==================== uart_host_ctrl_flat
## config.mk

```make
export PLATFORM = sky130hd
export DESIGN_NAME = uart_host_ctrl_flat
export DESIGN_NICKNAME = d
export VERILOG_FILES = /design/src/rtl/uart_pkg.sv /design/src/rtl/uart_host_ctrl_if.sv /design/src/rtl/uart_host_ctrl.sv /design/src/flat_wrapper.sv
export SDC_FILE = /design/constraint.sdc
export NUM_CORES = 1
export LEC_CHECK = 0
export CAP_MARGIN = 15
export CORE_AREA = 4 4 60 62
export CTS_CLUSTER_SIZE = 16
export DETAILED_ROUTE_END_ITERATION = 16
export DIE_AREA = 0 0 64 66
export PLACE_DENSITY = 0.76
export RECOVER_POWER = 25
export SLEW_MARGIN = 30
export SYNTH_ARGS = -nofsm -noshare
export SYNTH_HDL_FRONTEND = slang
export SYNTH_SLANG_ARGS = --single-unit
```

## constraint.sdc

```tcl
create_clock -name clk -period 1.6 [get_ports clk]
set_input_delay 0.32 -clock clk [delete_from_list [all_inputs] [get_ports clk]]
set_output_delay 0.32 -clock clk [all_outputs]
set_load 0.02 [all_outputs]
```

## src/rtl/uart_pkg.sv

```systemverilog
// Shared constants for the UART host controller: 16550 register map, LSR bit
// positions and the controller FSM state encoding.
package uart_pkg;

    localparam logic [2:0] AddrRbrThr = 3'd0;
    localparam logic [2:0] AddrIer    = 3'd1;
    localparam logic [2:0] AddrLcr    = 3'd3;
    localparam logic [2:0] AddrLsr    = 3'd5;
    localparam logic [2:0] AddrScr    = 3'd7;

    localparam int unsigned LsrDr   = 0;
    localparam int unsigned LsrOe   = 1;
    localparam int unsigned LsrPe   = 2;
    localparam int unsigned LsrFe   = 3;
    localparam int unsigned LsrBi   = 4;
    localparam int unsigned LsrThre = 5;

    localparam logic [7:0] IerVal = 8'h03;

    typedef enum logic [3:0] {
        StInitLcrDlab,
        StInitDll,
        StInitDlm,
        StInitLcr,
        StInitIer,
        StPoll,
        StEval,
        StWrThr,
        StRdRbr,
        StGap
    } state_e;

endpackage

```

## src/rtl/uart_host_ctrl_if.sv

```systemverilog
// Host byte streams plus the UART register bus, bundled for uart_host_ctrl.
// master = controller side, slave = host/UART side.
interface uart_host_ctrl_if;

    logic [7:0] tx_data;
    logic       tx_valid;
    logic       tx_ready;
    logic [7:0] rx_data;
    logic       rx_valid;
    logic       rx_ready;
    logic       cs;
    logic       wr;
    logic [2:0] addr;
    logic [7:0] wdata;
    logic [7:0] rdata;
    logic       irq;

    modport master (
        input  tx_data, tx_valid, rx_ready, rdata, irq,
        output tx_ready, rx_data, rx_valid, cs, wr, addr, wdata
    );

    modport slave (
        output tx_data, tx_valid, rx_ready, rdata, irq,
        input  tx_ready, rx_data, rx_valid, cs, wr, addr, wdata
    );

endinterface

```

## src/rtl/uart_host_ctrl.sv

```systemverilog
// Configures a 16550-style UART after reset, then polls LSR to move bytes.
// Define UART_HOST_IRQ_EN to add the IER write and gate polling on irq/tx_valid.
module uart_host_ctrl
    import uart_pkg::*;
#(
    parameter logic [15:0] DIVISOR = 16'h028B,
    parameter logic [7:0]  LCR_VAL = 8'h03
) (
    input  logic             clk,
    input  logic             rst,
    uart_host_ctrl_if.master bus,
    output logic             init_done,
    output logic [3:0]       line_err
);

    state_e     state_q, state_d;
    state_e     ret_q, ret_d;
    logic       lsr_dr_q, lsr_thre_q;
    logic [7:0] rx_data_q;
    logic       rx_valid_q;
    logic       init_done_q;
    logic [3:0] line_err_q;
    logic       poll_ok;

    logic       cs, wr, tx_ready;
    logic [2:0] addr;
    logic [7:0] wdata;

`ifdef UART_HOST_IRQ_EN
    localparam state_e AfterLcr = StInitIer;
    assign poll_ok = bus.irq | bus.tx_valid;
`else
    localparam state_e AfterLcr = StPoll;
    logic unused_irq;
    assign unused_irq = bus.irq;
    assign poll_ok    = 1'b1;
`endif

    // Every strobe is followed by StGap; ret holds where to go afterwards.
    always_comb begin
        state_d  = state_q;
        ret_d    = ret_q;
        cs       = 1'b0;
        wr       = 1'b0;
        addr     = 3'd0;
        wdata    = 8'h00;
        tx_ready = 1'b0;
        unique case (state_q)
            StInitLcrDlab: begin
                cs = 1'b1; wr = 1'b1; addr = AddrLcr; wdata = LCR_VAL | 8'h80;
                state_d = StGap; ret_d = StInitDll;
            end
            StInitDll: begin
                cs = 1'b1; wr = 1'b1; addr = AddrRbrThr; wdata = DIVISOR[7:0];
                state_d = StGap; ret_d = StInitDlm;
            end
            StInitDlm: begin
                cs = 1'b1; wr = 1'b1; addr = AddrIer; wdata = DIVISOR[15:8];
                state_d = StGap; ret_d = StInitLcr;
            end
            StInitLcr: begin
                cs = 1'b1; wr = 1'b1; addr = AddrLcr; wdata = LCR_VAL & 8'h7F;
                state_d = StGap; ret_d = AfterLcr;
            end
            StInitIer: begin
                cs = 1'b1; wr = 1'b1; addr = AddrIer; wdata = IerVal;
                state_d = StGap; ret_d = StPoll;
            end
            StPoll: begin
                cs = 1'b1; addr = AddrLsr;
                state_d = StEval;
            end
            // Doubles as the gap cycle after the LSR read.
            StEval: begin
                if (lsr_dr_q && !rx_valid_q) begin
                    state_d = StRdRbr;
                end else if (lsr_thre_q && bus.tx_valid) begin
                    state_d = StWrThr;
                end else if (poll_ok) begin
                    state_d = StPoll;
                end else begin
                    state_d = StGap; ret_d = StPoll;
                end
            end
            StWrThr: begin
                // A byte withdrawn since EVAL is simply not written.
                cs       = bus.tx_valid;
                wr       = bus.tx_valid;
                addr     = AddrRbrThr;
                wdata    = bus.tx_valid ? bus.tx_data : 8'h00;
                tx_ready = bus.tx_valid;
                state_d  = StGap; ret_d = StPoll;
            end
            StRdRbr: begin
                cs = 1'b1; addr = AddrRbrThr;
                state_d = StGap; ret_d = StPoll;
            end
            StGap: begin
                if (ret_q != StPoll || poll_ok) state_d = ret_q;
            end
            default: state_d = StInitLcrDlab;
        endcase
    end

    always_ff @(posedge clk) begin
        if (rst) begin
            state_q     <= StInitLcrDlab;
            ret_q       <= StInitDll;
            lsr_dr_q    <= 1'b0;
            lsr_thre_q  <= 1'b0;
            rx_data_q   <= 8'h00;
            rx_valid_q  <= 1'b0;
            init_done_q <= 1'b0;
            line_err_q  <= 4'h0;
        end else begin
            state_q <= state_d;
            ret_q   <= ret_d;
            if (state_q == StPoll) begin
                lsr_dr_q   <= bus.rdata[LsrDr];
                lsr_thre_q <= bus.rdata[LsrThre];
                line_err_q <= line_err_q | {bus.rdata[LsrBi], bus.rdata[LsrFe],
                                            bus.rdata[LsrPe], bus.rdata[LsrOe]};
            end
            if (state_q == StRdRbr) begin
                rx_data_q  <= bus.rdata;
                rx_valid_q <= 1'b1;
            end else if (rx_valid_q && bus.rx_ready) begin
                rx_valid_q <= 1'b0;
            end
            if (state_q == StGap && ret_q == StPoll) init_done_q <= 1'b1;
        end
    end

    // Outputs are forced quiet for the whole reset cycle, not just after the edge.
    assign bus.cs       = cs & ~rst;
    assign bus.wr       = wr & ~rst;
    assign bus.addr     = rst ? 3'd0 : addr;
    assign bus.wdata    = rst ? 8'h00 : wdata;
    assign bus.tx_ready = tx_ready & ~rst;
    assign bus.rx_valid = rx_valid_q & ~rst;
    assign bus.rx_data  = rst ? 8'h00 : rx_data_q;
    assign init_done    = init_done_q & ~rst;
    assign line_err     = rst ? 4'h0 : line_err_q;

endmodule

```

## src/flat_wrapper.sv

```systemverilog
// flat-port wrapper written by rule: the top's interface ports become plain ports
module uart_host_ctrl_flat import uart_pkg::*;
#(
    parameter logic [15:0] DIVISOR = 16'h028B,
    parameter logic [7:0]  LCR_VAL = 8'h03
)
  (clk, rst, init_done, line_err, bus_tx_data, bus_tx_valid, bus_rx_ready, bus_rdata, bus_irq, bus_tx_ready, bus_rx_data, bus_rx_valid, bus_cs, bus_wr, bus_addr, bus_wdata);
  uart_host_ctrl_if bus_i ();
  input  logic clk;
  input  logic rst;
  output logic init_done;
  output logic [3:0] line_err;
  input wire logic [$bits(bus_i.tx_data)-1:0] bus_tx_data;
  input wire logic [$bits(bus_i.tx_valid)-1:0] bus_tx_valid;
  input wire logic [$bits(bus_i.rx_ready)-1:0] bus_rx_ready;
  input wire logic [$bits(bus_i.rdata)-1:0] bus_rdata;
  input wire logic [$bits(bus_i.irq)-1:0] bus_irq;
  output wire logic [$bits(bus_i.tx_ready)-1:0] bus_tx_ready;
  output wire logic [$bits(bus_i.rx_data)-1:0] bus_rx_data;
  output wire logic [$bits(bus_i.rx_valid)-1:0] bus_rx_valid;
  output wire logic [$bits(bus_i.cs)-1:0] bus_cs;
  output wire logic [$bits(bus_i.wr)-1:0] bus_wr;
  output wire logic [$bits(bus_i.addr)-1:0] bus_addr;
  output wire logic [$bits(bus_i.wdata)-1:0] bus_wdata;
  assign bus_i.tx_data = bus_tx_data;
  assign bus_i.tx_valid = bus_tx_valid;
  assign bus_i.rx_ready = bus_rx_ready;
  assign bus_i.rdata = bus_rdata;
  assign bus_i.irq = bus_irq;
  assign bus_tx_ready = bus_i.tx_ready;
  assign bus_rx_data = bus_i.rx_data;
  assign bus_rx_valid = bus_i.rx_valid;
  assign bus_cs = bus_i.cs;
  assign bus_wr = bus_i.wr;
  assign bus_addr = bus_i.addr;
  assign bus_wdata = bus_i.wdata;
  uart_host_ctrl #(.DIVISOR(DIVISOR), .LCR_VAL(LCR_VAL)) u_core (.clk(clk), .rst(rst), .bus(bus_i), .init_done(init_done), .line_err(line_err));
endmodule
```

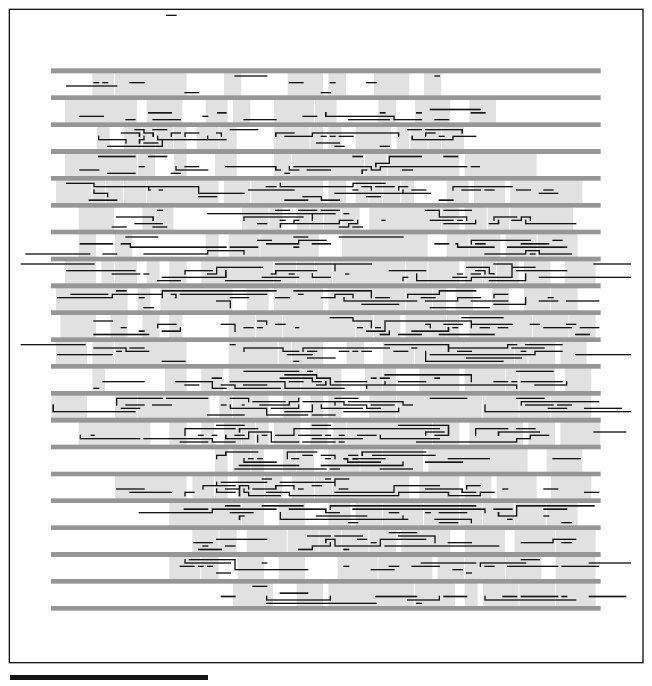
uart_host_ctrl_flat: M1 wires
Bar = 20 um. Supply wires on this layer in grey. Cells faint in the background.
The layer carries 1610 um of wire. The wires run mostly horizontal. The layer holds 40% of the routed length. The longest straight run is 18.9 um.
final routed wirelength across all metal layers: 3990 um
global routing usage on met1: 0.213

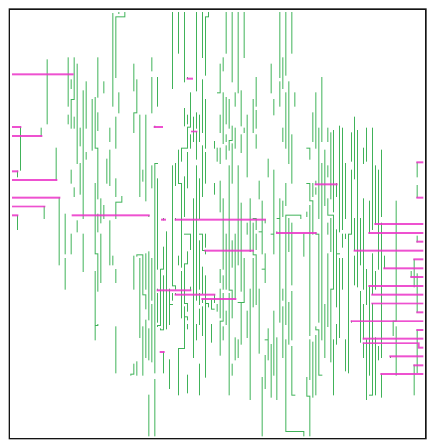
uart_host_ctrl_flat: wiring by layer
Only two layers are drawn.
Key: met2 = green [wire length 2120 um]; met3 = magenta [wire length 201 um]
vias after detailed routing: 1434
Overall Global Routing Usage: 0.193

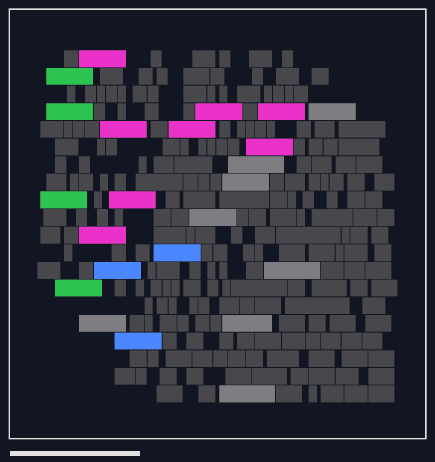
uart_host_ctrl_flat: sequential cells coloured by netlist name
Bar = 20 um.
Key: u_core.line_err_q = green [flops 4]; u_core.ret_q = blue [flops 3]; u_core.rx_data_q = magenta [flops 8]
Another 8 sequential cells are not coloured.
final design utilization: 0.707
total area of sequential cells: 473 um2
Seq. pwr: 610 uW

==> Table 3: Implementation characteristics <==
Implementation parameters

Parameter                              Value

Run status
  Run status .................. complete, but fails checks
  Failing checks .................. negative setup slack

Critical path
  Worst path cell trace .................. nand2_4 -> nor4b_4 -> buf_4 -> and2_2 -> buf_6
  Startpoint of the worst setup timing path .................. u_core.state_q[1]
  Levels on crit path .................. 5

Power
  Portion of total power attributed to sequential cells .................. 0.493
  Cell Int Power .................. 861 uW

Floorplan
  Die X .................. approximately 64 um

Logic synthesis
  Tally of unique sky130hd cells used after synthesis .................. 36

STA
  Number of endpoints failing setup at the final stage .................. 14
  Minimum setup slack in the final design .................. -0.293 ns

Final layout
  Most common cell after layout, fill and taps aside .................. sky130_fd_sc_hd__nand2_1
  Cell kind with the greatest summed area .................. logic gates

Place
  Number of buffers inserted by port buffering .................. 47

Clock network
  Clock tree from TritonCTS .................. yes

==================== fetch_ctrl
fetch_ctrl, track usage over the die:
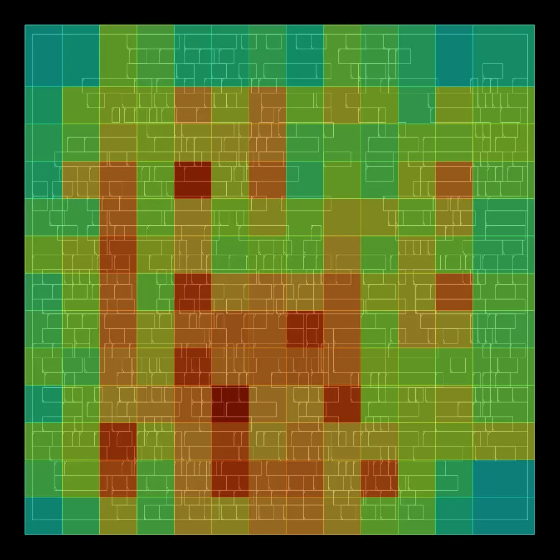
fetch_ctrl, wiring by layer:
Only two layers are drawn.
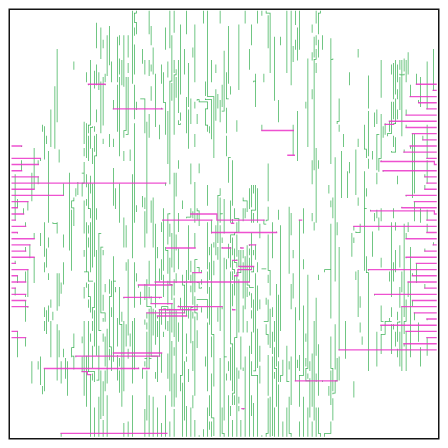
fetch_ctrl, nets reached from selected ports:
Bar = 20 um.
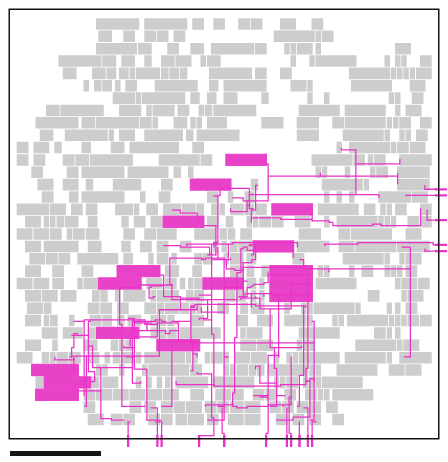
$ cat src/rtl/fetch_pkg.sv
// Shared types and constants for the fetch stage: FSM state encoding,
// default widths and the squash mask driven on every redirect.
package fetch_pkg;

    localparam int ADDR_W_DEF      = 16;
    localparam int DATA_W_DEF      = 16;
    localparam int FLUSH_DEPTH_DEF = 2;
    localparam int COUNT_W         = 16;

    localparam logic [FLUSH_DEPTH_DEF-1:0] FLUSH_ALL = '1;

    typedef enum logic [1:0] {
        ST_IDLE  = 2'd0,
        ST_FETCH = 2'd1,
        ST_HALT  = 2'd2
    } fetch_state_e;

endpackage

$ cat src/rtl/sat_counter.sv
// Up-counter with enable that sticks at all-ones instead of wrapping.
module sat_counter #(
    parameter int WIDTH = 16
) (
    input  logic             clk,
    input  logic             rst_n,
    input  logic             en,
    output logic [WIDTH-1:0] count
);

    // NOTE: sequential state uses non-blocking assignments so every flop samples pre-edge values.
    always_ff @(posedge clk or negedge rst_n) begin
        if (!rst_n) begin
            count <= '0;
        end else if (en && (count != '1)) begin
            count <= count + WIDTH'(1);
        end
    end

endmodule

$ cat src/rtl/fetch_ctrl.sv
// Fetch-stage sequencer: owns the PC, issues instruction-memory requests and
// handles start/branch redirects, halt and decode back-pressure.
module fetch_ctrl
    import fetch_pkg::*;
#(
    parameter int ADDR_W      = ADDR_W_DEF,
    parameter int DATA_W      = DATA_W_DEF,
    parameter int FLUSH_DEPTH = FLUSH_DEPTH_DEF
) (
    input  logic                   clk,
    input  logic                   rst_n,
    input  logic                   start_i,
    input  logic [ADDR_W-1:0]      start_address_i,
    input  logic                   branch_i,
    input  logic [ADDR_W-1:0]      branchloc_i,
    input  logic                   halt_i,
    input  logic                   stall_i,
    output logic                   imem_req_o,
    output logic [ADDR_W-1:0]      imem_addr_o,
    input  logic                   imem_ack_i,
    input  logic [DATA_W-1:0]      imem_data_i,
    output logic [ADDR_W-1:0]      pc_o,
    output logic [DATA_W-1:0]      inst_o,
    output logic [ADDR_W-1:0]      inst_pc_o,
    output logic                   inst_valid_o,
    output logic [FLUSH_DEPTH-1:0] flush_o,
    output logic [COUNT_W-1:0]     fetch_count_o,
    output logic [1:0]             state_o
);

    fetch_state_e state_q;
    logic         transfer;

    // Any redirect, halt or stall this cycle suppresses the request outright.
    assign imem_req_o  = (state_q == ST_FETCH) & ~stall_i & ~start_i & ~branch_i & ~halt_i;
    assign imem_addr_o = pc_o;
    assign transfer    = imem_req_o & imem_ack_i;
    assign state_o     = state_q;

    // NOTE: every register, datapath included, is reset so outputs are defined immediately after rst_n.
    always_ff @(posedge clk or negedge rst_n) begin
        if (!rst_n) begin
            state_q      <= ST_IDLE;
            pc_o         <= '0;
            inst_o       <= '0;
            inst_pc_o    <= '0;
            inst_valid_o <= 1'b0;
            flush_o      <= '0;
        end else begin
            flush_o <= '0;
            if (start_i) begin
                state_q      <= ST_FETCH;
                pc_o         <= start_address_i;
                flush_o      <= '1;
                inst_valid_o <= 1'b0;
            end else begin
                case (state_q)
                    ST_FETCH: begin
                        if (branch_i) begin
                            pc_o         <= branchloc_i;
                            flush_o      <= '1;
                            inst_valid_o <= 1'b0;
                        end else if (halt_i) begin
                            state_q      <= ST_HALT;
                            inst_valid_o <= 1'b0;
                        end else if (!stall_i) begin
                            if (transfer) begin
                                inst_o       <= imem_data_i;
                                inst_pc_o    <= pc_o;
                                inst_valid_o <= 1'b1;
                                pc_o         <= pc_o + ADDR_W'(1);
                            end else begin
                                inst_valid_o <= 1'b0;
                            end
                        end
                    end
                    ST_IDLE, ST_HALT: begin
                    end
                    default: begin
                        state_q      <= ST_IDLE;
                        inst_valid_o <= 1'b0;
                    end
                endcase
            end
        end
    end

    sat_counter #(
        .WIDTH (COUNT_W)
    ) u_fetch_count (
        .clk   (clk),
        .rst_n (rst_n),
        .en    (transfer),
        .count (fetch_count_o)
    );

endmodule

$ cat config.mk
export PLATFORM = sky130hd
export DESIGN_NAME = fetch_ctrl
export DESIGN_NICKNAME = d
export VERILOG_FILES = /design/src/rtl/fetch_pkg.sv /design/src/rtl/sat_counter.sv /design/src/rtl/fetch_ctrl.sv
export SDC_FILE = /design/constraint.sdc
export NUM_CORES = 1
export LEC_CHECK = 0
export CORE_UTILIZATION = 40
export DETAILED_ROUTE_END_ITERATION = 16
export HOLD_SLACK_MARGIN = 0.03
export PLACE_DENSITY = 0.76
export SKIP_LAST_GASP = 1
export SLEW_MARGIN = 20
export SYNTH_ARGS = -nofsm -noshare
export SYNTH_HDL_FRONTEND = slang
export SYNTH_SLANG_ARGS = --single-unit
$ cat constraint.sdc
create_clock -name clk -period 2.1 [get_ports clk]
set_input_delay 0.42 -clock clk [delete_from_list [all_inputs] [get_ports clk]]
set_output_delay 0.42 -clock clk [all_outputs]
set_load 0.1 [all_outputs]
==> Table 3: Implementation characteristics <==
Implementation parameters

Parameter                              Value

Power
  P_clk .................. 1090 uW
  Overall power of the completed layout .................. 5850 uW
  Net Sw Power .................. 3050 uW

Floorplan
  Die Outline Area .................. just under 0.009 mm2

Critical path
  Logic depth of the worst register-to-register path .................. 5

Final layout
  Flop share of the area .................. 0.343
  Buffers excl. clock .................. about 170
  Number of sequential cells in the layout .................. roughly 70
  Count of clock-net buffers in the final layout .................. 12

Run status
  Run status .................. complete, no violations

STA
  Smallest hold slack .................. about 0.12 ns
  Minimum clock period after layout .................. roughly 2.0 ns
  Worst slew margin relative to its limit .................. 0.561

Clock network
  Clock tree from TritonCTS .................. yes

Logic synthesis
  Share of the synthesized area in the top cell type .................. 0.501
  Share of cell area taken by muxes after synthesis .................. 0.00883

Routing
  Antenna viol nets, final .................. 0
  Top sig layer .................. met4
  Vias per Instance .................. between 5 and 6

Global routing
  Global-route wire length before repair .................. ~15000 um
Notes on 'track usage over the die' of fetch_ctrl above:
met3 track demand over resource in global routing: 0.0396
Overall Global Routing Usage: 0.226
global routing usage on met1: 0.307
final design utilization: 0.617
most used routing layer: met2

Notes on 'wiring by layer' of fetch_ctrl above:
Key: met3 = magenta [wire length 653 um]; met2 = green [wire length 4480 um]
mean routed wirelength per cell: 15.0 um
vias after detailed routing: 3222
final routed wirelength across all metal layers: 9410 um

Notes on 'nets reached from selected ports' of fetch_ctrl above:
Key: pc_o = magenta [bits 16, direction output, end cells 16, buffers 20, wire 1360 um]
number of buffers inserted by port buffering: 140
Top-Level Pins: 141


==================== fp_normpack_flat
fp_normpack_flat, track usage over the die:
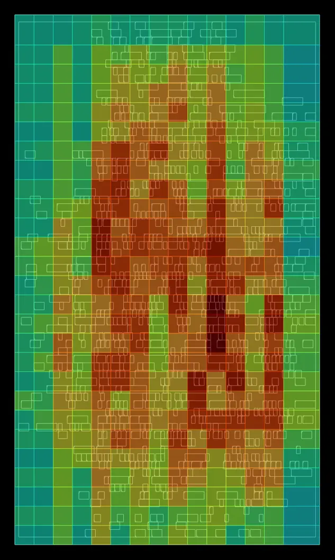
fp_normpack_flat, nets reached from selected ports:
Bar = 20 um.
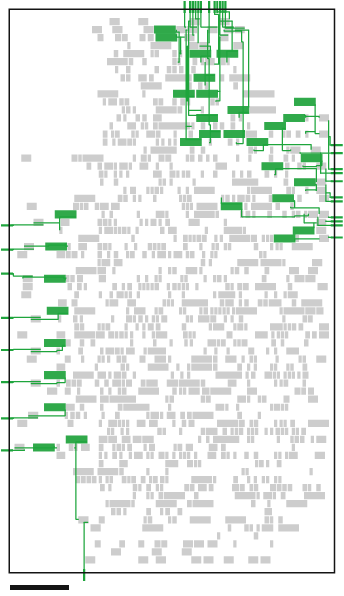
$ cat config.mk
export PLATFORM = sky130hd
export DESIGN_NAME = fp_normpack_flat
export DESIGN_NICKNAME = d
export VERILOG_FILES = /design/src/rtl/fp_normpack_if.sv /design/src/rtl/fp_normpack.sv /design/src/flat_wrapper.sv
export SDC_FILE = /design/constraint.sdc
export NUM_CORES = 1
export LEC_CHECK = 0
export ABC_AREA = 1
export CAP_MARGIN = 15
export CORE_ASPECT_RATIO = 1.75
export CORE_UTILIZATION = 28
export DETAILED_ROUTE_END_ITERATION = 8
export GPL_TIMING_DRIVEN = 0
export PLACE_DENSITY = 0.52
export SYNTH_ARGS = -nofsm -noshare
export SYNTH_HDL_FRONTEND = slang
export SYNTH_SLANG_ARGS = --single-unit
$ cat constraint.sdc
create_clock -name clk -period 6.4 [get_ports clk]
set_clock_uncertainty 0.2 [all_clocks]
set_input_delay 1.28 -clock clk [delete_from_list [all_inputs] [get_ports clk]]
set_output_delay 1.28 -clock clk [all_outputs]
set_load 0.01 [all_outputs]
$ cat src/rtl/fp_normpack_if.sv
// fp_normpack_if: start/done handshake plus operand and result bus of the
// FP normalize/round/pack back end. The master side drives the unpacked sum,
// the slave side (fp_normpack) returns the packed single and status flags.
interface fp_normpack_if #(
  parameter int MANT_W = 28,
  parameter int EXP_W  = 10
);
  logic                    norm_start;
  logic                    in_sign;
  logic signed [EXP_W-1:0] in_exp;
  logic [MANT_W-1:0]       in_mant;
  logic [31:0]             norm_result;
  logic                    norm_done;
  logic                    norm_busy;
  logic                    norm_overflow;
  logic                    norm_underflow;
  logic                    norm_inexact;

  modport master (
    output norm_start, in_sign, in_exp, in_mant,
    input  norm_result, norm_done, norm_busy,
    input  norm_overflow, norm_underflow, norm_inexact
  );

  modport slave (
    input  norm_start, in_sign, in_exp, in_mant,
    output norm_result, norm_done, norm_busy,
    output norm_overflow, norm_underflow, norm_inexact
  );
endinterface

$ cat src/rtl/fp_normpack.sv
// fp_normpack: normalizes, rounds (nearest, ties to even) and packs the
// unpacked sum from the add/sub aligner into an IEEE-754 single.
// Normalization moves one bit per cycle under a small FSM.
// Mantissa layout: [27]=carry, [26]=hidden, [25:3]=fraction, [2:0]=G/R/S.
// Optional feature macro: FP_DENORM_EN -- when defined, tiny results are
// delivered as denormals; otherwise they flush to signed zero.
module fp_normpack #(
  parameter int MANT_W = 28,
  parameter int EXP_W  = 10
) (
  input logic          clk,
  input logic          rst,
  fp_normpack_if.slave bus
);

`ifdef FP_DENORM_EN
  localparam bit DENORM_EN = 1'b1;
`else
  localparam bit DENORM_EN = 1'b0;
`endif

  localparam int HID = MANT_W - 2;
  localparam int CRY = MANT_W - 1;
  localparam logic signed [EXP_W-1:0] EXP_ONE = EXP_W'(1);
  localparam logic signed [EXP_W-1:0] EXP_INF = EXP_W'(255);

  typedef enum logic [2:0] {IDLE, CHECK, NORM, ROUND, PACK} state_t;

  state_t                  state_q, state_d;
  logic                    sign_q, sign_d;
  logic signed [EXP_W-1:0] exp_q, exp_d;
  logic [MANT_W-1:0]       mant_q, mant_d;
  logic                    rnd_inexact_q, rnd_inexact_d;
  logic [31:0]             result_q, result_d;
  logic                    done_q, done_d;
  logic                    busy_q, busy_d;
  logic                    ovf_q, ovf_d;
  logic                    unf_q, unf_d;
  logic                    inx_q, inx_d;

  logic [MANT_W-1:0]       mant_rsh;
  logic [MANT_W-1:0]       mant_lsh;
  logic signed [EXP_W-1:0] exp_inc;
  logic signed [EXP_W-1:0] exp_dec;
  logic                    rnd_up;
  logic [MANT_W-4:0]       rnd_sum;
  logic                    tiny;
  logic                    flush;

  // Single-bit shifts of the working mantissa; right shift keeps the lost
  // bit alive in the sticky position so rounding still sees it.
  assign mant_rsh = {1'b0, mant_q[MANT_W-1:2], mant_q[1] | mant_q[0]};
  assign mant_lsh = {mant_q[MANT_W-2:0], 1'b0};
  assign exp_inc  = exp_q + EXP_ONE;
  assign exp_dec  = exp_q - EXP_ONE;

  // Round to nearest even: bump the fraction when G is set and either R/S
  // is set or the fraction LSB is odd.
  assign rnd_up  = mant_q[2] & (mant_q[1] | mant_q[0] | mant_q[3]);
  assign rnd_sum = mant_q[MANT_W-1:3] + (MANT_W-3)'(rnd_up);

  // Next-state and next-output logic for the normalize/round/pack sequence.
  always_comb begin
    state_d       = state_q;
    sign_d        = sign_q;
    exp_d         = exp_q;
    mant_d        = mant_q;
    rnd_inexact_d = rnd_inexact_q;
    result_d      = result_q;
    done_d        = 1'b0;
    busy_d        = busy_q;
    ovf_d         = ovf_q;
    unf_d         = unf_q;
    inx_d         = inx_q;
    tiny          = 1'b0;
    flush         = 1'b0;

    case (state_q)
      IDLE: begin
        if (bus.norm_start) begin
          sign_d  = bus.in_sign;
          exp_d   = bus.in_exp;
          mant_d  = bus.in_mant;
          busy_d  = 1'b1;
          state_d = CHECK;
        end
      end

      CHECK: begin
        if (mant_q == '0) begin
          result_d = {sign_q, 31'b0};
          ovf_d    = 1'b0;
          unf_d    = 1'b0;
          inx_d    = 1'b0;
          done_d   = 1'b1;
          busy_d   = 1'b0;
          state_d  = IDLE;
        end else begin
          if (mant_q[CRY]) begin
            mant_d = mant_rsh;
            exp_d  = exp_inc;
            tiny   = (exp_inc < EXP_ONE);
          end else begin
            tiny = (exp_q < EXP_ONE) || (!mant_q[HID] && (exp_q == EXP_ONE));
          end
          if (tiny) begin
            if (DENORM_EN) state_d = (exp_d < EXP_ONE) ? NORM : ROUND;
            else           flush   = 1'b1;
          end else if (mant_q[CRY] || mant_q[HID]) begin
            state_d = ROUND;
          end else begin
            state_d = NORM;
          end
        end
      end

      NORM: begin
        if (DENORM_EN && (exp_q < EXP_ONE)) begin
          mant_d = mant_rsh;
          exp_d  = exp_inc;
          if (exp_inc == EXP_ONE) state_d = ROUND;
        end else begin
          mant_d = mant_lsh;
          exp_d  = exp_dec;
          if (mant_lsh[HID]) begin
            state_d = ROUND;
          end else if (exp_dec == EXP_ONE) begin
            if (DENORM_EN) state_d = ROUND;
            else           flush   = 1'b1;
          end
        end
      end

      ROUND: begin
        rnd_inexact_d = |mant_q[2:0];
        if (rnd_sum[MANT_W-4]) begin
          mant_d = {1'b0, rnd_sum, 2'b00};
          exp_d  = exp_inc;
        end else begin
          mant_d = {rnd_sum, 3'b000};
        end
        state_d = PACK;
      end

      PACK: begin
        inx_d   = rnd_inexact_q;
        done_d  = 1'b1;
        busy_d  = 1'b0;
        state_d = IDLE;
        if (exp_q >= EXP_INF) begin
          result_d = {sign_q, 8'hFF, 23'b0};
          ovf_d    = 1'b1;
          unf_d    = 1'b0;
        end else if (mant_q[HID]) begin
          result_d = {sign_q, exp_q[7:0], mant_q[HID-1:3]};
          ovf_d    = 1'b0;
          unf_d    = 1'b0;
        end else begin
          result_d = {sign_q, 8'h00, mant_q[HID-1:3]};
          ovf_d    = 1'b0;
          unf_d    = 1'b1;
        end
      end

      default: state_d = IDLE;
    endcase

    if (flush) begin
      result_d = {sign_q, 31'b0};
      ovf_d    = 1'b0;
      unf_d    = 1'b1;
      inx_d    = 1'b1;
      done_d   = 1'b1;
      busy_d   = 1'b0;
      state_d  = IDLE;
    end
  end

  // State and registered outputs; reset aborts any operation in flight.
  always_ff @(posedge clk) begin
    if (rst) begin
      state_q       <= IDLE;
      sign_q        <= 1'b0;
      exp_q         <= '0;
      mant_q        <= '0;
      rnd_inexact_q <= 1'b0;
      result_q      <= '0;
      done_q        <= 1'b0;
      busy_q        <= 1'b0;
      ovf_q         <= 1'b0;
      unf_q         <= 1'b0;
      inx_q         <= 1'b0;
    end else begin
      state_q       <= state_d;
      sign_q        <= sign_d;
      exp_q         <= exp_d;
      mant_q        <= mant_d;
      rnd_inexact_q <= rnd_inexact_d;
      result_q      <= result_d;
      done_q        <= done_d;
      busy_q        <= busy_d;
      ovf_q         <= ovf_d;
      unf_q         <= unf_d;
      inx_q         <= inx_d;
    end
  end

  assign bus.norm_result    = result_q;
  assign bus.norm_done      = done_q;
  assign bus.norm_busy      = busy_q;
  assign bus.norm_overflow  = ovf_q;
  assign bus.norm_underflow = unf_q;
  assign bus.norm_inexact   = inx_q;

endmodule

$ cat src/flat_wrapper.sv
// flat-port wrapper written by rule: the top's interface ports become plain ports
module fp_normpack_flat 
#(
  parameter int MANT_W = 28,
  parameter int EXP_W  = 10
)
  (clk, rst, bus_norm_start, bus_in_sign, bus_in_exp, bus_in_mant, bus_norm_result, bus_norm_done, bus_norm_busy, bus_norm_overflow, bus_norm_underflow, bus_norm_inexact);
  fp_normpack_if #(.MANT_W(MANT_W), .EXP_W(EXP_W)) bus_i ();
  input logic clk;
  input logic rst;
  input wire logic [$bits(bus_i.norm_start)-1:0] bus_norm_start;
  input wire logic [$bits(bus_i.in_sign)-1:0] bus_in_sign;
  input wire logic [$bits(bus_i.in_exp)-1:0] bus_in_exp;
  input wire logic [$bits(bus_i.in_mant)-1:0] bus_in_mant;
  output wire logic [$bits(bus_i.norm_result)-1:0] bus_norm_result;
  output wire logic [$bits(bus_i.norm_done)-1:0] bus_norm_done;
  output wire logic [$bits(bus_i.norm_busy)-1:0] bus_norm_busy;
  output wire logic [$bits(bus_i.norm_overflow)-1:0] bus_norm_overflow;
  output wire logic [$bits(bus_i.norm_underflow)-1:0] bus_norm_underflow;
  output wire logic [$bits(bus_i.norm_inexact)-1:0] bus_norm_inexact;
  assign bus_i.norm_start = bus_norm_start;
  assign bus_i.in_sign = bus_in_sign;
  assign bus_i.in_exp = bus_in_exp;
  assign bus_i.in_mant = bus_in_mant;
  assign bus_norm_result = bus_i.norm_result;
  assign bus_norm_done = bus_i.norm_done;
  assign bus_norm_busy = bus_i.norm_busy;
  assign bus_norm_overflow = bus_i.norm_overflow;
  assign bus_norm_underflow = bus_i.norm_underflow;
  assign bus_norm_inexact = bus_i.norm_inexact;
  fp_normpack #(.MANT_W(MANT_W), .EXP_W(EXP_W)) u_core (.clk(clk), .rst(rst), .bus(bus_i));
endmodule
==> Table 3: Implementation characteristics <==
Implementation parameters

Parameter                              Value

Run status
  Run status .................. complete, no violations

Critical path
  Slowest cell delay on critical path .................. 0.51 ns
  Crit Path Category .................. in -> reg
  CP required .................. 6.49 ns
  Worst reg2reg setup slack .................. roughly 3.6 ns
  Arrival time of the worst setup path .................. between 3 and 4 ns
  Reg-to-Reg End .................. u_core.bus.norm_result[2]
  Launching point of the worst reg2reg path .................. u_core.exp_q[0]

Power
  Logic pwr share .................. 0.556
  Combinational Power .................. ~1700 uW
  Switching Share .................. 0.499
  Cell Int Power .................. between 1500 and 2000 uW
  Seq. pwr .................. between 700 and 800 uW
  VDD IR-drop max .................. ~0.00014 V

Global routing
  Antenna violations before repair .................. 0
  Final global-route overflow total .................. 0

Hold path
  Worst hold path class .................. reg -> reg
  Hold path startpoint .................. u_core.bus.norm_result[28]

Routing
  Detailed-routing wirelength on met1 .................. between 8000 and 9000 um

Logic synthesis
  Synth warn .................. 0
  Number of flip-flops and latches in the synthesized netlist .................. approximately 80
  Synth Area in Compound Gates .................. 0.188
  Async set or reset register ratio after synthesis .................. 0
  Number of cell instances after yosys synthesis .................. ~900
  Share of cell area taken by muxes after synthesis .................. 0
  Most instantiated flip-flop cell in the synthesis netlist .................. sky130_fd_sc_hd__dfxtp_1
  Total nets after synthesis .................. ~950
  Total cell area reported by yosys after synthesis .................. 0.00567 mm2
  Share of the synthesized area in the top cell type .................. 0.283

Final layout
  Number of flip-flops under the largest register name .................. 32
  Flop share of the area .................. 0.226
  Mi-comb count .................. between 600 and 700
  Most common cell after layout, fill and taps aside .................. sky130_fd_sc_hd__nand2_1
  Clock buffers and inverters, area share .................. 0.0463
  Cell kind with the greatest summed area .................. logic gates
  Number of sequential cells in the layout .................. 80
  Buffers excl. clock .................. about 130
  Count of inserted antenna diode cells .................. 0
  Count of clock-net buffers in the final layout .................. 9

Clock network
  Skew-Pair Late Insertion Delay .................. between 0.3 and 0.4 ns
  Clock sink total .................. roughly 80
  Number of buffers created by CTS .................. 9

STA
  Number of endpoints failing setup at the final stage .................. 0
  Endpoints failing hold .................. 0
## Picture notes: 'track usage over the die' of fp_normpack_flat
Overall Global Routing Usage: 0.214
global routing usage on met1: 0.224
met3 track demand over resource in global routing: 0.0205
mean routed wirelength per cell: 17.4 um
final design utilization: 0.359

## Picture notes: 'nets reached from selected ports' of fp_normpack_flat
Key: bus_norm_result = green [bits 32, direction output, end cells 32, buffers 32, wire 926 um]
number of buffers inserted by port buffering: 78
Top-Level Pins: 79


==================== divider_arbiter_flat
## src/rtl/divider_arbiter_if.sv

```systemverilog
// divider_arbiter_if
// Purpose: bundles everything that passes between the requesters, the shared
//   divider and divider_arbiter into one interface.
// Requester side:
//   req, a_flat, b_flat  requests and operands (requester i at [i*W +: W])
//   ack                  one-hot grant pulse
// Divider side:
//   div_a, div_b         registered operands to the divider
//   div_start            start pulse to the divider
//   div_q                quotient from the divider
//   div_dvz, div_ovf     divide-by-zero and overflow flags from the divider
//   div_busy, div_valid  divider status
// Response side:
//   rsp_valid            response pulse
//   rsp_id               index of the requester being answered
//   rsp_q, rsp_dvz, rsp_ovf, rsp_tmo  captured result fields
//   busy                 arbiter is not idle
// Modports:
//   slave   the arbiter
//   master  the surrounding system (requesters plus divider)
interface divider_arbiter_if #(
  parameter int N_REQ = 4,
  parameter int W     = 10
);
  localparam int ID_W = $clog2(N_REQ);

  logic [N_REQ-1:0]   req;
  logic [N_REQ*W-1:0] a_flat;
  logic [N_REQ*W-1:0] b_flat;
  logic [N_REQ-1:0]   ack;
  logic [W-1:0]       div_a;
  logic [W-1:0]       div_b;
  logic               div_start;
  logic [W-1:0]       div_q;
  logic               div_dvz;
  logic               div_ovf;
  logic               div_busy;
  logic               div_valid;
  logic               rsp_valid;
  logic [ID_W-1:0]    rsp_id;
  logic [W-1:0]       rsp_q;
  logic               rsp_dvz;
  logic               rsp_ovf;
  logic               rsp_tmo;
  logic               busy;

  modport slave (
    input  req, a_flat, b_flat, div_q, div_dvz, div_ovf, div_busy, div_valid,
    output ack, div_a, div_b, div_start, rsp_valid, rsp_id, rsp_q,
           rsp_dvz, rsp_ovf, rsp_tmo, busy
  );

  modport master (
    output req, a_flat, b_flat, div_q, div_dvz, div_ovf, div_busy, div_valid,
    input  ack, div_a, div_b, div_start, rsp_valid, rsp_id, rsp_q,
           rsp_dvz, rsp_ovf, rsp_tmo, busy
  );
endinterface

```

## src/rtl/divider_arbiter.sv

```systemverilog
// divider_arbiter
// Purpose: shares one unsigned Q6.4 fixed-point divider among N_REQ clients.
//   Requesters are granted round-robin. The granted operands are captured and
//   handed to the divider with a start pulse. The divider's result is then
//   returned tagged with the requester index. One operation is in flight at a time.
// Ports:
//   clk   single rising-edge clock
//   sclr  synchronous active-high reset (the divider shares it)
//   bus   divider_arbiter_if.slave. This modport carries:
//         - the requester handshake (req / a_flat / b_flat / ack)
//         - the divider handshake (div_*)
//         - the tagged response (rsp_*)
//         - busy
// Parameters:
//   N_REQ    number of requesters (2..8)
//   W        operand / quotient width
//   TIMEOUT  WAIT-state cycle limit, used only when DIV_TIMEOUT_EN is defined
// Configuration:
//   DIV_TIMEOUT_EN  when defined, an operation that does not complete within
//                   TIMEOUT WAIT cycles is aborted. Its response then carries
//                   rsp_tmo=1 and zeroed result fields.
//                   Otherwise WAIT waits indefinitely and rsp_tmo is tied low.
module divider_arbiter #(
  parameter int N_REQ   = 4,
  parameter int W       = 10,
  parameter int TIMEOUT = 64
) (
  input  logic              clk,
  input  logic              sclr,
  divider_arbiter_if.slave  bus
);
  localparam int ID_W = $clog2(N_REQ);

  localparam logic [1:0] ST_IDLE  = 2'd0;
  localparam logic [1:0] ST_ISSUE = 2'd1;
  localparam logic [1:0] ST_WAIT  = 2'd2;
  localparam logic [1:0] ST_RESP  = 2'd3;

  if (N_REQ < 2 || N_REQ > 8 || TIMEOUT < 1) begin : g_bad_cfg
    $error("divider_arbiter: unsupported N_REQ or TIMEOUT");
  end

  logic [1:0]      state;
  logic [ID_W-1:0] ptr;
  logic            seen_busy;
  logic            grant_found;
  logic [ID_W-1:0] grant_id;
  logic [ID_W-1:0] ptr_next;
  logic            done;
  int              scan_idx;

`ifdef DIV_TIMEOUT_EN
  localparam int CNT_W = $clog2(TIMEOUT + 1);
  logic [CNT_W-1:0] tmo_cnt;
`endif

  // Round-robin pick: scan offsets from the highest down to zero, so the
  // requester nearest ptr (offset 0 first, wrapping) is written last and wins.
  always_comb begin
    grant_found = 1'b0;
    grant_id    = '0;
    scan_idx    = 0;
    for (int k = N_REQ - 1; k >= 0; k--) begin
      scan_idx = int'(ptr) + k;
      if (scan_idx >= N_REQ) scan_idx = scan_idx - N_REQ;
      if (bus.req[scan_idx]) begin
        grant_found = 1'b1;
        grant_id    = scan_idx[ID_W-1:0];
      end
    end
  end

  assign ptr_next = (grant_id == ID_W'(N_REQ - 1)) ? '0 : grant_id + 1'b1;

  // A div_valid left over from the previous operation is still high when WAIT
  // starts. It only counts once the divider has been seen busy for this
  // operation. Divide-by-zero may finish without the divider ever going busy.
  assign done = bus.div_dvz | (bus.div_valid & seen_busy);

  assign bus.busy = (state != ST_IDLE);

`ifndef DIV_TIMEOUT_EN
  assign bus.rsp_tmo = 1'b0;
`endif

  // Main sequencer.
  // ack, div_start and rsp_valid are single-cycle pulses: they default low and
  // are raised only on the transition into the state that presents them.
  always_ff @(posedge clk) begin
    if (sclr) begin
      state         <= ST_IDLE;
      ptr           <= '0;
      seen_busy     <= 1'b0;
      bus.ack       <= '0;
      bus.div_a     <= '0;
      bus.div_b     <= '0;
      bus.div_start <= 1'b0;
      bus.rsp_valid <= 1'b0;
      bus.rsp_id    <= '0;
      bus.rsp_q     <= '0;
      bus.rsp_dvz   <= 1'b0;
      bus.rsp_ovf   <= 1'b0;
`ifdef DIV_TIMEOUT_EN
      bus.rsp_tmo   <= 1'b0;
      tmo_cnt       <= '0;
`endif
    end else begin
      bus.ack       <= '0;
      bus.div_start <= 1'b0;
      bus.rsp_valid <= 1'b0;
      case (state)
        ST_IDLE: begin
          if (grant_found) begin
            bus.div_a         <= bus.a_flat[grant_id*W +: W];
            bus.div_b         <= bus.b_flat[grant_id*W +: W];
            bus.rsp_id        <= grant_id;
            bus.ack[grant_id] <= 1'b1;
            ptr               <= ptr_next;
            state             <= ST_ISSUE;
          end
        end
        ST_ISSUE: begin
          bus.div_start <= 1'b1;
          seen_busy     <= 1'b0;
`ifdef DIV_TIMEOUT_EN
          tmo_cnt       <= '0;
`endif
          state         <= ST_WAIT;
        end
        ST_WAIT: begin
          if (bus.div_busy) seen_busy <= 1'b1;
          if (done) begin
            bus.rsp_q     <= bus.div_q;
            bus.rsp_dvz   <= bus.div_dvz;
            bus.rsp_ovf   <= bus.div_ovf;
`ifdef DIV_TIMEOUT_EN
            bus.rsp_tmo   <= 1'b0;
`endif
            bus.rsp_valid <= 1'b1;
            state         <= ST_RESP;
          end
`ifdef DIV_TIMEOUT_EN
          else if (tmo_cnt == CNT_W'(TIMEOUT - 1)) begin
            bus.rsp_q     <= '0;
            bus.rsp_dvz   <= 1'b0;
            bus.rsp_ovf   <= 1'b0;
            bus.rsp_tmo   <= 1'b1;
            bus.rsp_valid <= 1'b1;
            state         <= ST_RESP;
          end else begin
            tmo_cnt <= tmo_cnt + 1'b1;
          end
`endif
        end
        ST_RESP: begin
          state <= ST_IDLE;
        end
        default: begin
          state <= ST_IDLE;
        end
      endcase
    end
  end
endmodule

```

## src/flat_wrapper.sv

```systemverilog
// flat-port wrapper written by rule: the top's interface ports become plain ports
module divider_arbiter_flat 
#(
  parameter int N_REQ   = 4,
  parameter int W       = 10,
  parameter int TIMEOUT = 64
)
  (clk, sclr, bus_req, bus_a_flat, bus_b_flat, bus_div_q, bus_div_dvz, bus_div_ovf, bus_div_busy, bus_div_valid, bus_ack, bus_div_a, bus_div_b, bus_div_start, bus_rsp_valid, bus_rsp_id, bus_rsp_q, bus_rsp_dvz, bus_rsp_ovf, bus_rsp_tmo, bus_busy);
  divider_arbiter_if #(.N_REQ(N_REQ), .W(W)) bus_i ();
  input  logic clk;
  input  logic sclr;
  input wire logic [$bits(bus_i.req)-1:0] bus_req;
  input wire logic [$bits(bus_i.a_flat)-1:0] bus_a_flat;
  input wire logic [$bits(bus_i.b_flat)-1:0] bus_b_flat;
  input wire logic [$bits(bus_i.div_q)-1:0] bus_div_q;
  input wire logic [$bits(bus_i.div_dvz)-1:0] bus_div_dvz;
  input wire logic [$bits(bus_i.div_ovf)-1:0] bus_div_ovf;
  input wire logic [$bits(bus_i.div_busy)-1:0] bus_div_busy;
  input wire logic [$bits(bus_i.div_valid)-1:0] bus_div_valid;
  output wire logic [$bits(bus_i.ack)-1:0] bus_ack;
  output wire logic [$bits(bus_i.div_a)-1:0] bus_div_a;
  output wire logic [$bits(bus_i.div_b)-1:0] bus_div_b;
  output wire logic [$bits(bus_i.div_start)-1:0] bus_div_start;
  output wire logic [$bits(bus_i.rsp_valid)-1:0] bus_rsp_valid;
  output wire logic [$bits(bus_i.rsp_id)-1:0] bus_rsp_id;
  output wire logic [$bits(bus_i.rsp_q)-1:0] bus_rsp_q;
  output wire logic [$bits(bus_i.rsp_dvz)-1:0] bus_rsp_dvz;
  output wire logic [$bits(bus_i.rsp_ovf)-1:0] bus_rsp_ovf;
  output wire logic [$bits(bus_i.rsp_tmo)-1:0] bus_rsp_tmo;
  output wire logic [$bits(bus_i.busy)-1:0] bus_busy;
  assign bus_i.req = bus_req;
  assign bus_i.a_flat = bus_a_flat;
  assign bus_i.b_flat = bus_b_flat;
  assign bus_i.div_q = bus_div_q;
  assign bus_i.div_dvz = bus_div_dvz;
  assign bus_i.div_ovf = bus_div_ovf;
  assign bus_i.div_busy = bus_div_busy;
  assign bus_i.div_valid = bus_div_valid;
  assign bus_ack = bus_i.ack;
  assign bus_div_a = bus_i.div_a;
  assign bus_div_b = bus_i.div_b;
  assign bus_div_start = bus_i.div_start;
  assign bus_rsp_valid = bus_i.rsp_valid;
  assign bus_rsp_id = bus_i.rsp_id;
  assign bus_rsp_q = bus_i.rsp_q;
  assign bus_rsp_dvz = bus_i.rsp_dvz;
  assign bus_rsp_ovf = bus_i.rsp_ovf;
  assign bus_rsp_tmo = bus_i.rsp_tmo;
  assign bus_busy = bus_i.busy;
  divider_arbiter #(.N_REQ(N_REQ), .W(W), .TIMEOUT(TIMEOUT)) u_core (.clk(clk), .sclr(sclr), .bus(bus_i));
endmodule
```

## config.mk

```make
export PLATFORM = sky130hd
export DESIGN_NAME = divider_arbiter_flat
export DESIGN_NICKNAME = d
export VERILOG_FILES = /design/src/rtl/divider_arbiter_if.sv /design/src/rtl/divider_arbiter.sv /design/src/flat_wrapper.sv
export SDC_FILE = /design/constraint.sdc
export NUM_CORES = 1
export LEC_CHECK = 0
export CORE_ASPECT_RATIO = 0.7
export CORE_MARGIN = 3
export CORE_UTILIZATION = 40
export CTS_CLUSTER_DIAMETER = 200
export DETAILED_ROUTE_END_ITERATION = 6
export PLACE_DENSITY = 0.95
export SYNTH_ARGS = -nofsm -noshare
export SYNTH_HDL_FRONTEND = slang
export SYNTH_SLANG_ARGS = --single-unit
```

## constraint.sdc

```tcl
create_clock -name clk -period 5.55 [get_ports clk]
set_clock_uncertainty 0.2 [all_clocks]
set_input_delay 1.11 -clock clk [delete_from_list [all_inputs] [get_ports clk]]
set_output_delay 1.11 -clock clk [all_outputs]
set_load 0.005 [all_outputs]
```

==> Table 3: Implementation characteristics <==
Implementation parameters

Parameter                              Value

Run status
  Run status .................. complete, no violations

Floorplan
  Die X .................. around 97 um
  Pre-placement core utilization .................. 0.430
  DIE HEIGHT .................. ~70 um

Critical path
  Crit Path Category .................. in -> reg
  Reg-to-Reg End .................. u_core.ptr[1]
  Peak fanout along the critical path .................. around 40
  Logic depth of the worst register-to-register path .................. 5
  Levels on crit path .................. 6

Logic synthesis
  Synth warn .................. 0
  Average size of a mapped cell .................. between 8 and 9 um2
  Most area-consuming cells after synthesis .................. sky130_fd_sc_hd__dfxtp_1 (39%), sky130_fd_sc_hd__mux2i_1 (15%), sky130_fd_sc_hd__a21boi_0 (6.4%)
  Async set or reset register ratio after synthesis .................. 0

Power
  Leakage power figure .................. around 0.0016 uW
  Portion of total power attributed to sequential cells .................. 0.342
  P_clk .................. 200 uW

Place
  Final HPWL from detailed placement .................. roughly 5500 um
  Cell area after placement .................. between 0.003 and 0.004 mm2
  Number of cells in the design after placement .................. approximately 460

Routing
  Total length of routed met3 wires .................. between 500 and 600 um
  Vias per Instance .................. approximately 5.1
  Top sig layer .................. met5

Final layout
  Count of inserted antenna diode cells .................. 0
  Layout overhead on the synthesized area .................. 63.9%
  Logic share of the area .................. 0.339
  Count of clock-net buffers in the final layout .................. 6
  Post-route design area .................. between 0.003 and 0.004 mm2
  Fraction of final layout cells with drive strength greater than 1 .................. 0.0378

STA
  Achievable clock frequency .................. around 260 MHz

Clock network
  Setup bufs post-CTS .................. 0
  Skew-Pair Late Insertion Delay .................. slightly below 0.3 ns
  Cell at the root of the clock tree .................. sky130_fd_sc_hd__clkbuf_8

Global routing
  Global-route met2 utilization .................. 0.382

Hold path
  Destination of the worst hold path .................. u_core.bus.rsp_dvz

Job
  Maxcap violations .................. 0
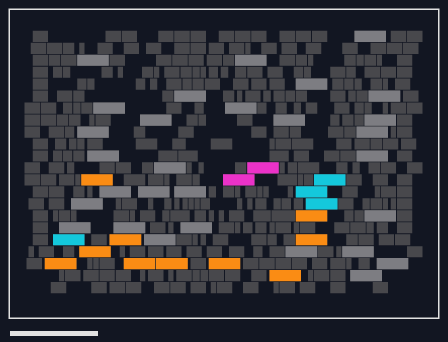
divider_arbiter_flat: sequential cells coloured by netlist name
Bar = 20 um.
Key: u_core.bus.rsp_q = orange [flops 10]; u_core.bus.ack = cyan [flops 4]; u_core.ptr = magenta [flops 2]
flop share of the area: 0.236
total area of sequential cells: 901 um2

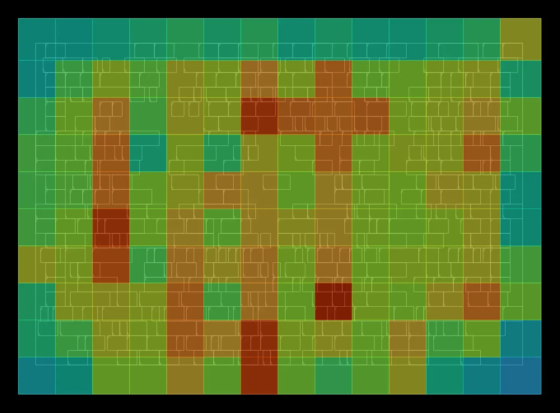
divider_arbiter_flat: track usage over the die
final design utilization: 0.705
global routing usage on met1: 0.263
met3 track demand over resource in global routing: 0.0599
Overall Global Routing Usage: 0.214

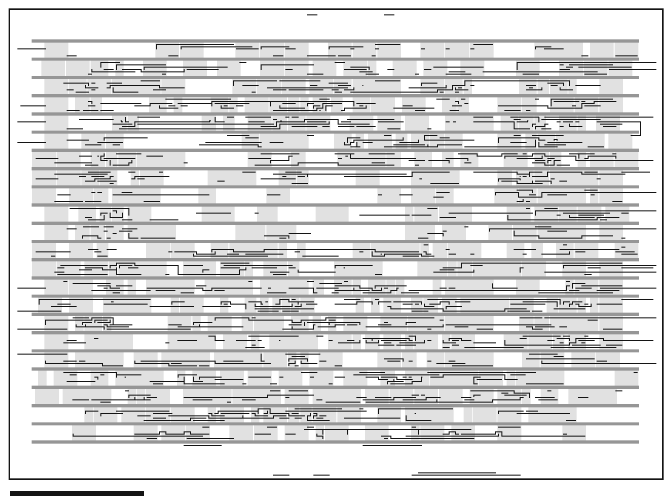
divider_arbiter_flat: M1 wires
Bar = 20 um. Supply wires on this layer in grey. Cells faint in the background.
The longest straight run is 24.8 um. The layer holds 43% of the routed length. The wires run mostly horizontal. 442 nets have wire on it.
vias after detailed routing: 2402
final routed wirelength across all metal layers: 7260 um


==================== int_action_dispatch_flat
int_action_dispatch_flat, track usage over the die:
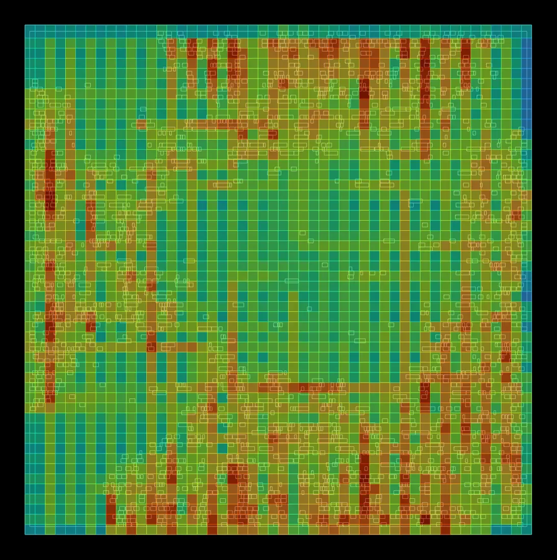
--- src/rtl/int_action_dispatch_pkg.sv ---
// Shared widths, command codes and helpers for the interrupt action dispatcher.
package int_action_dispatch_pkg;

    localparam int FUNC_WIDTH = 4;
    localparam int DATA_WIDTH = 32;

    // Layer controller functional IDs carried in the interrupt action table.
    localparam logic [FUNC_WIDTH-1:0] LC_CMD_RF_WRITE  = 4'h0;
    localparam logic [FUNC_WIDTH-1:0] LC_CMD_RF_READ   = 4'h1;
    localparam logic [FUNC_WIDTH-1:0] LC_CMD_MEM_WRITE = 4'h2;
    localparam logic [FUNC_WIDTH-1:0] LC_CMD_MEM_READ  = 4'h3;

    // Word k of a three-word payload; word 0 is the most significant slice.
    function automatic logic [DATA_WIDTH-1:0] payload_word(
        input logic [3*DATA_WIDTH-1:0] payload,
        input logic [1:0]              k
    );
        case (k)
            2'd0:    return payload[3*DATA_WIDTH-1:2*DATA_WIDTH];
            2'd1:    return payload[2*DATA_WIDTH-1:DATA_WIDTH];
            default: return payload[DATA_WIDTH-1:0];
        endcase
    endfunction

endpackage

--- src/rtl/int_action_dispatch_if.sv ---
// Command path from the dispatcher to the layer controller (valid/ack).
interface int_action_dispatch_if;
    import int_action_dispatch_pkg::*;

    logic [FUNC_WIDTH-1:0] INT_FU_ID;
    logic [DATA_WIDTH-1:0] INT_DATA;
    logic                  INT_DATA_VALID;
    logic                  INT_DATA_LAST;
    logic                  INT_DATA_ACK;

    modport master (
        output INT_FU_ID, INT_DATA, INT_DATA_VALID, INT_DATA_LAST,
        input  INT_DATA_ACK
    );

    modport slave (
        input  INT_FU_ID, INT_DATA, INT_DATA_VALID, INT_DATA_LAST,
        output INT_DATA_ACK
    );

endinterface

--- src/rtl/int_action_dispatch_pri_encoder.sv ---
// Lowest-index-first priority encoder with an any-set flag.
module int_pri_encoder #(
    parameter int WIDTH = 8,
    parameter int IDX_W = (WIDTH > 1) ? $clog2(WIDTH) : 1
) (
    input  logic [WIDTH-1:0] i_req,
    output logic [IDX_W-1:0] o_idx,
    output logic             o_any
);

    // Scan from the top down so the lowest set bit is written last and wins.
    always_comb begin
        // NOTE: defaults first so every path assigns the outputs and no latch is inferred.
        o_idx = '0;
        o_any = |i_req;
        for (int i = WIDTH - 1; i >= 0; i--) begin
            if (i_req[i]) o_idx = IDX_W'(i);
        end
    end

endmodule

--- src/rtl/int_action_dispatch.sv ---
// Interrupt action dispatcher: arbitrates requests, latches the table entry,
// streams its command words over valid/ack and pulses the request clear.
module int_action_dispatch
    import int_action_dispatch_pkg::*;
#(
    parameter int LC_INT_DEPTH = 8
) (
    input  logic                                 CLK,
    input  logic                                 RESET,
    input  logic [LC_INT_DEPTH-1:0]              REQ_INT,
    input  logic [FUNC_WIDTH*LC_INT_DEPTH-1:0]   INT_FUNC_ID,
    input  logic [3*DATA_WIDTH*LC_INT_DEPTH-1:0] INT_PAYLOAD,
    input  logic [2*LC_INT_DEPTH-1:0]            INT_CMD_LEN,
    output logic [LC_INT_DEPTH-1:0]              CLR_INT,
    output logic                                 WAKEUP_REQ,
    int_action_dispatch_if.master                cmd
);

    localparam int IW = (LC_INT_DEPTH > 1) ? $clog2(LC_INT_DEPTH) : 1;

    typedef enum logic [1:0] {
        ST_IDLE = 2'd0,
        ST_SEND = 2'd1,
        ST_CLR  = 2'd2
    } state_t;

    state_t                  r_state;
    logic [FUNC_WIDTH-1:0]   r_func;
    logic [3*DATA_WIDTH-1:0] r_payload;
    logic [1:0]              r_len;
    logic [IW-1:0]           r_idx;
    logic [1:0]              r_k;
    logic [LC_INT_DEPTH-1:0] r_clr_int;
    logic                    r_wakeup;
    logic [FUNC_WIDTH-1:0]   r_fu_id;
    logic [DATA_WIDTH-1:0]   r_data;
    logic                    r_valid;
    logic                    r_last;

    logic [IW-1:0]           w_idx;
    logic                    w_any;
    logic [FUNC_WIDTH-1:0]   w_func_arr    [LC_INT_DEPTH];
    logic [3*DATA_WIDTH-1:0] w_payload_arr [LC_INT_DEPTH];
    logic [1:0]              w_len_arr     [LC_INT_DEPTH];
    logic [FUNC_WIDTH-1:0]   w_sel_func;
    logic [3*DATA_WIDTH-1:0] w_sel_payload;
    logic [1:0]              w_sel_len;

    int_pri_encoder #(
        .WIDTH (LC_INT_DEPTH),
        .IDX_W (IW)
    ) u_pri_enc (
        .i_req (REQ_INT),
        .o_idx (w_idx),
        .o_any (w_any)
    );

    // Unpack the flat table into per-entry views.
    for (genvar gi = 0; gi < LC_INT_DEPTH; gi++) begin : g_entry
        assign w_func_arr[gi]    = INT_FUNC_ID[FUNC_WIDTH*gi +: FUNC_WIDTH];
        assign w_payload_arr[gi] = INT_PAYLOAD[3*DATA_WIDTH*gi +: 3*DATA_WIDTH];
        assign w_len_arr[gi]     = INT_CMD_LEN[2*gi +: 2];
    end

    assign w_sel_func    = w_func_arr[w_idx];
    assign w_sel_payload = w_payload_arr[w_idx];
    assign w_sel_len     = w_len_arr[w_idx];

    function automatic logic [LC_INT_DEPTH-1:0] onehot(input logic [IW-1:0] idx);
        return LC_INT_DEPTH'(1) << idx;
    endfunction

    // Dispatcher FSM; every output is a register written here. WAKEUP_REQ
    // rises on acceptance and drops in the first IDLE cycle with nothing pending,
    // so it also covers the IDLE cycle that follows a clear.
    always_ff @(posedge CLK or posedge RESET) begin
        if (RESET) begin
            // NOTE: the single-entry latch is reset too, so a reset fully discards the entry in flight.
            r_state   <= ST_IDLE;
            r_func    <= '0;
            r_payload <= '0;
            r_len     <= '0;
            r_idx     <= '0;
            r_k       <= '0;
            r_clr_int <= '0;
            r_wakeup  <= 1'b0;
            r_fu_id   <= '0;
            r_data    <= '0;
            r_valid   <= 1'b0;
            r_last    <= 1'b0;
        end else begin
            // NOTE: non-blocking assignments so every register samples pre-edge values.
            case (r_state)
                ST_IDLE: begin
                    r_clr_int <= '0;
                    r_wakeup  <= w_any;
                    if (w_any) begin
                        r_func    <= w_sel_func;
                        r_payload <= w_sel_payload;
                        r_len     <= w_sel_len;
                        r_idx     <= w_idx;
                        r_k       <= 2'd0;
                        if (w_sel_len != 2'd0) begin
                            r_state <= ST_SEND;
                            r_valid <= 1'b1;
                            r_fu_id <= w_sel_func;
                            r_data  <= payload_word(w_sel_payload, 2'd0);
                            r_last  <= (w_sel_len == 2'd1);
                        end else begin
                            r_state   <= ST_CLR;
                            r_clr_int <= onehot(w_idx);
                        end
                    end
                end
                ST_SEND: begin
                    if (cmd.INT_DATA_ACK) begin
                        r_k <= r_k + 2'd1;
                        if (r_last) begin
                            r_state   <= ST_CLR;
                            r_valid   <= 1'b0;
                            r_last    <= 1'b0;
                            r_data    <= '0;
                            r_fu_id   <= '0;
                            r_clr_int <= onehot(r_idx);
                        end else begin
                            r_data <= payload_word(r_payload, r_k + 2'd1);
                            r_last <= ((r_k + 2'd1) == (r_len - 2'd1));
                        end
                    end
                end
                ST_CLR: begin
                    r_clr_int <= '0;
                    r_k       <= 2'd0;
                    r_state   <= ST_IDLE;
                end
                default: begin
                    r_state <= ST_IDLE;
                end
            endcase
        end
    end

    assign CLR_INT            = r_clr_int;
    assign WAKEUP_REQ         = r_wakeup;
    assign cmd.INT_FU_ID      = r_fu_id;
    assign cmd.INT_DATA       = r_data;
    assign cmd.INT_DATA_VALID = r_valid;
    assign cmd.INT_DATA_LAST  = r_last;

endmodule

--- src/flat_wrapper.sv ---
// flat-port wrapper written by rule: the top's interface ports become plain ports
module int_action_dispatch_flat import int_action_dispatch_pkg::*;
#(
    parameter int LC_INT_DEPTH = 8
)
  (CLK, RESET, REQ_INT, INT_FUNC_ID, INT_PAYLOAD, INT_CMD_LEN, CLR_INT, WAKEUP_REQ, cmd_INT_FU_ID, cmd_INT_DATA, cmd_INT_DATA_VALID, cmd_INT_DATA_LAST, cmd_INT_DATA_ACK);
  int_action_dispatch_if cmd_i ();
  input  logic CLK;
  input  logic RESET;
  input  logic [LC_INT_DEPTH-1:0] REQ_INT;
  input  logic [FUNC_WIDTH*LC_INT_DEPTH-1:0] INT_FUNC_ID;
  input  logic [3*DATA_WIDTH*LC_INT_DEPTH-1:0] INT_PAYLOAD;
  input  logic [2*LC_INT_DEPTH-1:0] INT_CMD_LEN;
  output logic [LC_INT_DEPTH-1:0] CLR_INT;
  output logic WAKEUP_REQ;
  output wire logic [$bits(cmd_i.INT_FU_ID)-1:0] cmd_INT_FU_ID;
  output wire logic [$bits(cmd_i.INT_DATA)-1:0] cmd_INT_DATA;
  output wire logic [$bits(cmd_i.INT_DATA_VALID)-1:0] cmd_INT_DATA_VALID;
  output wire logic [$bits(cmd_i.INT_DATA_LAST)-1:0] cmd_INT_DATA_LAST;
  input wire logic [$bits(cmd_i.INT_DATA_ACK)-1:0] cmd_INT_DATA_ACK;
  assign cmd_INT_FU_ID = cmd_i.INT_FU_ID;
  assign cmd_INT_DATA = cmd_i.INT_DATA;
  assign cmd_INT_DATA_VALID = cmd_i.INT_DATA_VALID;
  assign cmd_INT_DATA_LAST = cmd_i.INT_DATA_LAST;
  assign cmd_i.INT_DATA_ACK = cmd_INT_DATA_ACK;
  int_action_dispatch #(.LC_INT_DEPTH(LC_INT_DEPTH)) u_core (.CLK(CLK), .RESET(RESET), .REQ_INT(REQ_INT), .INT_FUNC_ID(INT_FUNC_ID), .INT_PAYLOAD(INT_PAYLOAD), .INT_CMD_LEN(INT_CMD_LEN), .CLR_INT(CLR_INT), .WAKEUP_REQ(WAKEUP_REQ), .cmd(cmd_i));
endmodule
--- config.mk ---
export PLATFORM = sky130hd
export DESIGN_NAME = int_action_dispatch_flat
export DESIGN_NICKNAME = d
export VERILOG_FILES = /design/src/rtl/int_action_dispatch_pkg.sv /design/src/rtl/int_action_dispatch_if.sv /design/src/rtl/int_action_dispatch_pri_encoder.sv /design/src/rtl/int_action_dispatch.sv /design/src/flat_wrapper.sv
export SDC_FILE = /design/constraint.sdc
export NUM_CORES = 1
export LEC_CHECK = 0
export CORE_AREA = 3 3 342 344
export CTS_CLUSTER_DIAMETER = 150
export DETAILED_ROUTE_END_ITERATION = 8
export DIE_AREA = 0 0 345 347
export PLACE_DENSITY = 0.3
export SYNTH_ARGS = -nofsm -noshare
export SYNTH_HDL_FRONTEND = slang
export SYNTH_SLANG_ARGS = --single-unit
--- constraint.sdc ---
create_clock -name CLK -period 6 [get_ports CLK]
set_input_delay 1.2 -clock CLK [delete_from_list [all_inputs] [get_ports CLK]]
set_output_delay 1.2 -clock CLK [all_outputs]
set_load 0.05 [all_outputs]
==> Table 3: Implementation characteristics <==
Implementation parameters

Parameter                              Value

Run status
  Run status .................. complete, no violations

Critical path
  Peak fanout along the critical path .................. 33
  Crit-path most repeated cell .................. sky130_fd_sc_hd__buf_4
  Worst path cell trace .................. clkdlybuf4s50_1 -> nor4_1 -> nand2_2 -> buf_4 -> a221oi_1 -> o311ai_0 -> o21ai_1 -> o21a_2 -> a21oi_4 -> buf_4 -> mux2_4
  Startpoint of the worst setup timing path .................. REQ_INT[0]

STA
  Endpoints failing hold .................. 0
  Number of endpoints failing setup at the final stage .................. 0

Power
  Logic pwr share .................. 0.552
  VDD IR-drop max .................. 0.000206 V
  Total power per unit cell area .................. between 300 and 400 mW/mm2

Logic synthesis
  Share of the synthesized area in the top cell type .................. 0.331
  Tally of unique sky130hd cells used after synthesis .................. around 56
  Post-synth top cells .................. sky130_fd_sc_hd__nand2_1 (214), sky130_fd_sc_hd__a21oi_1 (168), sky130_fd_sc_hd__dfrtp_1 (152)
  Total nets after synthesis .................. 2181
  Most area-hungry cell type in the Yosys netlist .................. sky130_fd_sc_hd__dfrtp_1
  Share of cell area taken by muxes after synthesis .................. 0.0717

Clock network
  Deepest clock path buffer count .................. 2
  Number of buffers created by CTS .................. 17

Place
  Number of cells in the design after placement .................. 3612

Global routing
  Most used routing layer .................. met2
  Number of global-route vias before repair .................. roughly 16000
  Antenna violations before repair .................. 37

Final layout
  Non-clk invs .................. 10
  Fraction of final layout cells with drive strength greater than 1 .................. 0.0549
  Register with the highest flop count .................. u_core.r_payload
  Count of clock-net buffers in the final layout .................. 17

Routing
  Top sig layer .................. met5
  DRC violation count after routing .................. 0
  Final routed wirelength across all metal layers .................. 101000 um

Hold path
  Worst hold path class .................. reg -> reg

Floorplan
  Die Outline Area .................. 0.120 mm2
  DIE HEIGHT .................. between 300 and 400 um
  Die X .................. between 300 and 400 um

Job
  Maxcap violations .................. 0
## Picture notes: 'track usage over the die' of int_action_dispatch_flat
global-route met2 utilization: 0.274
mean routed wirelength per cell: 27.7 um
met3 track demand over resource in global routing: 0.0411


==================== univ_shift_reg
univ_shift_reg, wiring by layer:
Only two layers are drawn.
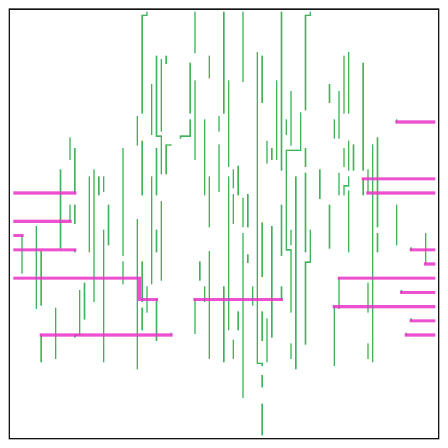
[config.mk]
export PLATFORM = sky130hd
export DESIGN_NAME = univ_shift_reg
export DESIGN_NICKNAME = d
export VERILOG_FILES = /design/src/rtl/univ_shift_reg.sv
export SDC_FILE = /design/constraint.sdc
export NUM_CORES = 1
export LEC_CHECK = 0
export ABC_CLOCK_PERIOD_IN_PS = 1750
export CORE_MARGIN = 2
export CORE_UTILIZATION = 42
export CTS_CLUSTER_DIAMETER = 200
export DETAILED_ROUTE_END_ITERATION = 10
export PLACE_DENSITY = 0.77
export SLEW_MARGIN = 10
export SYNTH_ARGS = -nofsm -noshare
export SYNTH_HDL_FRONTEND = slang
export SYNTH_SLANG_ARGS = --single-unit
[constraint.sdc]
create_clock -name clk -period 1.75 [get_ports clk]
set_clock_uncertainty 0.05 [all_clocks]
set_input_delay 0.35 -clock clk [delete_from_list [all_inputs] [get_ports clk]]
set_output_delay 0.35 -clock clk [all_outputs]
set_load 0.005 [all_outputs]
[src/rtl/univ_shift_reg.sv]
// univ_shift_reg: parametrised universal shift register (load, shift, rotate,
// clear, hold under a clock enable) with a saturating shift counter that
// flags when a loaded word has been fully serialised.
// Optional build macro: UNIV_SHIFT_REG_PARITY_EN adds the registered even
// parity output par, tracking ^q.
module univ_shift_reg #(
   parameter int               WIDTH     = 4,
   parameter logic [WIDTH-1:0] RESET_VAL = {WIDTH{1'b0}}
) (
   input  logic                       clk,
   input  logic                       reset,
   input  logic                       en,
   input  logic [2:0]                 mode,
   input  logic [WIDTH-1:0]           x,
   input  logic                       sin_r,
   input  logic                       sin_l,
   output logic [WIDTH-1:0]           q,
   output logic                       sout_r,
   output logic                       sout_l,
   output logic [$clog2(WIDTH+1)-1:0] cnt,
   output logic                       done
`ifdef UNIV_SHIFT_REG_PARITY_EN
   ,
   output logic                       par
`endif
);

   localparam int            CW      = $clog2(WIDTH + 1);
   localparam logic [CW-1:0] CNT_MAX = CW'(WIDTH);
   localparam logic [CW-1:0] CNT_ONE = CW'(1);

   localparam logic [2:0] MODE_HOLD  = 3'b000;
   localparam logic [2:0] MODE_LOAD  = 3'b001;
   localparam logic [2:0] MODE_SHR   = 3'b010;
   localparam logic [2:0] MODE_SHL   = 3'b011;
   localparam logic [2:0] MODE_ROR   = 3'b100;
   localparam logic [2:0] MODE_ROL   = 3'b101;
   localparam logic [2:0] MODE_CLEAR = 3'b110;

   logic [WIDTH-1:0] q_r;
   logic [CW-1:0]    cnt_r;
   logic [WIDTH-1:0] q_next_s;
   logic [CW-1:0]    cnt_next_s;
   logic [CW-1:0]    cnt_inc_s;

   // Next-state selection for the data register and the shift counter.
   always_comb begin
      q_next_s   = q_r;
      cnt_next_s = cnt_r;
      // Counter saturates at WIDTH so done stays up until a load or clear.
      cnt_inc_s  = (cnt_r == CNT_MAX) ? CNT_MAX : (cnt_r + CNT_ONE);
      case (mode)
         MODE_HOLD: begin
            q_next_s   = q_r;
            cnt_next_s = cnt_r;
         end
         MODE_LOAD: begin
            q_next_s   = x;
            cnt_next_s = {CW{1'b0}};
         end
         MODE_SHR: begin
            q_next_s   = {sin_r, q_r[WIDTH-1:1]};
            cnt_next_s = cnt_inc_s;
         end
         MODE_SHL: begin
            q_next_s   = {q_r[WIDTH-2:0], sin_l};
            cnt_next_s = cnt_inc_s;
         end
         MODE_ROR: begin
            q_next_s   = {q_r[0], q_r[WIDTH-1:1]};
            cnt_next_s = cnt_inc_s;
         end
         MODE_ROL: begin
            q_next_s   = {q_r[WIDTH-2:0], q_r[WIDTH-1]};
            cnt_next_s = cnt_inc_s;
         end
         MODE_CLEAR: begin
            // Clear goes to all-zeros, deliberately not RESET_VAL.
            q_next_s   = {WIDTH{1'b0}};
            cnt_next_s = {CW{1'b0}};
         end
         default: begin
            // Reserved encoding behaves as hold.
            q_next_s   = q_r;
            cnt_next_s = cnt_r;
         end
      endcase
   end

   // Data and counter registers: async reset, update only when enabled.
   always_ff @(posedge clk or negedge reset) begin
      if (!reset) begin
         q_r   <= RESET_VAL;
         cnt_r <= {CW{1'b0}};
      end else if (en) begin
         q_r   <= q_next_s;
         cnt_r <= cnt_next_s;
      end
   end

   assign q      = q_r;
   assign cnt    = cnt_r;
   assign sout_r = q_r[0];
   assign sout_l = q_r[WIDTH-1];
   assign done   = (cnt_r == CNT_MAX);

`ifdef UNIV_SHIFT_REG_PARITY_EN
   function automatic logic even_parity(input logic [WIDTH-1:0] v);
      return ^v;
   endfunction

   logic par_r;

   // Parity register written from the next-state word so it tracks q exactly.
   always_ff @(posedge clk or negedge reset) begin
      if (!reset) begin
         par_r <= even_parity(RESET_VAL);
      end else if (en) begin
         par_r <= even_parity(q_next_s);
      end
   end

   assign par = par_r;
`endif

endmodule

==> Table 3: Implementation characteristics <==
Implementation parameters

Parameter                              Value

Logic synthesis
  Number of cell instances after yosys synthesis .................. around 63
  Synthesized netlist cell count .................. approximately 63
  Average size of a mapped cell .................. a little over 9 um2
  Xor/xnor cell area share of the yosys netlist .................. 0.0153
  Async set or reset register ratio after synthesis .................. 1.00

Final layout
  Count of clock-net buffers in the final layout .................. 4
  Most common cell after layout, fill and taps aside .................. sky130_fd_sc_hd__clkdlybuf4s50_1
  Mi-comb count .................. between 40 and 50
  Buffers excl. clock .................. 29

Clock network
  Hold buffers post-CTS .................. 0

Global routing
  Antenna violations before repair .................. 0
  Maximum number of pins on one net before global-route repair .................. 9

Critical path
  Crit Path Category .................. in -> reg
  Critical Path Source Type .................. primary input

Routing
  Mean routed wirelength per cell .................. around 12 um

Floorplan
  Die X .................. slightly above 40 um
  DIE HEIGHT .................. a little over 40 um
  Die Outline Area .................. around 0.0017 mm2

Run status
  Run status .................. complete, no violations

Power
  Net Sw Power .................. ~230 uW
About 'wiring by layer' of univ_shift_reg:
Key: met3 = magenta [wire length 99.9 um]; met2 = green [wire length 611 um]
final routed wirelength across all metal layers: 1220 um
Overall Global Routing Usage: 0.174


==================== multi_switch_debouncer_flat
===== src/rtl/multi_switch_debouncer_if.sv =====
// ---------------------------------------------------------------------------
// multi_switch_debouncer_if
// Bundles the switch-side inputs and the qualified outputs of the
// multi-channel debouncer.
//   switch           : raw, asynchronous switch levels (one bit per channel)
//   switch_debounced : qualified level per channel, 1 = pressed
//   press_pulse      : one-cycle strobe when a press is accepted
//   release_pulse    : one-cycle strobe when a release is accepted
//   tick             : shared prescaler tick, one cycle wide
// Modports: master = the block driving switches / consuming results,
//           slave  = the debouncer itself.
// ---------------------------------------------------------------------------
interface multi_switch_debouncer_if #(
  parameter int CHANNELS = 4
);
  logic [CHANNELS-1:0] switch;
  logic [CHANNELS-1:0] switch_debounced;
  logic [CHANNELS-1:0] press_pulse;
  logic [CHANNELS-1:0] release_pulse;
  logic                tick;

  modport master (
    output switch,
    input  switch_debounced,
    input  press_pulse,
    input  release_pulse,
    input  tick
  );

  modport slave (
    input  switch,
    output switch_debounced,
    output press_pulse,
    output release_pulse,
    output tick
  );
endinterface


===== src/rtl/multi_switch_debouncer.sv =====
// ---------------------------------------------------------------------------
// multi_switch_debouncer
// Synchronises CHANNELS raw switch inputs, qualifies each against a shared
// tick-based stability window and produces per-channel debounced levels plus
// one-cycle press/release strobes.
// Ports:
//   i_clk   : system clock, rising edge
//   i_rst_n : asynchronous active-low reset, released synchronously inside
//   sw_if   : slave side of multi_switch_debouncer_if (switch in; debounced
//             levels, press/release strobes and tick out)
// ---------------------------------------------------------------------------
module multi_switch_debouncer #(
  parameter int CHANNELS     = 4,
  parameter int TICK_BITS    = 19,
  parameter int STABLE_TICKS = 3,
  parameter int SYNC_STAGES  = 2,
  parameter bit ACTIVE_LOW   = 1'b0
) (
  input  logic                     i_clk,
  input  logic                     i_rst_n,
  multi_switch_debouncer_if.slave  sw_if
);

  localparam int CW = $clog2(STABLE_TICKS + 1);
  localparam logic [CW-1:0] LAST_CNT = CW'(STABLE_TICKS - 1);

  typedef enum logic [1:0] {
    IDLE      = 2'd0,
    PRESS_CHK = 2'd1,
    HELD      = 2'd2,
    REL_CHK   = 2'd3
  } state_t;

  logic [1:0]             r_rst_sync;
  logic                   w_run;
  logic [TICK_BITS-1:0]   r_presc;
  logic                   w_tick;
  logic [SYNC_STAGES-1:0] r_sync [CHANNELS];
  logic [CHANNELS-1:0]    w_s;
  state_t                 r_state [CHANNELS];
  logic [CW-1:0]          r_cnt [CHANNELS];
  logic [CHANNELS-1:0]    r_deb;
  logic [CHANNELS-1:0]    r_press;
  logic [CHANNELS-1:0]    r_rel;

  // Reset bridge: reset asserts asynchronously everywhere, but the logic only
  // starts running two edges after i_rst_n rises, so release is synchronous.
  always_ff @(posedge i_clk or negedge i_rst_n) begin
    if (!i_rst_n) r_rst_sync <= 2'b00;
    else          r_rst_sync <= {r_rst_sync[0], 1'b1};
  end

  assign w_run = r_rst_sync[1];

  // Shared prescaler; the all-ones state is the tick and wraps to 0 naturally.
  always_ff @(posedge i_clk or negedge i_rst_n) begin
    if (!i_rst_n)   r_presc <= '0;
    else if (w_run) r_presc <= r_presc + 1'b1;
  end

  assign w_tick = &r_presc;

  // Synchronisers park at the inactive raw level so that no channel sees a
  // phantom press while coming out of reset.
  always_ff @(posedge i_clk or negedge i_rst_n) begin
    if (!i_rst_n) begin
      for (int c = 0; c < CHANNELS; c++) r_sync[c] <= {SYNC_STAGES{ACTIVE_LOW}};
    end else if (w_run) begin
      for (int c = 0; c < CHANNELS; c++)
        r_sync[c] <= {r_sync[c][SYNC_STAGES-2:0], sw_if.switch[c]};
    end
  end

  // Normalised sample: 1 = pressed regardless of board polarity.
  always_comb begin
    w_s = '0;
    for (int c = 0; c < CHANNELS; c++) w_s[c] = r_sync[c][SYNC_STAGES-1] ^ ACTIVE_LOW;
  end

  // Per-channel qualification FSMs. The outputs are updated together with the
  // state transition so each strobe lines up with the first cycle of the new
  // state. A wrong-level sample is checked before the tick, so an abort on a
  // tick cycle never counts.
  always_ff @(posedge i_clk or negedge i_rst_n) begin
    if (!i_rst_n) begin
      for (int c = 0; c < CHANNELS; c++) begin
        r_state[c] <= IDLE;
        r_cnt[c]   <= '0;
      end
      r_deb   <= '0;
      r_press <= '0;
      r_rel   <= '0;
    end else if (w_run) begin
      r_press <= '0;
      r_rel   <= '0;
      for (int c = 0; c < CHANNELS; c++) begin
        case (r_state[c])
          IDLE: begin
            if (w_s[c]) begin
              r_state[c] <= PRESS_CHK;
              r_cnt[c]   <= '0;
            end
          end
          PRESS_CHK: begin
            if (!w_s[c]) begin
              r_state[c] <= IDLE;
            end else if (w_tick) begin
              if (r_cnt[c] == LAST_CNT) begin
                r_state[c] <= HELD;
                r_deb[c]   <= 1'b1;
                r_press[c] <= 1'b1;
              end else begin
                r_cnt[c] <= r_cnt[c] + 1'b1;
              end
            end
          end
          HELD: begin
            if (!w_s[c]) begin
              r_state[c] <= REL_CHK;
              r_cnt[c]   <= '0;
            end
          end
          REL_CHK: begin
            if (w_s[c]) begin
              r_state[c] <= HELD;
            end else if (w_tick) begin
              if (r_cnt[c] == LAST_CNT) begin
                r_state[c] <= IDLE;
                r_deb[c]   <= 1'b0;
                r_rel[c]   <= 1'b1;
              end else begin
                r_cnt[c] <= r_cnt[c] + 1'b1;
              end
            end
          end
          default: begin
            r_state[c] <= IDLE;
            r_deb[c]   <= 1'b0;
          end
        endcase
      end
    end
  end

  assign sw_if.switch_debounced = r_deb;
  assign sw_if.press_pulse      = r_press;
  assign sw_if.release_pulse    = r_rel;
  assign sw_if.tick             = w_tick;

endmodule

===== src/flat_wrapper.sv =====
// flat-port wrapper written by rule: the top's interface ports become plain ports
module multi_switch_debouncer_flat 
#(
  parameter int CHANNELS     = 4,
  parameter int TICK_BITS    = 19,
  parameter int STABLE_TICKS = 3,
  parameter int SYNC_STAGES  = 2,
  parameter bit ACTIVE_LOW   = 1'b0
)
  (i_clk, i_rst_n, sw_if_switch, sw_if_switch_debounced, sw_if_press_pulse, sw_if_release_pulse, sw_if_tick);
  multi_switch_debouncer_if #(.CHANNELS(CHANNELS)) sw_if_i ();
  input  logic i_clk;
  input  logic i_rst_n;
  input wire logic [$bits(sw_if_i.switch)-1:0] sw_if_switch;
  output wire logic [$bits(sw_if_i.switch_debounced)-1:0] sw_if_switch_debounced;
  output wire logic [$bits(sw_if_i.press_pulse)-1:0] sw_if_press_pulse;
  output wire logic [$bits(sw_if_i.release_pulse)-1:0] sw_if_release_pulse;
  output wire logic [$bits(sw_if_i.tick)-1:0] sw_if_tick;
  assign sw_if_i.switch = sw_if_switch;
  assign sw_if_switch_debounced = sw_if_i.switch_debounced;
  assign sw_if_press_pulse = sw_if_i.press_pulse;
  assign sw_if_release_pulse = sw_if_i.release_pulse;
  assign sw_if_tick = sw_if_i.tick;
  multi_switch_debouncer #(.CHANNELS(CHANNELS), .TICK_BITS(TICK_BITS), .STABLE_TICKS(STABLE_TICKS), .SYNC_STAGES(SYNC_STAGES), .ACTIVE_LOW(ACTIVE_LOW)) u_core (.i_clk(i_clk), .i_rst_n(i_rst_n), .sw_if(sw_if_i));
endmodule

===== config.mk =====
export PLATFORM = sky130hd
export DESIGN_NAME = multi_switch_debouncer_flat
export DESIGN_NICKNAME = d
export VERILOG_FILES = /design/src/rtl/multi_switch_debouncer_if.sv /design/src/rtl/multi_switch_debouncer.sv /design/src/flat_wrapper.sv
export SDC_FILE = /design/constraint.sdc
export NUM_CORES = 1
export LEC_CHECK = 0
export ABC_AREA = 1
export CAP_MARGIN = 20
export CELL_PAD_IN_SITES_DETAIL_PLACEMENT = 1
export CELL_PAD_IN_SITES_GLOBAL_PLACEMENT = 2
export CORE_MARGIN = 3
export CORE_UTILIZATION = 30
export CTS_CLUSTER_DIAMETER = 50
export CTS_CLUSTER_SIZE = 8
export DETAILED_ROUTE_END_ITERATION = 8
export GPL_TIMING_DRIVEN = 0
export MAX_ROUTING_LAYER = met4
export PLACE_DENSITY = 0.73
export SYNTH_ARGS = -nofsm -noshare
export SYNTH_HDL_FRONTEND = slang
export SYNTH_SLANG_ARGS = --single-unit
export TNS_END_PERCENT = 20

===== constraint.sdc =====
create_clock -name i_clk -period 1.5 [get_ports i_clk]
set_clock_uncertainty 0.15 [all_clocks]
set_input_delay 0.3 -clock i_clk [delete_from_list [all_inputs] [get_ports i_clk]]
set_output_delay 0.3 -clock i_clk [all_outputs]
set_load 0.1 [all_outputs]

==> Table 3: Implementation characteristics <==
Implementation parameters

Parameter                              Value

Place
  Number of cells in the design after placement .................. 509

Final layout
  Final design utilization .................. 0.402
  Layout overhead on the synthesized area .................. 29.2%
  Logic share of the area .................. 0.380
  Mi-comb count .................. between 200 and 300

Floorplan
  Total number of tap cells .................. roughly 130

STA
  Number of endpoints failing setup at the final stage .................. 39
  Minimum setup slack in the final design .................. -0.435 ns
  Worst slew margin relative to its limit .................. 0.491
  Minimum clock period after layout .................. about 1.9 ns
  Smallest hold slack .................. roughly 0.21 ns

Critical path
  Category of the worst setup path capture point .................. output port
  Peak fanout along the critical path .................. 2
  CP required .................. ~1.1 ns
  Largest delay share family, worst path .................. simple AND/OR/NAND/NOR gates

Logic synthesis
  Share of cell area taken by muxes after synthesis .................. 0
  Combinational family with the most area after synthesis .................. simple AND/OR/NAND/NOR gates
  Total cell area reported by yosys after synthesis .................. around 0.0029 mm2
  Xor/xnor cell area share of the yosys netlist .................. 0.0453

Run status
  Run status .................. complete, but fails checks
  Failing checks .................. negative setup slack

Hold path
  Destination of the worst hold path .................. u_core.r_rst_sync[1]
  Worst hold path class .................. reg -> reg

Clock network
  Clock sink total .................. about 57
  Clock tree from TritonCTS .................. yes
  Number of buffers created by CTS .................. 9

Power
  Net Sw Power .................. roughly 1800 uW
  Clock network fraction of total power .................. 0.265
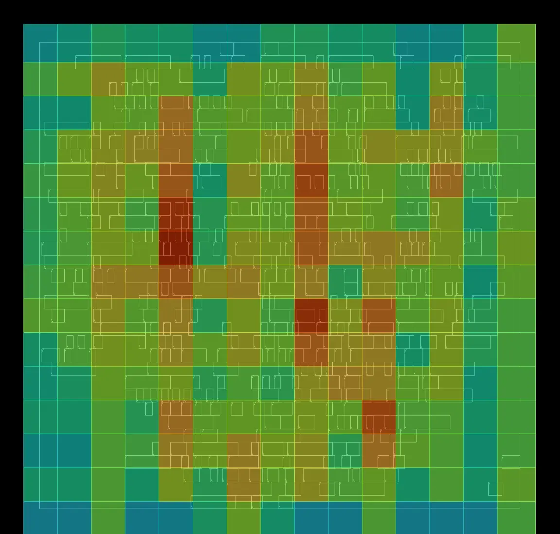
multi_switch_debouncer_flat: track usage over the die
most used routing layer: met2
mean routed wirelength per cell: 12.9 um

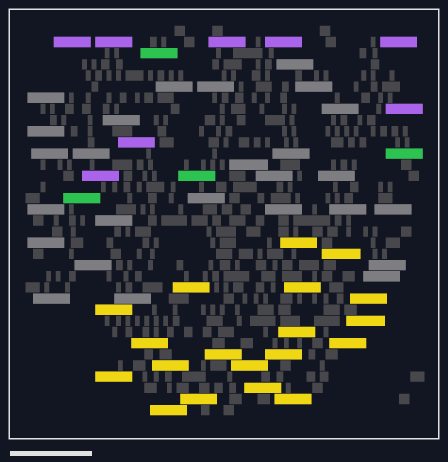
multi_switch_debouncer_flat: sequential cells coloured by netlist name
Bar = 20 um.
Key: u_core.sw_if.switch_debounced = green [flops 4]; u_core.r_presc = yellow [flops 19]; u_core.r_cnt = purple [flops 8]
Another 26 sequential cells are not coloured.
total area of sequential cells: 0.00143 mm2
Seq. pwr: 2150 uW


==================== arbitro_contador
`config.mk`:
```
export PLATFORM = sky130hd
export DESIGN_NAME = arbitro_contador
export DESIGN_NICKNAME = d
export VERILOG_FILES = /design/src/rtl/arbitro_contador.sv
export SDC_FILE = /design/constraint.sdc
export NUM_CORES = 1
export LEC_CHECK = 0
export ABC_AREA = 1
export CORE_MARGIN = 2
export CORE_UTILIZATION = 51
export CTS_CLUSTER_SIZE = 8
export DETAILED_ROUTE_END_ITERATION = 16
export PLACE_DENSITY = 0.82
export SLEW_MARGIN = 20
export SYNTH_ARGS = -nofsm -noshare
export SYNTH_HDL_FRONTEND = slang
export SYNTH_SLANG_ARGS = --single-unit
export TNS_END_PERCENT = 30
```
`constraint.sdc`:
```
create_clock -name clk -period 2.02 [get_ports clk]
set_input_delay 0.404 -clock clk [delete_from_list [all_inputs] [get_ports clk]]
set_output_delay 0.404 -clock clk [all_outputs]
set_load 0.02 [all_outputs]
```
`src/rtl/arbitro_contador.sv`:
```
// Two-requester round-robin arbiter that lends a shared up-counter to the winner
// until it reaches the winner's requested terminal count.
module arbitro_contador #(
    parameter int unsigned WIDTH = 4
) (
    input  logic             clk,
    input  logic             rst,
    input  logic             enable,
    input  logic [1:0]       req,
    input  logic [WIDTH-1:0] len0,
    input  logic [WIDTH-1:0] len1,
    output logic [1:0]       gnt,
    output logic [1:0]       done,
    output logic             busy,
    output logic [WIDTH-1:0] cuenta
);

    typedef enum logic [1:0] {StIdle, StRun, StFin} state_t;

    state_t           state;
    logic [WIDTH-1:0] target;
    logic             owner;
    logic             last;
    logic             winner;
    logic             owner_req;

    // On contention the requester not served last wins.
    assign winner    = (req == 2'b11) ? ~last : req[1];
    assign owner_req = req[owner];

    always_ff @(posedge clk) begin
        if (rst) begin
            state  <= StIdle;
            target <= '0;
            owner  <= 1'b0;
            last   <= 1'b1;
            gnt    <= '0;
            done   <= '0;
            busy   <= 1'b0;
            cuenta <= '0;
        end else begin
            done <= '0;
            unique case (state)
                StIdle: begin
                    if (req != 2'b00) begin
                        owner  <= winner;
                        target <= winner ? len1 : len0;
                        cuenta <= '0;
                        gnt    <= winner ? 2'b10 : 2'b01;
                        busy   <= 1'b1;
                        state  <= StRun;
                    end
                end
                StRun: begin
                    // Abort outranks completion: a dropped request never sees done.
                    if (!owner_req) begin
                        gnt   <= '0;
                        busy  <= 1'b0;
                        last  <= owner;
                        state <= StIdle;
                    end else if (enable) begin
                        if (cuenta == target) begin
                            gnt         <= '0;
                            done[owner] <= 1'b1;
                            last        <= owner;
                            state       <= StFin;
                        end else begin
                            cuenta <= cuenta + WIDTH'(1);
                        end
                    end
                end
                StFin: begin
                    busy  <= 1'b0;
                    state <= StIdle;
                end
                default: begin
                    gnt   <= '0;
                    busy  <= 1'b0;
                    state <= StIdle;
                end
            endcase
        end
    end

endmodule

```
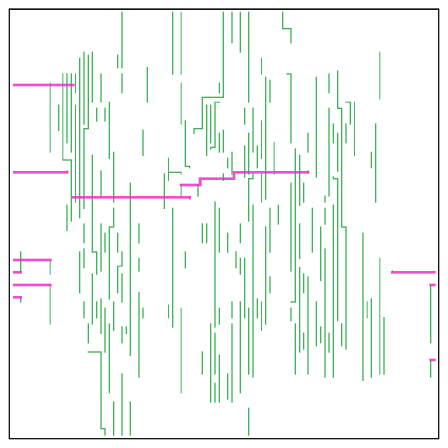
arbitro_contador: wiring by layer
Only two layers are drawn.
Key: met2 = green [wire length 887 um]; met3 = magenta [wire length 54.6 um]
final routed wirelength across all metal layers: 1770 um
Overall Global Routing Usage: 0.198

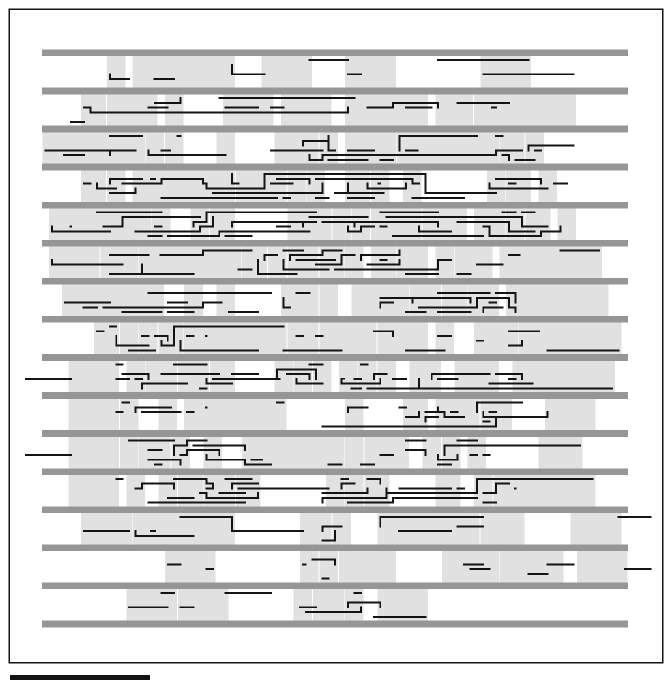
arbitro_contador: M1 wires
Bar = 10 um. Supply wires on this layer in grey. Cells faint in the background.
148 nets have wire on it. The layer carries 813 um of wire.
global routing usage on met1: 0.230
vias after detailed routing: 838

==> Table 3: Implementation characteristics <==
Implementation parameters

Parameter                              Value

Clock network
  Cell at the root of the clock tree .................. sky130_fd_sc_hd__clkbuf_4
  Setup bufs post-CTS .................. 0
  Clock slew at the register clock pins of the worst setup and hold paths .................. roughly 0.090 ns
  Resized cells post-CTS .................. 0
  Deepest clock path buffer count .................. 2
  Deepest level of the CTS H-tree .................. 1

STA
  Actual slew at the worst max-slew pin .................. approximately 0.41 ns
  Total Neg Setup Slack .................. 0 ns
  Smallest hold slack .................. ~0.47 ns
  Minimum clock period after layout .................. approximately 1.8 ns

Power
  Logic pwr share .................. 0.278
  Leakage power figure .................. ~0.00047 uW
  Overall power of the completed layout .................. 770 uW
  Cell Int Power .................. ~520 uW
  Net Sw Power .................. between 200 and 300 uW

Routing
  Met2 WL post-DR .................. 887 um
  Detailed-routing wirelength on met1 .................. 813 um
  Total length of routed met3 wires .................. about 54 um
  DRC violation count after routing .................. 0

Run status
  Run status .................. complete, no violations

Logic synthesis
  Xor/xnor cell area share of the yosys netlist .................. 0.0189
  Average size of a mapped cell .................. about 7.5 um2
  Arithmetic-cell share of the synthesized area counting full adders, half adders and majority gates .................. 0.0135
  Async set or reset register ratio after synthesis .................. 0
  Share of cell area taken by muxes after synthesis .................. 0
  Tally of unique sky130hd cells used after synthesis .................. 24
  Number of enable flip-flop cells .................. 0
  Share of the synthesized area in the top cell type .................. 0.368

Final layout
  Buffers excl. clock .................. 22
  Layout overhead on the synthesized area .................. 29.5%
  Count of clock-net buffers in the final layout .................. 3
  Post-route design area .................. 0.00120 mm2
  Count of inserted antenna diode cells .................. 0
  Clock buffers and inverters, area share .................. 0.0230
  Non-clk invs .................. 18
  Final non-clock buffer share .................. 0.182

Critical path
  Worst path cell trace .................. clkdlybuf4s50_1
  Largest delay share family, worst path .................. buffers and inverters
  Logic depth of the worst register-to-register path .................. 9
  Worst reg2reg setup slack .................. about 0.67 ns
  Peak fanout along the critical path .................. 6
  Crit path max-delay cell type .................. sky130_fd_sc_hd__clkdlybuf4s50_1
  End of the critical path .................. cuenta[1]

Global routing
  Met3 track demand over resource in global routing .................. 0.0588
  Global-route wire length before repair .................. around 3000 um

==================== egress_packet_merger_flat
===== src/rtl/egress_packet_merger_pkg.sv =====
// Shared definitions for the egress packet merger: bus widths, source IDs and FSM encodings.
package egress_packet_merger_pkg;

    localparam int PKT_HEAD_BUS_WIDTH = 16;
    localparam int PKT_DATA_BUS_WIDTH = 32;

    typedef logic src_t;
    localparam src_t SRC_REQ  = 1'b0;
    localparam src_t SRC_RESP = 1'b1;

    localparam logic [1:0] ST_IDLE      = 2'd0;
    localparam logic [1:0] ST_LOCK_REQ  = 2'd1;
    localparam logic [1:0] ST_LOCK_RESP = 2'd2;

    function automatic logic [1:0] lock_state(input src_t s);
        return (s == SRC_RESP) ? ST_LOCK_RESP : ST_LOCK_REQ;
    endfunction

endpackage


===== src/rtl/egress_packet_merger_if.sv =====
// Packet beat bundle: valid/ready handshake carrying head, data and start/last framing.
interface egress_packet_merger_if #(
    parameter int HEAD_W = egress_packet_merger_pkg::PKT_HEAD_BUS_WIDTH,
    parameter int DATA_W = egress_packet_merger_pkg::PKT_DATA_BUS_WIDTH
);
    logic              valid;
    logic [HEAD_W-1:0] head;
    logic [DATA_W-1:0] data;
    logic              start;
    logic              last;
    logic              ready;

    modport master (output valid, head, data, start, last, input ready);
    modport slave  (input valid, head, data, start, last, output ready);
endinterface


===== src/rtl/egress_packet_merger_skid.sv =====
// Two-entry FIFO with registered output; in_ready depends only on occupancy, never on out_ready.
module egress_packet_merger_skid #(
    parameter int WIDTH = 2
) (
    input  logic             clk,
    input  logic             rst,
    input  logic             push,
    input  logic [WIDTH-1:0] din,
    output logic             in_ready,
    output logic             out_valid,
    output logic [WIDTH-1:0] dout,
    input  logic             out_ready
);
    logic [WIDTH-1:0] ent0, ent1;
    logic [1:0]       cnt;
    logic             do_push, do_pop;

    assign in_ready  = (cnt != 2'd2);
    assign out_valid = (cnt != 2'd0);
    assign dout      = ent0;
    assign do_push   = push & in_ready;
    assign do_pop    = out_ready & out_valid;

    // ent0 is always the head of the queue and drives the output directly.
    always_ff @(posedge clk) begin
        if (rst) begin
            cnt  <= 2'd0;
            ent0 <= '0;
            ent1 <= '0;
        end else begin
            case ({do_push, do_pop})
                2'b10: begin
                    if (cnt == 2'd0) ent0 <= din;
                    else             ent1 <= din;
                    cnt <= cnt + 2'd1;
                end
                2'b01: begin
                    ent0 <= ent1;
                    cnt  <= cnt - 2'd1;
                end
                2'b11: begin
                    if (cnt == 2'd1) begin
                        ent0 <= din;
                    end else begin
                        ent0 <= ent1;
                        ent1 <= din;
                    end
                end
                default: ;
            endcase
        end
    end

endmodule


===== src/rtl/egress_packet_merger.sv =====
// Merges request- and response-engine packet streams into one egress stream. Arbitration is
// per packet with round-robin on ties; the output is registered through a 2-entry skid buffer.
module egress_packet_merger
    import egress_packet_merger_pkg::*;
#(
    parameter int HEAD_W = PKT_HEAD_BUS_WIDTH,
    parameter int DATA_W = PKT_DATA_BUS_WIDTH
) (
    input  logic                   clk,
    input  logic                   rst,
    egress_packet_merger_if.slave  req_trans_pkt,
    egress_packet_merger_if.slave  resp_trans_pkt,
    egress_packet_merger_if.master egress_packet,
    output logic                   merge_proto_err
);
    localparam int BEAT_W = HEAD_W + DATA_W + 2;

    logic [1:0]        state;
    src_t              rr_last, grant, src;
    logic              free, sel_req, sel_resp, acc, push;
    logic [HEAD_W-1:0] b_head;
    logic [DATA_W-1:0] b_data;
    logic              b_start, b_last;
    logic [BEAT_W-1:0] buf_out;

    always_comb begin
        grant = SRC_REQ;
        if (req_trans_pkt.valid && resp_trans_pkt.valid) grant = ~rr_last;
        else if (resp_trans_pkt.valid)                    grant = SRC_RESP;
    end

    // In IDLE the winner is selected combinationally so its start beat goes through with no bubble.
    assign sel_req  = (state == ST_IDLE) ? (req_trans_pkt.valid && grant == SRC_REQ)
                                         : (state == ST_LOCK_REQ);
    assign sel_resp = (state == ST_IDLE) ? (resp_trans_pkt.valid && grant == SRC_RESP)
                                         : (state == ST_LOCK_RESP);

    assign req_trans_pkt.ready  = ~rst & free & sel_req;
    assign resp_trans_pkt.ready = ~rst & free & sel_resp;

    assign src     = sel_resp ? SRC_RESP : SRC_REQ;
    assign b_head  = sel_resp ? resp_trans_pkt.head  : req_trans_pkt.head;
    assign b_data  = sel_resp ? resp_trans_pkt.data  : req_trans_pkt.data;
    assign b_start = sel_resp ? resp_trans_pkt.start : req_trans_pkt.start;
    assign b_last  = sel_resp ? resp_trans_pkt.last  : req_trans_pkt.last;

    assign acc  = (req_trans_pkt.valid & req_trans_pkt.ready) |
                  (resp_trans_pkt.valid & resp_trans_pkt.ready);
    // A headless beat arriving in IDLE is swallowed so the engine cannot wedge.
    assign push = acc & (b_start | (state != ST_IDLE));

    always_ff @(posedge clk) begin
        if (rst) begin
            state           <= ST_IDLE;
            rr_last         <= SRC_RESP;
            merge_proto_err <= 1'b0;
        end else begin
            case (state)
                ST_IDLE: begin
                    if (acc) begin
                        if (!b_start)    merge_proto_err <= 1'b1;
                        else if (b_last) rr_last <= src;
                        else             state <= lock_state(src);
                    end
                end
                ST_LOCK_REQ, ST_LOCK_RESP: begin
                    if (acc) begin
                        if (b_start) merge_proto_err <= 1'b1;
                        if (b_last) begin
                            state   <= ST_IDLE;
                            rr_last <= src;
                        end
                    end
                end
                default: state <= ST_IDLE;
            endcase
        end
    end

    egress_packet_merger_skid #(.WIDTH(BEAT_W)) u_skid (
        .clk       (clk),
        .rst       (rst),
        .push      (push),
        .din       ({b_head, b_data, b_start, b_last}),
        .in_ready  (free),
        .out_valid (egress_packet.valid),
        .dout      (buf_out),
        .out_ready (egress_packet.ready)
    );

    assign {egress_packet.head, egress_packet.data, egress_packet.start, egress_packet.last} = buf_out;

endmodule

===== src/flat_wrapper.sv =====
// flat-port wrapper written by rule: the top's interface ports become plain ports
module egress_packet_merger_flat import egress_packet_merger_pkg::*;
#(
    parameter int HEAD_W = PKT_HEAD_BUS_WIDTH,
    parameter int DATA_W = PKT_DATA_BUS_WIDTH
)
  (clk, rst, merge_proto_err, req_trans_pkt_valid, req_trans_pkt_head, req_trans_pkt_data, req_trans_pkt_start, req_trans_pkt_last, req_trans_pkt_ready, resp_trans_pkt_valid, resp_trans_pkt_head, resp_trans_pkt_data, resp_trans_pkt_start, resp_trans_pkt_last, resp_trans_pkt_ready, egress_packet_valid, egress_packet_head, egress_packet_data, egress_packet_start, egress_packet_last, egress_packet_ready);
  egress_packet_merger_if #(.HEAD_W(HEAD_W), .DATA_W(DATA_W)) req_trans_pkt_i ();
  egress_packet_merger_if #(.HEAD_W(HEAD_W), .DATA_W(DATA_W)) resp_trans_pkt_i ();
  egress_packet_merger_if #(.HEAD_W(HEAD_W), .DATA_W(DATA_W)) egress_packet_i ();
  input  logic clk;
  input  logic rst;
  output logic merge_proto_err;
  input wire logic [$bits(req_trans_pkt_i.valid)-1:0] req_trans_pkt_valid;
  input wire logic [$bits(req_trans_pkt_i.head)-1:0] req_trans_pkt_head;
  input wire logic [$bits(req_trans_pkt_i.data)-1:0] req_trans_pkt_data;
  input wire logic [$bits(req_trans_pkt_i.start)-1:0] req_trans_pkt_start;
  input wire logic [$bits(req_trans_pkt_i.last)-1:0] req_trans_pkt_last;
  output wire logic [$bits(req_trans_pkt_i.ready)-1:0] req_trans_pkt_ready;
  input wire logic [$bits(resp_trans_pkt_i.valid)-1:0] resp_trans_pkt_valid;
  input wire logic [$bits(resp_trans_pkt_i.head)-1:0] resp_trans_pkt_head;
  input wire logic [$bits(resp_trans_pkt_i.data)-1:0] resp_trans_pkt_data;
  input wire logic [$bits(resp_trans_pkt_i.start)-1:0] resp_trans_pkt_start;
  input wire logic [$bits(resp_trans_pkt_i.last)-1:0] resp_trans_pkt_last;
  output wire logic [$bits(resp_trans_pkt_i.ready)-1:0] resp_trans_pkt_ready;
  output wire logic [$bits(egress_packet_i.valid)-1:0] egress_packet_valid;
  output wire logic [$bits(egress_packet_i.head)-1:0] egress_packet_head;
  output wire logic [$bits(egress_packet_i.data)-1:0] egress_packet_data;
  output wire logic [$bits(egress_packet_i.start)-1:0] egress_packet_start;
  output wire logic [$bits(egress_packet_i.last)-1:0] egress_packet_last;
  input wire logic [$bits(egress_packet_i.ready)-1:0] egress_packet_ready;
  assign req_trans_pkt_i.valid = req_trans_pkt_valid;
  assign req_trans_pkt_i.head = req_trans_pkt_head;
  assign req_trans_pkt_i.data = req_trans_pkt_data;
  assign req_trans_pkt_i.start = req_trans_pkt_start;
  assign req_trans_pkt_i.last = req_trans_pkt_last;
  assign req_trans_pkt_ready = req_trans_pkt_i.ready;
  assign resp_trans_pkt_i.valid = resp_trans_pkt_valid;
  assign resp_trans_pkt_i.head = resp_trans_pkt_head;
  assign resp_trans_pkt_i.data = resp_trans_pkt_data;
  assign resp_trans_pkt_i.start = resp_trans_pkt_start;
  assign resp_trans_pkt_i.last = resp_trans_pkt_last;
  assign resp_trans_pkt_ready = resp_trans_pkt_i.ready;
  assign egress_packet_valid = egress_packet_i.valid;
  assign egress_packet_head = egress_packet_i.head;
  assign egress_packet_data = egress_packet_i.data;
  assign egress_packet_start = egress_packet_i.start;
  assign egress_packet_last = egress_packet_i.last;
  assign egress_packet_i.ready = egress_packet_ready;
  egress_packet_merger #(.HEAD_W(HEAD_W), .DATA_W(DATA_W)) u_core (.clk(clk), .rst(rst), .req_trans_pkt(req_trans_pkt_i), .resp_trans_pkt(resp_trans_pkt_i), .egress_packet(egress_packet_i), .merge_proto_err(merge_proto_err));
endmodule

===== config.mk =====
export PLATFORM = sky130hd
export DESIGN_NAME = egress_packet_merger_flat
export DESIGN_NICKNAME = d
export VERILOG_FILES = /design/src/rtl/egress_packet_merger_pkg.sv /design/src/rtl/egress_packet_merger_if.sv /design/src/rtl/egress_packet_merger_skid.sv /design/src/rtl/egress_packet_merger.sv /design/src/flat_wrapper.sv
export SDC_FILE = /design/constraint.sdc
export NUM_CORES = 1
export LEC_CHECK = 0
export CELL_PAD_IN_SITES_DETAIL_PLACEMENT = 1
export CELL_PAD_IN_SITES_GLOBAL_PLACEMENT = 2
export CORE_MARGIN = 3
export CORE_UTILIZATION = 27
export CTS_BUF_LIST = sky130_fd_sc_hd__clkbuf_16
export CTS_CLUSTER_DIAMETER = 40
export DETAILED_ROUTE_END_ITERATION = 10
export GPL_ROUTABILITY_DRIVEN = 0
export PLACE_DENSITY = 0.88
export RECOVER_POWER = 50
export SYNTH_ARGS = -nofsm -noshare
export SYNTH_HDL_FRONTEND = slang
export SYNTH_HIERARCHICAL = 1
export SYNTH_SLANG_ARGS = --single-unit

===== constraint.sdc =====
create_clock -name clk -period 2.9 [get_ports clk]
set_input_delay 0.87 -clock clk [delete_from_list [all_inputs] [get_ports clk]]
set_output_delay 0.87 -clock clk [all_outputs]
set_load 0.005 [all_outputs]

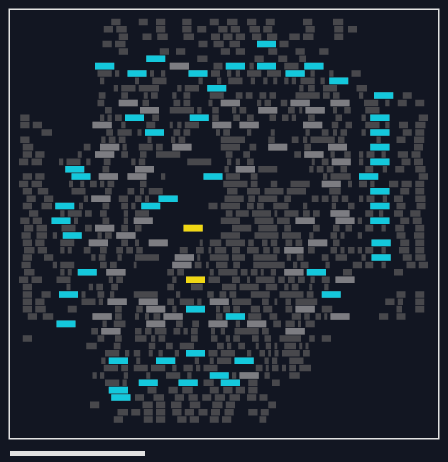
egress_packet_merger_flat: sequential cells coloured by netlist name
Bar = 50 um.
Key: u_core/u_skid/dout = cyan [flops 50, where widely spread]; u_core/u_skid/cnt = yellow [flops 2]
flop share of the area: 0.239
Seq. pwr: 2010 uW
total area of sequential cells: 0.00212 mm2
final design utilization: 0.391

==> Table 3: Implementation characteristics <==
Implementation parameters

Parameter                              Value

Final layout
  Layout overhead on the synthesized area .................. 42.2%
  Final standard cell count with taps included and fillers excluded .................. 1089
  Cell kind with the greatest summed area .................. logic gates
  Buffers excl. clock .................. 212

Critical path
  Levels on crit path .................. 12
  Startpoint of the worst setup timing path .................. req_trans_pkt_valid
  Slowest cell delay on critical path .................. just under 0.3 ns

Global routing
  Met3 track demand over resource in global routing .................. 0.0227
  Final global-route overflow total .................. 0
  Global-route met2 utilization .................. 0.296

Logic synthesis
  Synth Area in Compound Gates .................. 0.386
  Arithmetic-cell share of the synthesized area counting full adders, half adders and majority gates .................. 0.0200
  Leading cell type by number of instances after synthesis .................. sky130_fd_sc_hd__dfxtp_1
  Async set or reset register ratio after synthesis .................. 0

Clock network
  Clock sink total .................. 106
  Setup bufs post-CTS .................. 3

Run status
  Run status .................. complete, no violations

Place
  Worst slack after detailed placement .................. -0.642 ns
  Cell area after placement .................. roughly 0.0084 mm2

Routing
  Antenna viol nets, final .................. 0

Job
  Maxcap violations .................. 0

Power
  Cell Int Power .................. ~4000 uW
  P_clk .................. ~1100 uW
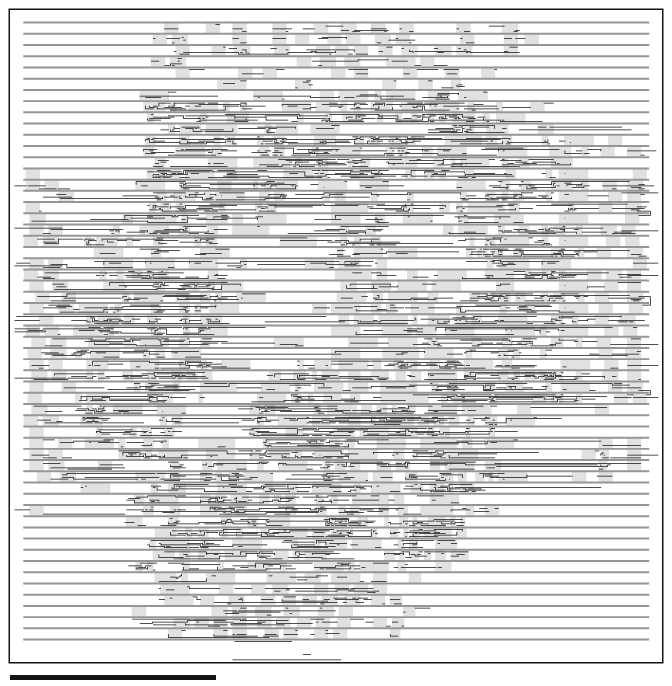
egress_packet_merger_flat: M1 wires
Bar = 50 um. Supply wires on this layer in grey. Cells faint in the background.
The layer holds 45% of the routed length. 799 nets have wire on it. The wires run mostly horizontal. The longest straight run is 75.0 um. The layer carries 10200 um of wire.
final routed wirelength across all metal layers: 22500 um
global routing usage on met1: 0.234


==================== centisec_stopwatch
centisec_stopwatch, track usage over the die:
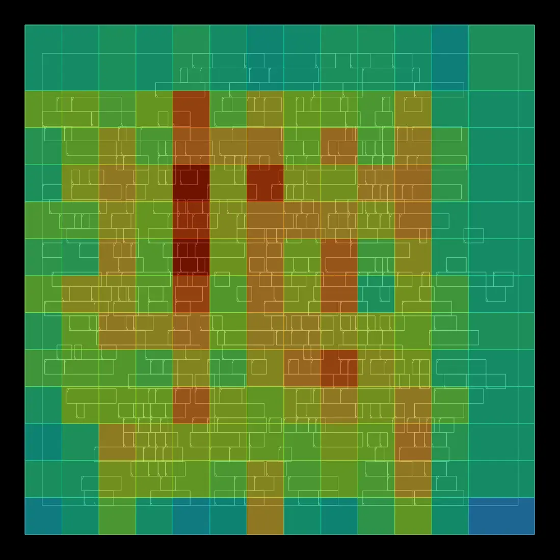
===== src/rtl/centisec_stopwatch.sv =====
// ============================================================================
// Module   : centisec_stopwatch
// Purpose  : Centisecond stopwatch. Accumulates ticks from the clock
//            modulator as a BCD MM:SS.cc count, runs a start/stop/clear/lap
//            control FSM and presents six registered BCD digits plus status
//            flags to the seven-segment display mux.
// Ports    : clk            - system clock
//            rst_n          - asynchronous active-low reset
//            tick_i         - centisecond tick
//            start_stop_i   - one-cycle pulse, toggles run/pause
//            clear_i        - one-cycle pulse, zero count/display/overflow
//            lap_i          - one-cycle pulse, freeze/unfreeze display
//            preset_load_i  - (countdown build) load preset while IDLE
//            preset_bcd_i   - (countdown build) {mm,ss,cc} BCD preset
//            *_ones_o/*_tens_o - displayed BCD digits
//            running_o      - high in RUN or LAP_RUN
//            lap_active_o   - high while the display is frozen
//            overflow_o     - sticky 59:59.99 boundary flag (done flag in
//                             countdown build)
// Options  : STOPWATCH_COUNTDOWN_EN - define to build the countdown variant
//            with preset inputs; undefined gives count-up only.
// Revision : 1.0 - initial release
// ============================================================================
`default_nettype none

module centisec_stopwatch #(
  parameter int unsigned SATURATE    = 0,  // 1: hold at 59:59.99, 0: wrap
  parameter int unsigned EDGE_DETECT = 1   // 1: count tick rising edges
) (
  input  logic        clk,
  input  logic        rst_n,
  input  logic        tick_i,
  input  logic        start_stop_i,
  input  logic        clear_i,
  input  logic        lap_i,
`ifdef STOPWATCH_COUNTDOWN_EN
  input  logic        preset_load_i,
  input  logic [23:0] preset_bcd_i,
`endif
  output logic [3:0]  cs_ones_o,
  output logic [3:0]  cs_tens_o,
  output logic [3:0]  sec_ones_o,
  output logic [3:0]  sec_tens_o,
  output logic [3:0]  min_ones_o,
  output logic [3:0]  min_tens_o,
  output logic        running_o,
  output logic        lap_active_o,
  output logic        overflow_o
);

  // FSM encoding
  localparam logic [2:0] c_IDLE      = 3'd0;
  localparam logic [2:0] c_RUN       = 3'd1;
  localparam logic [2:0] c_PAUSE     = 3'd2;
  localparam logic [2:0] c_LAP_RUN   = 3'd3;
  localparam logic [2:0] c_LAP_PAUSE = 3'd4;

  // Largest representable time, 59:59.99, digit 0 = centisecond ones
  localparam logic [23:0] c_MAX = 24'h595999;

  logic [2:0]      state_q, state_d;
  logic [5:0][3:0] cnt_q,   cnt_d;
  logic [5:0][3:0] disp_q,  disp_d;
  logic            ovf_q,   ovf_d;
  logic            tick_q;

  logic            w_inc;
  logic            w_counting;
  logic            w_lap_now;
  logic            w_lap_next;
`ifdef STOPWATCH_COUNTDOWN_EN
  logic            w_done;
`endif

  // Highest legal value of each digit: tens of seconds and tens of minutes
  // roll over at 5, everything else at 9.
  function automatic logic [3:0] digit_max(input int idx);
    return ((idx == 3) || (idx == 5)) ? 4'd5 : 4'd9;
  endfunction

  // Single-cycle ripple increment across all six digits.
  function automatic logic [5:0][3:0] bcd_inc(input logic [5:0][3:0] v);
    logic [5:0][3:0] r;
    logic            carry;
    r     = v;
    carry = 1'b1;
    for (int i = 0; i < 6; i++) begin
      if (carry) begin
        if (v[i] == digit_max(i)) begin
          r[i] = 4'd0;
        end else begin
          r[i]  = v[i] + 4'd1;
          carry = 1'b0;
        end
      end
    end
    return r;
  endfunction

`ifdef STOPWATCH_COUNTDOWN_EN
  // Single-cycle ripple decrement; a zero digit borrows and reloads its max.
  function automatic logic [5:0][3:0] bcd_dec(input logic [5:0][3:0] v);
    logic [5:0][3:0] r;
    logic            borrow;
    r      = v;
    borrow = 1'b1;
    for (int i = 0; i < 6; i++) begin
      if (borrow) begin
        if (v[i] == 4'd0) begin
          r[i] = digit_max(i);
        end else begin
          r[i]   = v[i] - 4'd1;
          borrow = 1'b0;
        end
      end
    end
    return r;
  endfunction
`endif

  // Count qualifier: with edge detection a stuck-high tick counts once.
  assign w_inc      = (EDGE_DETECT != 0) ? (tick_i & ~tick_q) : tick_i;
  // Counting is gated by the registered state, so a tick arriving with a
  // stop pulse still counts and one arriving with a start pulse does not.
  assign w_counting = (state_q == c_RUN) || (state_q == c_LAP_RUN);
  assign w_lap_now  = (state_q == c_LAP_RUN) || (state_q == c_LAP_PAUSE);
  assign w_lap_next = (state_d == c_LAP_RUN) || (state_d == c_LAP_PAUSE);

  always_comb begin
    state_d = state_q;
    cnt_d   = cnt_q;
    ovf_d   = ovf_q;
`ifdef STOPWATCH_COUNTDOWN_EN
    w_done  = 1'b0;
`endif

    if (clear_i) begin
      // Clear wins over everything, including a coincident tick.
      state_d = c_IDLE;
      cnt_d   = '0;
      ovf_d   = 1'b0;
    end else begin
      if (w_inc && w_counting) begin
`ifdef STOPWATCH_COUNTDOWN_EN
        if (cnt_q == '0) begin
          ovf_d  = 1'b1;
          w_done = 1'b1;
        end else begin
          cnt_d = bcd_dec(cnt_q);
          if (cnt_d == '0) begin
            ovf_d  = 1'b1;
            w_done = 1'b1;
          end
        end
`else
        if (cnt_q == c_MAX) begin
          ovf_d = 1'b1;
          cnt_d = (SATURATE != 0) ? cnt_q : '0;
        end else begin
          cnt_d = bcd_inc(cnt_q);
        end
`endif
      end

      // lap has priority over start_stop; the loser is discarded.
      if (lap_i) begin
        case (state_q)
          c_RUN:       state_d = c_LAP_RUN;
          c_LAP_RUN:   state_d = c_RUN;
          c_LAP_PAUSE: state_d = c_PAUSE;
          default:     state_d = state_q;
        endcase
      end else if (start_stop_i) begin
        case (state_q)
          c_IDLE:      state_d = c_RUN;
          c_RUN:       state_d = c_PAUSE;
          c_PAUSE:     state_d = c_RUN;
          c_LAP_RUN:   state_d = c_LAP_PAUSE;
          c_LAP_PAUSE: state_d = c_LAP_RUN;
          default:     state_d = c_IDLE;
        endcase
      end

`ifdef STOPWATCH_COUNTDOWN_EN
      // Reaching zero ends the countdown regardless of any button pulse.
      if (w_done) begin
        state_d = c_PAUSE;
      end
      if (preset_load_i && (state_q == c_IDLE)) begin
        cnt_d = preset_bcd_i;
      end
`endif
    end
  end

  // The display follows the count on the same edge except while staying
  // inside the lap states; on lap entry the freshly computed count is
  // captured and then held until lap is released.
  always_comb begin
    disp_d = cnt_d;
    if (w_lap_now && w_lap_next) begin
      disp_d = disp_q;
    end
  end

  always_ff @(posedge clk or negedge rst_n) begin
    if (!rst_n) begin
      state_q <= c_IDLE;
      cnt_q   <= '0;
      disp_q  <= '0;
      ovf_q   <= 1'b0;
      tick_q  <= 1'b0;
    end else begin
      state_q <= state_d;
      cnt_q   <= cnt_d;
      disp_q  <= disp_d;
      ovf_q   <= ovf_d;
      tick_q  <= tick_i;
    end
  end

  assign cs_ones_o    = disp_q[0];
  assign cs_tens_o    = disp_q[1];
  assign sec_ones_o   = disp_q[2];
  assign sec_tens_o   = disp_q[3];
  assign min_ones_o   = disp_q[4];
  assign min_tens_o   = disp_q[5];
  assign running_o    = w_counting;
  assign lap_active_o = w_lap_now;
  assign overflow_o   = ovf_q;

endmodule

`default_nettype wire

===== config.mk =====
export PLATFORM = sky130hd
export DESIGN_NAME = centisec_stopwatch
export DESIGN_NICKNAME = d
export VERILOG_FILES = /design/src/rtl/centisec_stopwatch.sv
export SDC_FILE = /design/constraint.sdc
export NUM_CORES = 1
export LEC_CHECK = 0
export CAP_MARGIN = 20
export CORE_MARGIN = 3
export CORE_UTILIZATION = 35
export CTS_BUF_LIST = sky130_fd_sc_hd__clkbuf_4 sky130_fd_sc_hd__clkbuf_8
export CTS_CLUSTER_DIAMETER = 80
export DETAILED_ROUTE_END_ITERATION = 12
export HOLD_SLACK_MARGIN = 0.03
export PLACE_DENSITY = 0.54
export SLEW_MARGIN = 20
export SYNTH_ARGS = -nofsm -noshare
export SYNTH_HDL_FRONTEND = slang
export SYNTH_SLANG_ARGS = --single-unit
export TNS_END_PERCENT = 100

===== constraint.sdc =====
create_clock -name clk -period 1.9 [get_ports clk]
set_input_delay 0.19 -clock clk [delete_from_list [all_inputs] [get_ports clk]]
set_output_delay 0.19 -clock clk [all_outputs]
set_load 0.05 [all_outputs]

==> Table 3: Implementation characteristics <==
Implementation parameters

Parameter                              Value

Critical path
  Crit path max-delay cell type .................. sky130_fd_sc_hd__or4b_4
  End of the critical path .................. min_tens_o[1]
  Worst path cell trace .................. inv_1 -> ha_2 -> and3b_2 -> nand4_4 -> or4b_4 -> a311oi_1
  Worst reg2reg setup slack .................. approximately 0.021 ns

Final layout
  Count of inserted antenna diode cells .................. 0
  Number of flip-flops under the largest register name .................. 24
  Commonest cells after routing, fill and taps aside .................. sky130_fd_sc_hd__dfrtp_1 (53), sky130_fd_sc_hd__buf_4 (44), sky130_fd_sc_hd__nor2_1 (35)

Logic synthesis
  Post-synth top cells .................. sky130_fd_sc_hd__dfrtp_1 (53), sky130_fd_sc_hd__nor2_1 (36), sky130_fd_sc_hd__a21oi_1 (23)
  Total cell area reported by yosys after synthesis .................. ~0.0028 mm2
  Async set or reset register ratio after synthesis .................. 1.00
  Yosys simple share .................. 0.239
  Tally of unique sky130hd cells used after synthesis .................. 43
  Number of flip-flops and latches in the synthesized netlist .................. 53
  Share of cell area taken by muxes after synthesis .................. 0.0342

Clock network
  Deepest clock path buffer count .................. 2

Job
  Maxcap violations .................. 0

STA
  Smallest hold slack .................. 0.372 ns
  Pins Over Slew Limit .................. 0
  Number of endpoints failing setup at the final stage .................. 0

Global routing
  Number of global-route vias before repair .................. between 2000 and 2500
  Overall Global Routing Usage .................. 0.165
  Maximum number of pins on one net before global-route repair .................. approximately 54
  Met3 track demand over resource in global routing .................. 0.0339

Run status
  Run status .................. complete, no violations

Power
  Cell Int Power .................. 1600 uW
  Overall power of the completed layout .................. 2090 uW

Place
  Final HPWL from detailed placement .................. just under 5000 um
  Number of cells in the design after placement .................. 449

Hold path
  Destination of the worst hold path .................. tick_q

Routing
  Top sig layer .................. met4
  Number of iterations in the first detailed-routing pass .................. 5

Floorplan
  Core ar. .................. between 0.007 and 0.008 mm2
Notes on 'track usage over the die' of centisec_stopwatch above:
most used routing layer: met2
global routing usage on met1: 0.232
mean routed wirelength per cell: 14.8 um
final design utilization: 0.497



==> screenshots <==
Wiring by layer.
Only two layers are drawn.
shot_01.png
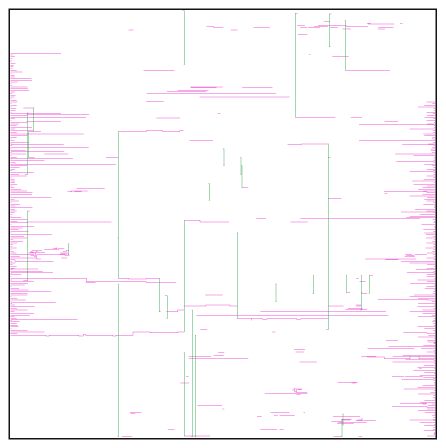
shot_02.png
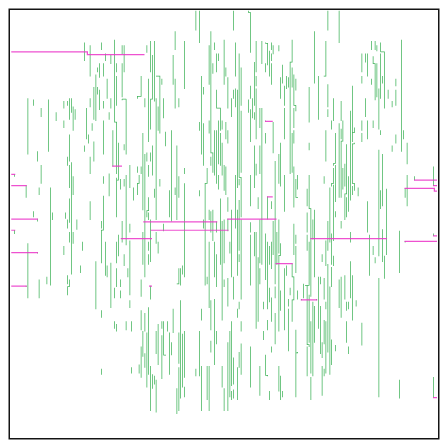
shot_03.png
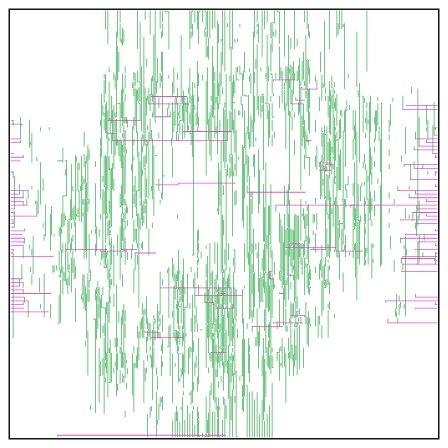
shot_04.png
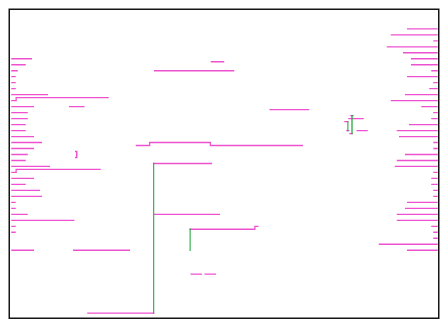
shot_05.png
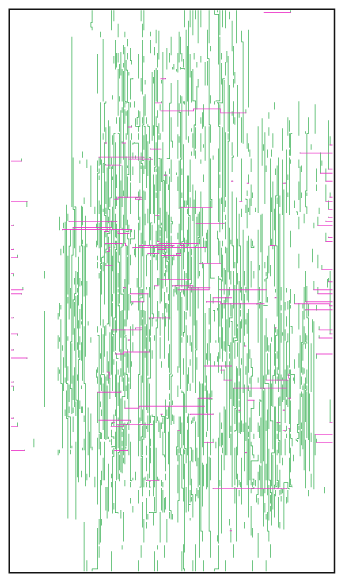
shot_06.png
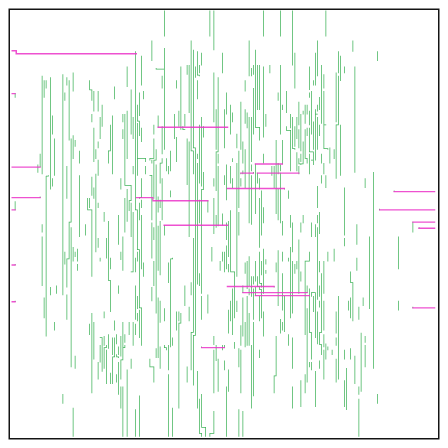
- most wire: shot_01.png
- shot_06.png = centisec_stopwatch
- shot_01.png = int_action_dispatch_flat
- shot_05.png = fp_normpack_flat
- shot_04.png = divider_arbiter_flat
- shot_02.png = multi_switch_debouncer_flat
- shot_03.png = egress_packet_merger_flat

Key to shot_05.png:
Key: met2 = green [wire length 11600 um]; met3 = magenta [wire length 683 um]


==> gallery <==
Nets reached from selected ports.
picture 1
Bar = 50 um.
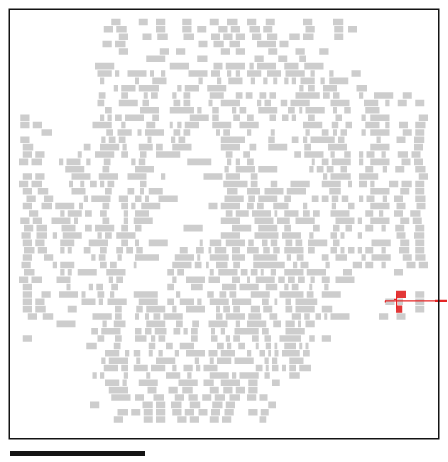
picture 2
Bar = 20 um.
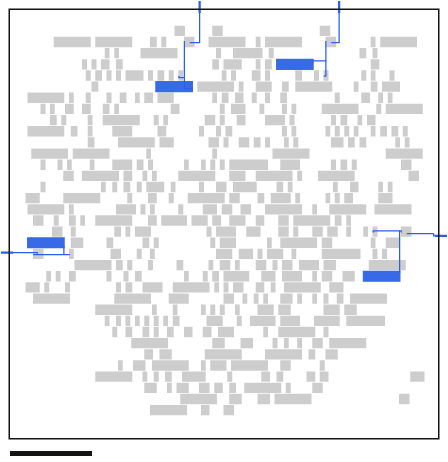
picture 3
Bar = 10 um.
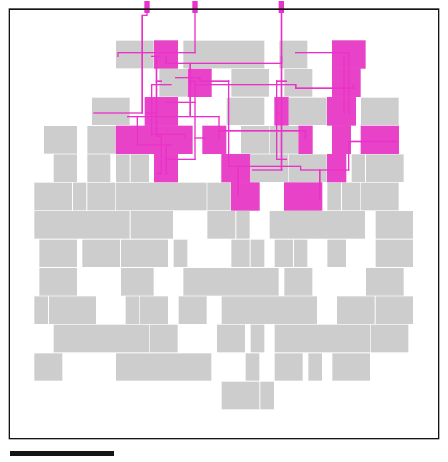
picture 4
Bar = 20 um.
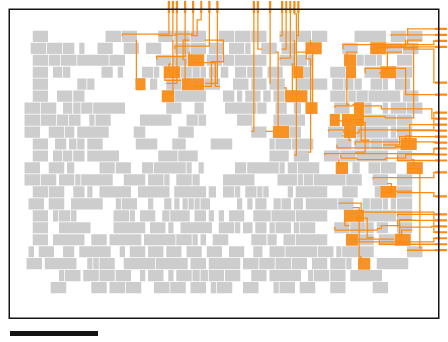
picture 5
Bar = 10 um.
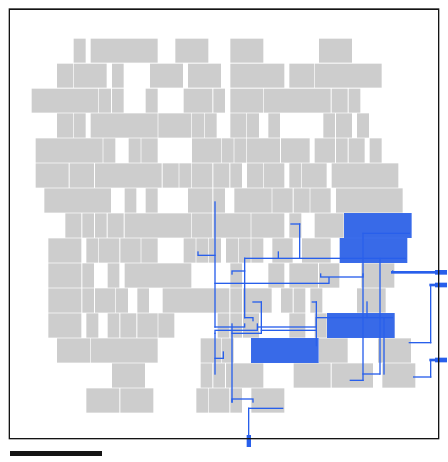
picture 6
Bar = 100 um.
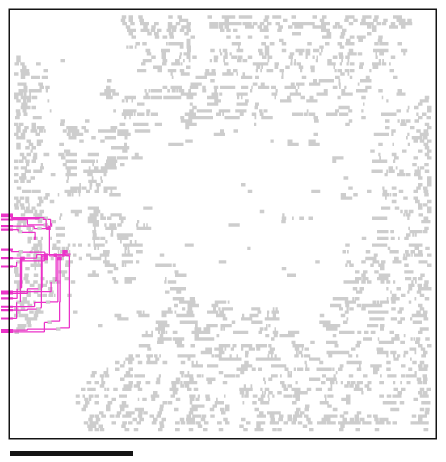
| from | picture |
|---|---|
| int_action_dispatch_flat | picture 6 |
| arbitro_contador | picture 5 |
| divider_arbiter_flat | picture 4 |
| egress_packet_merger_flat | picture 1 |
| multi_switch_debouncer_flat | picture 2 |
| univ_shift_reg | picture 3 |
Of these, smallest die: picture 3
Of these, largest die: picture 6

Power and IR drop assume default switching activity.
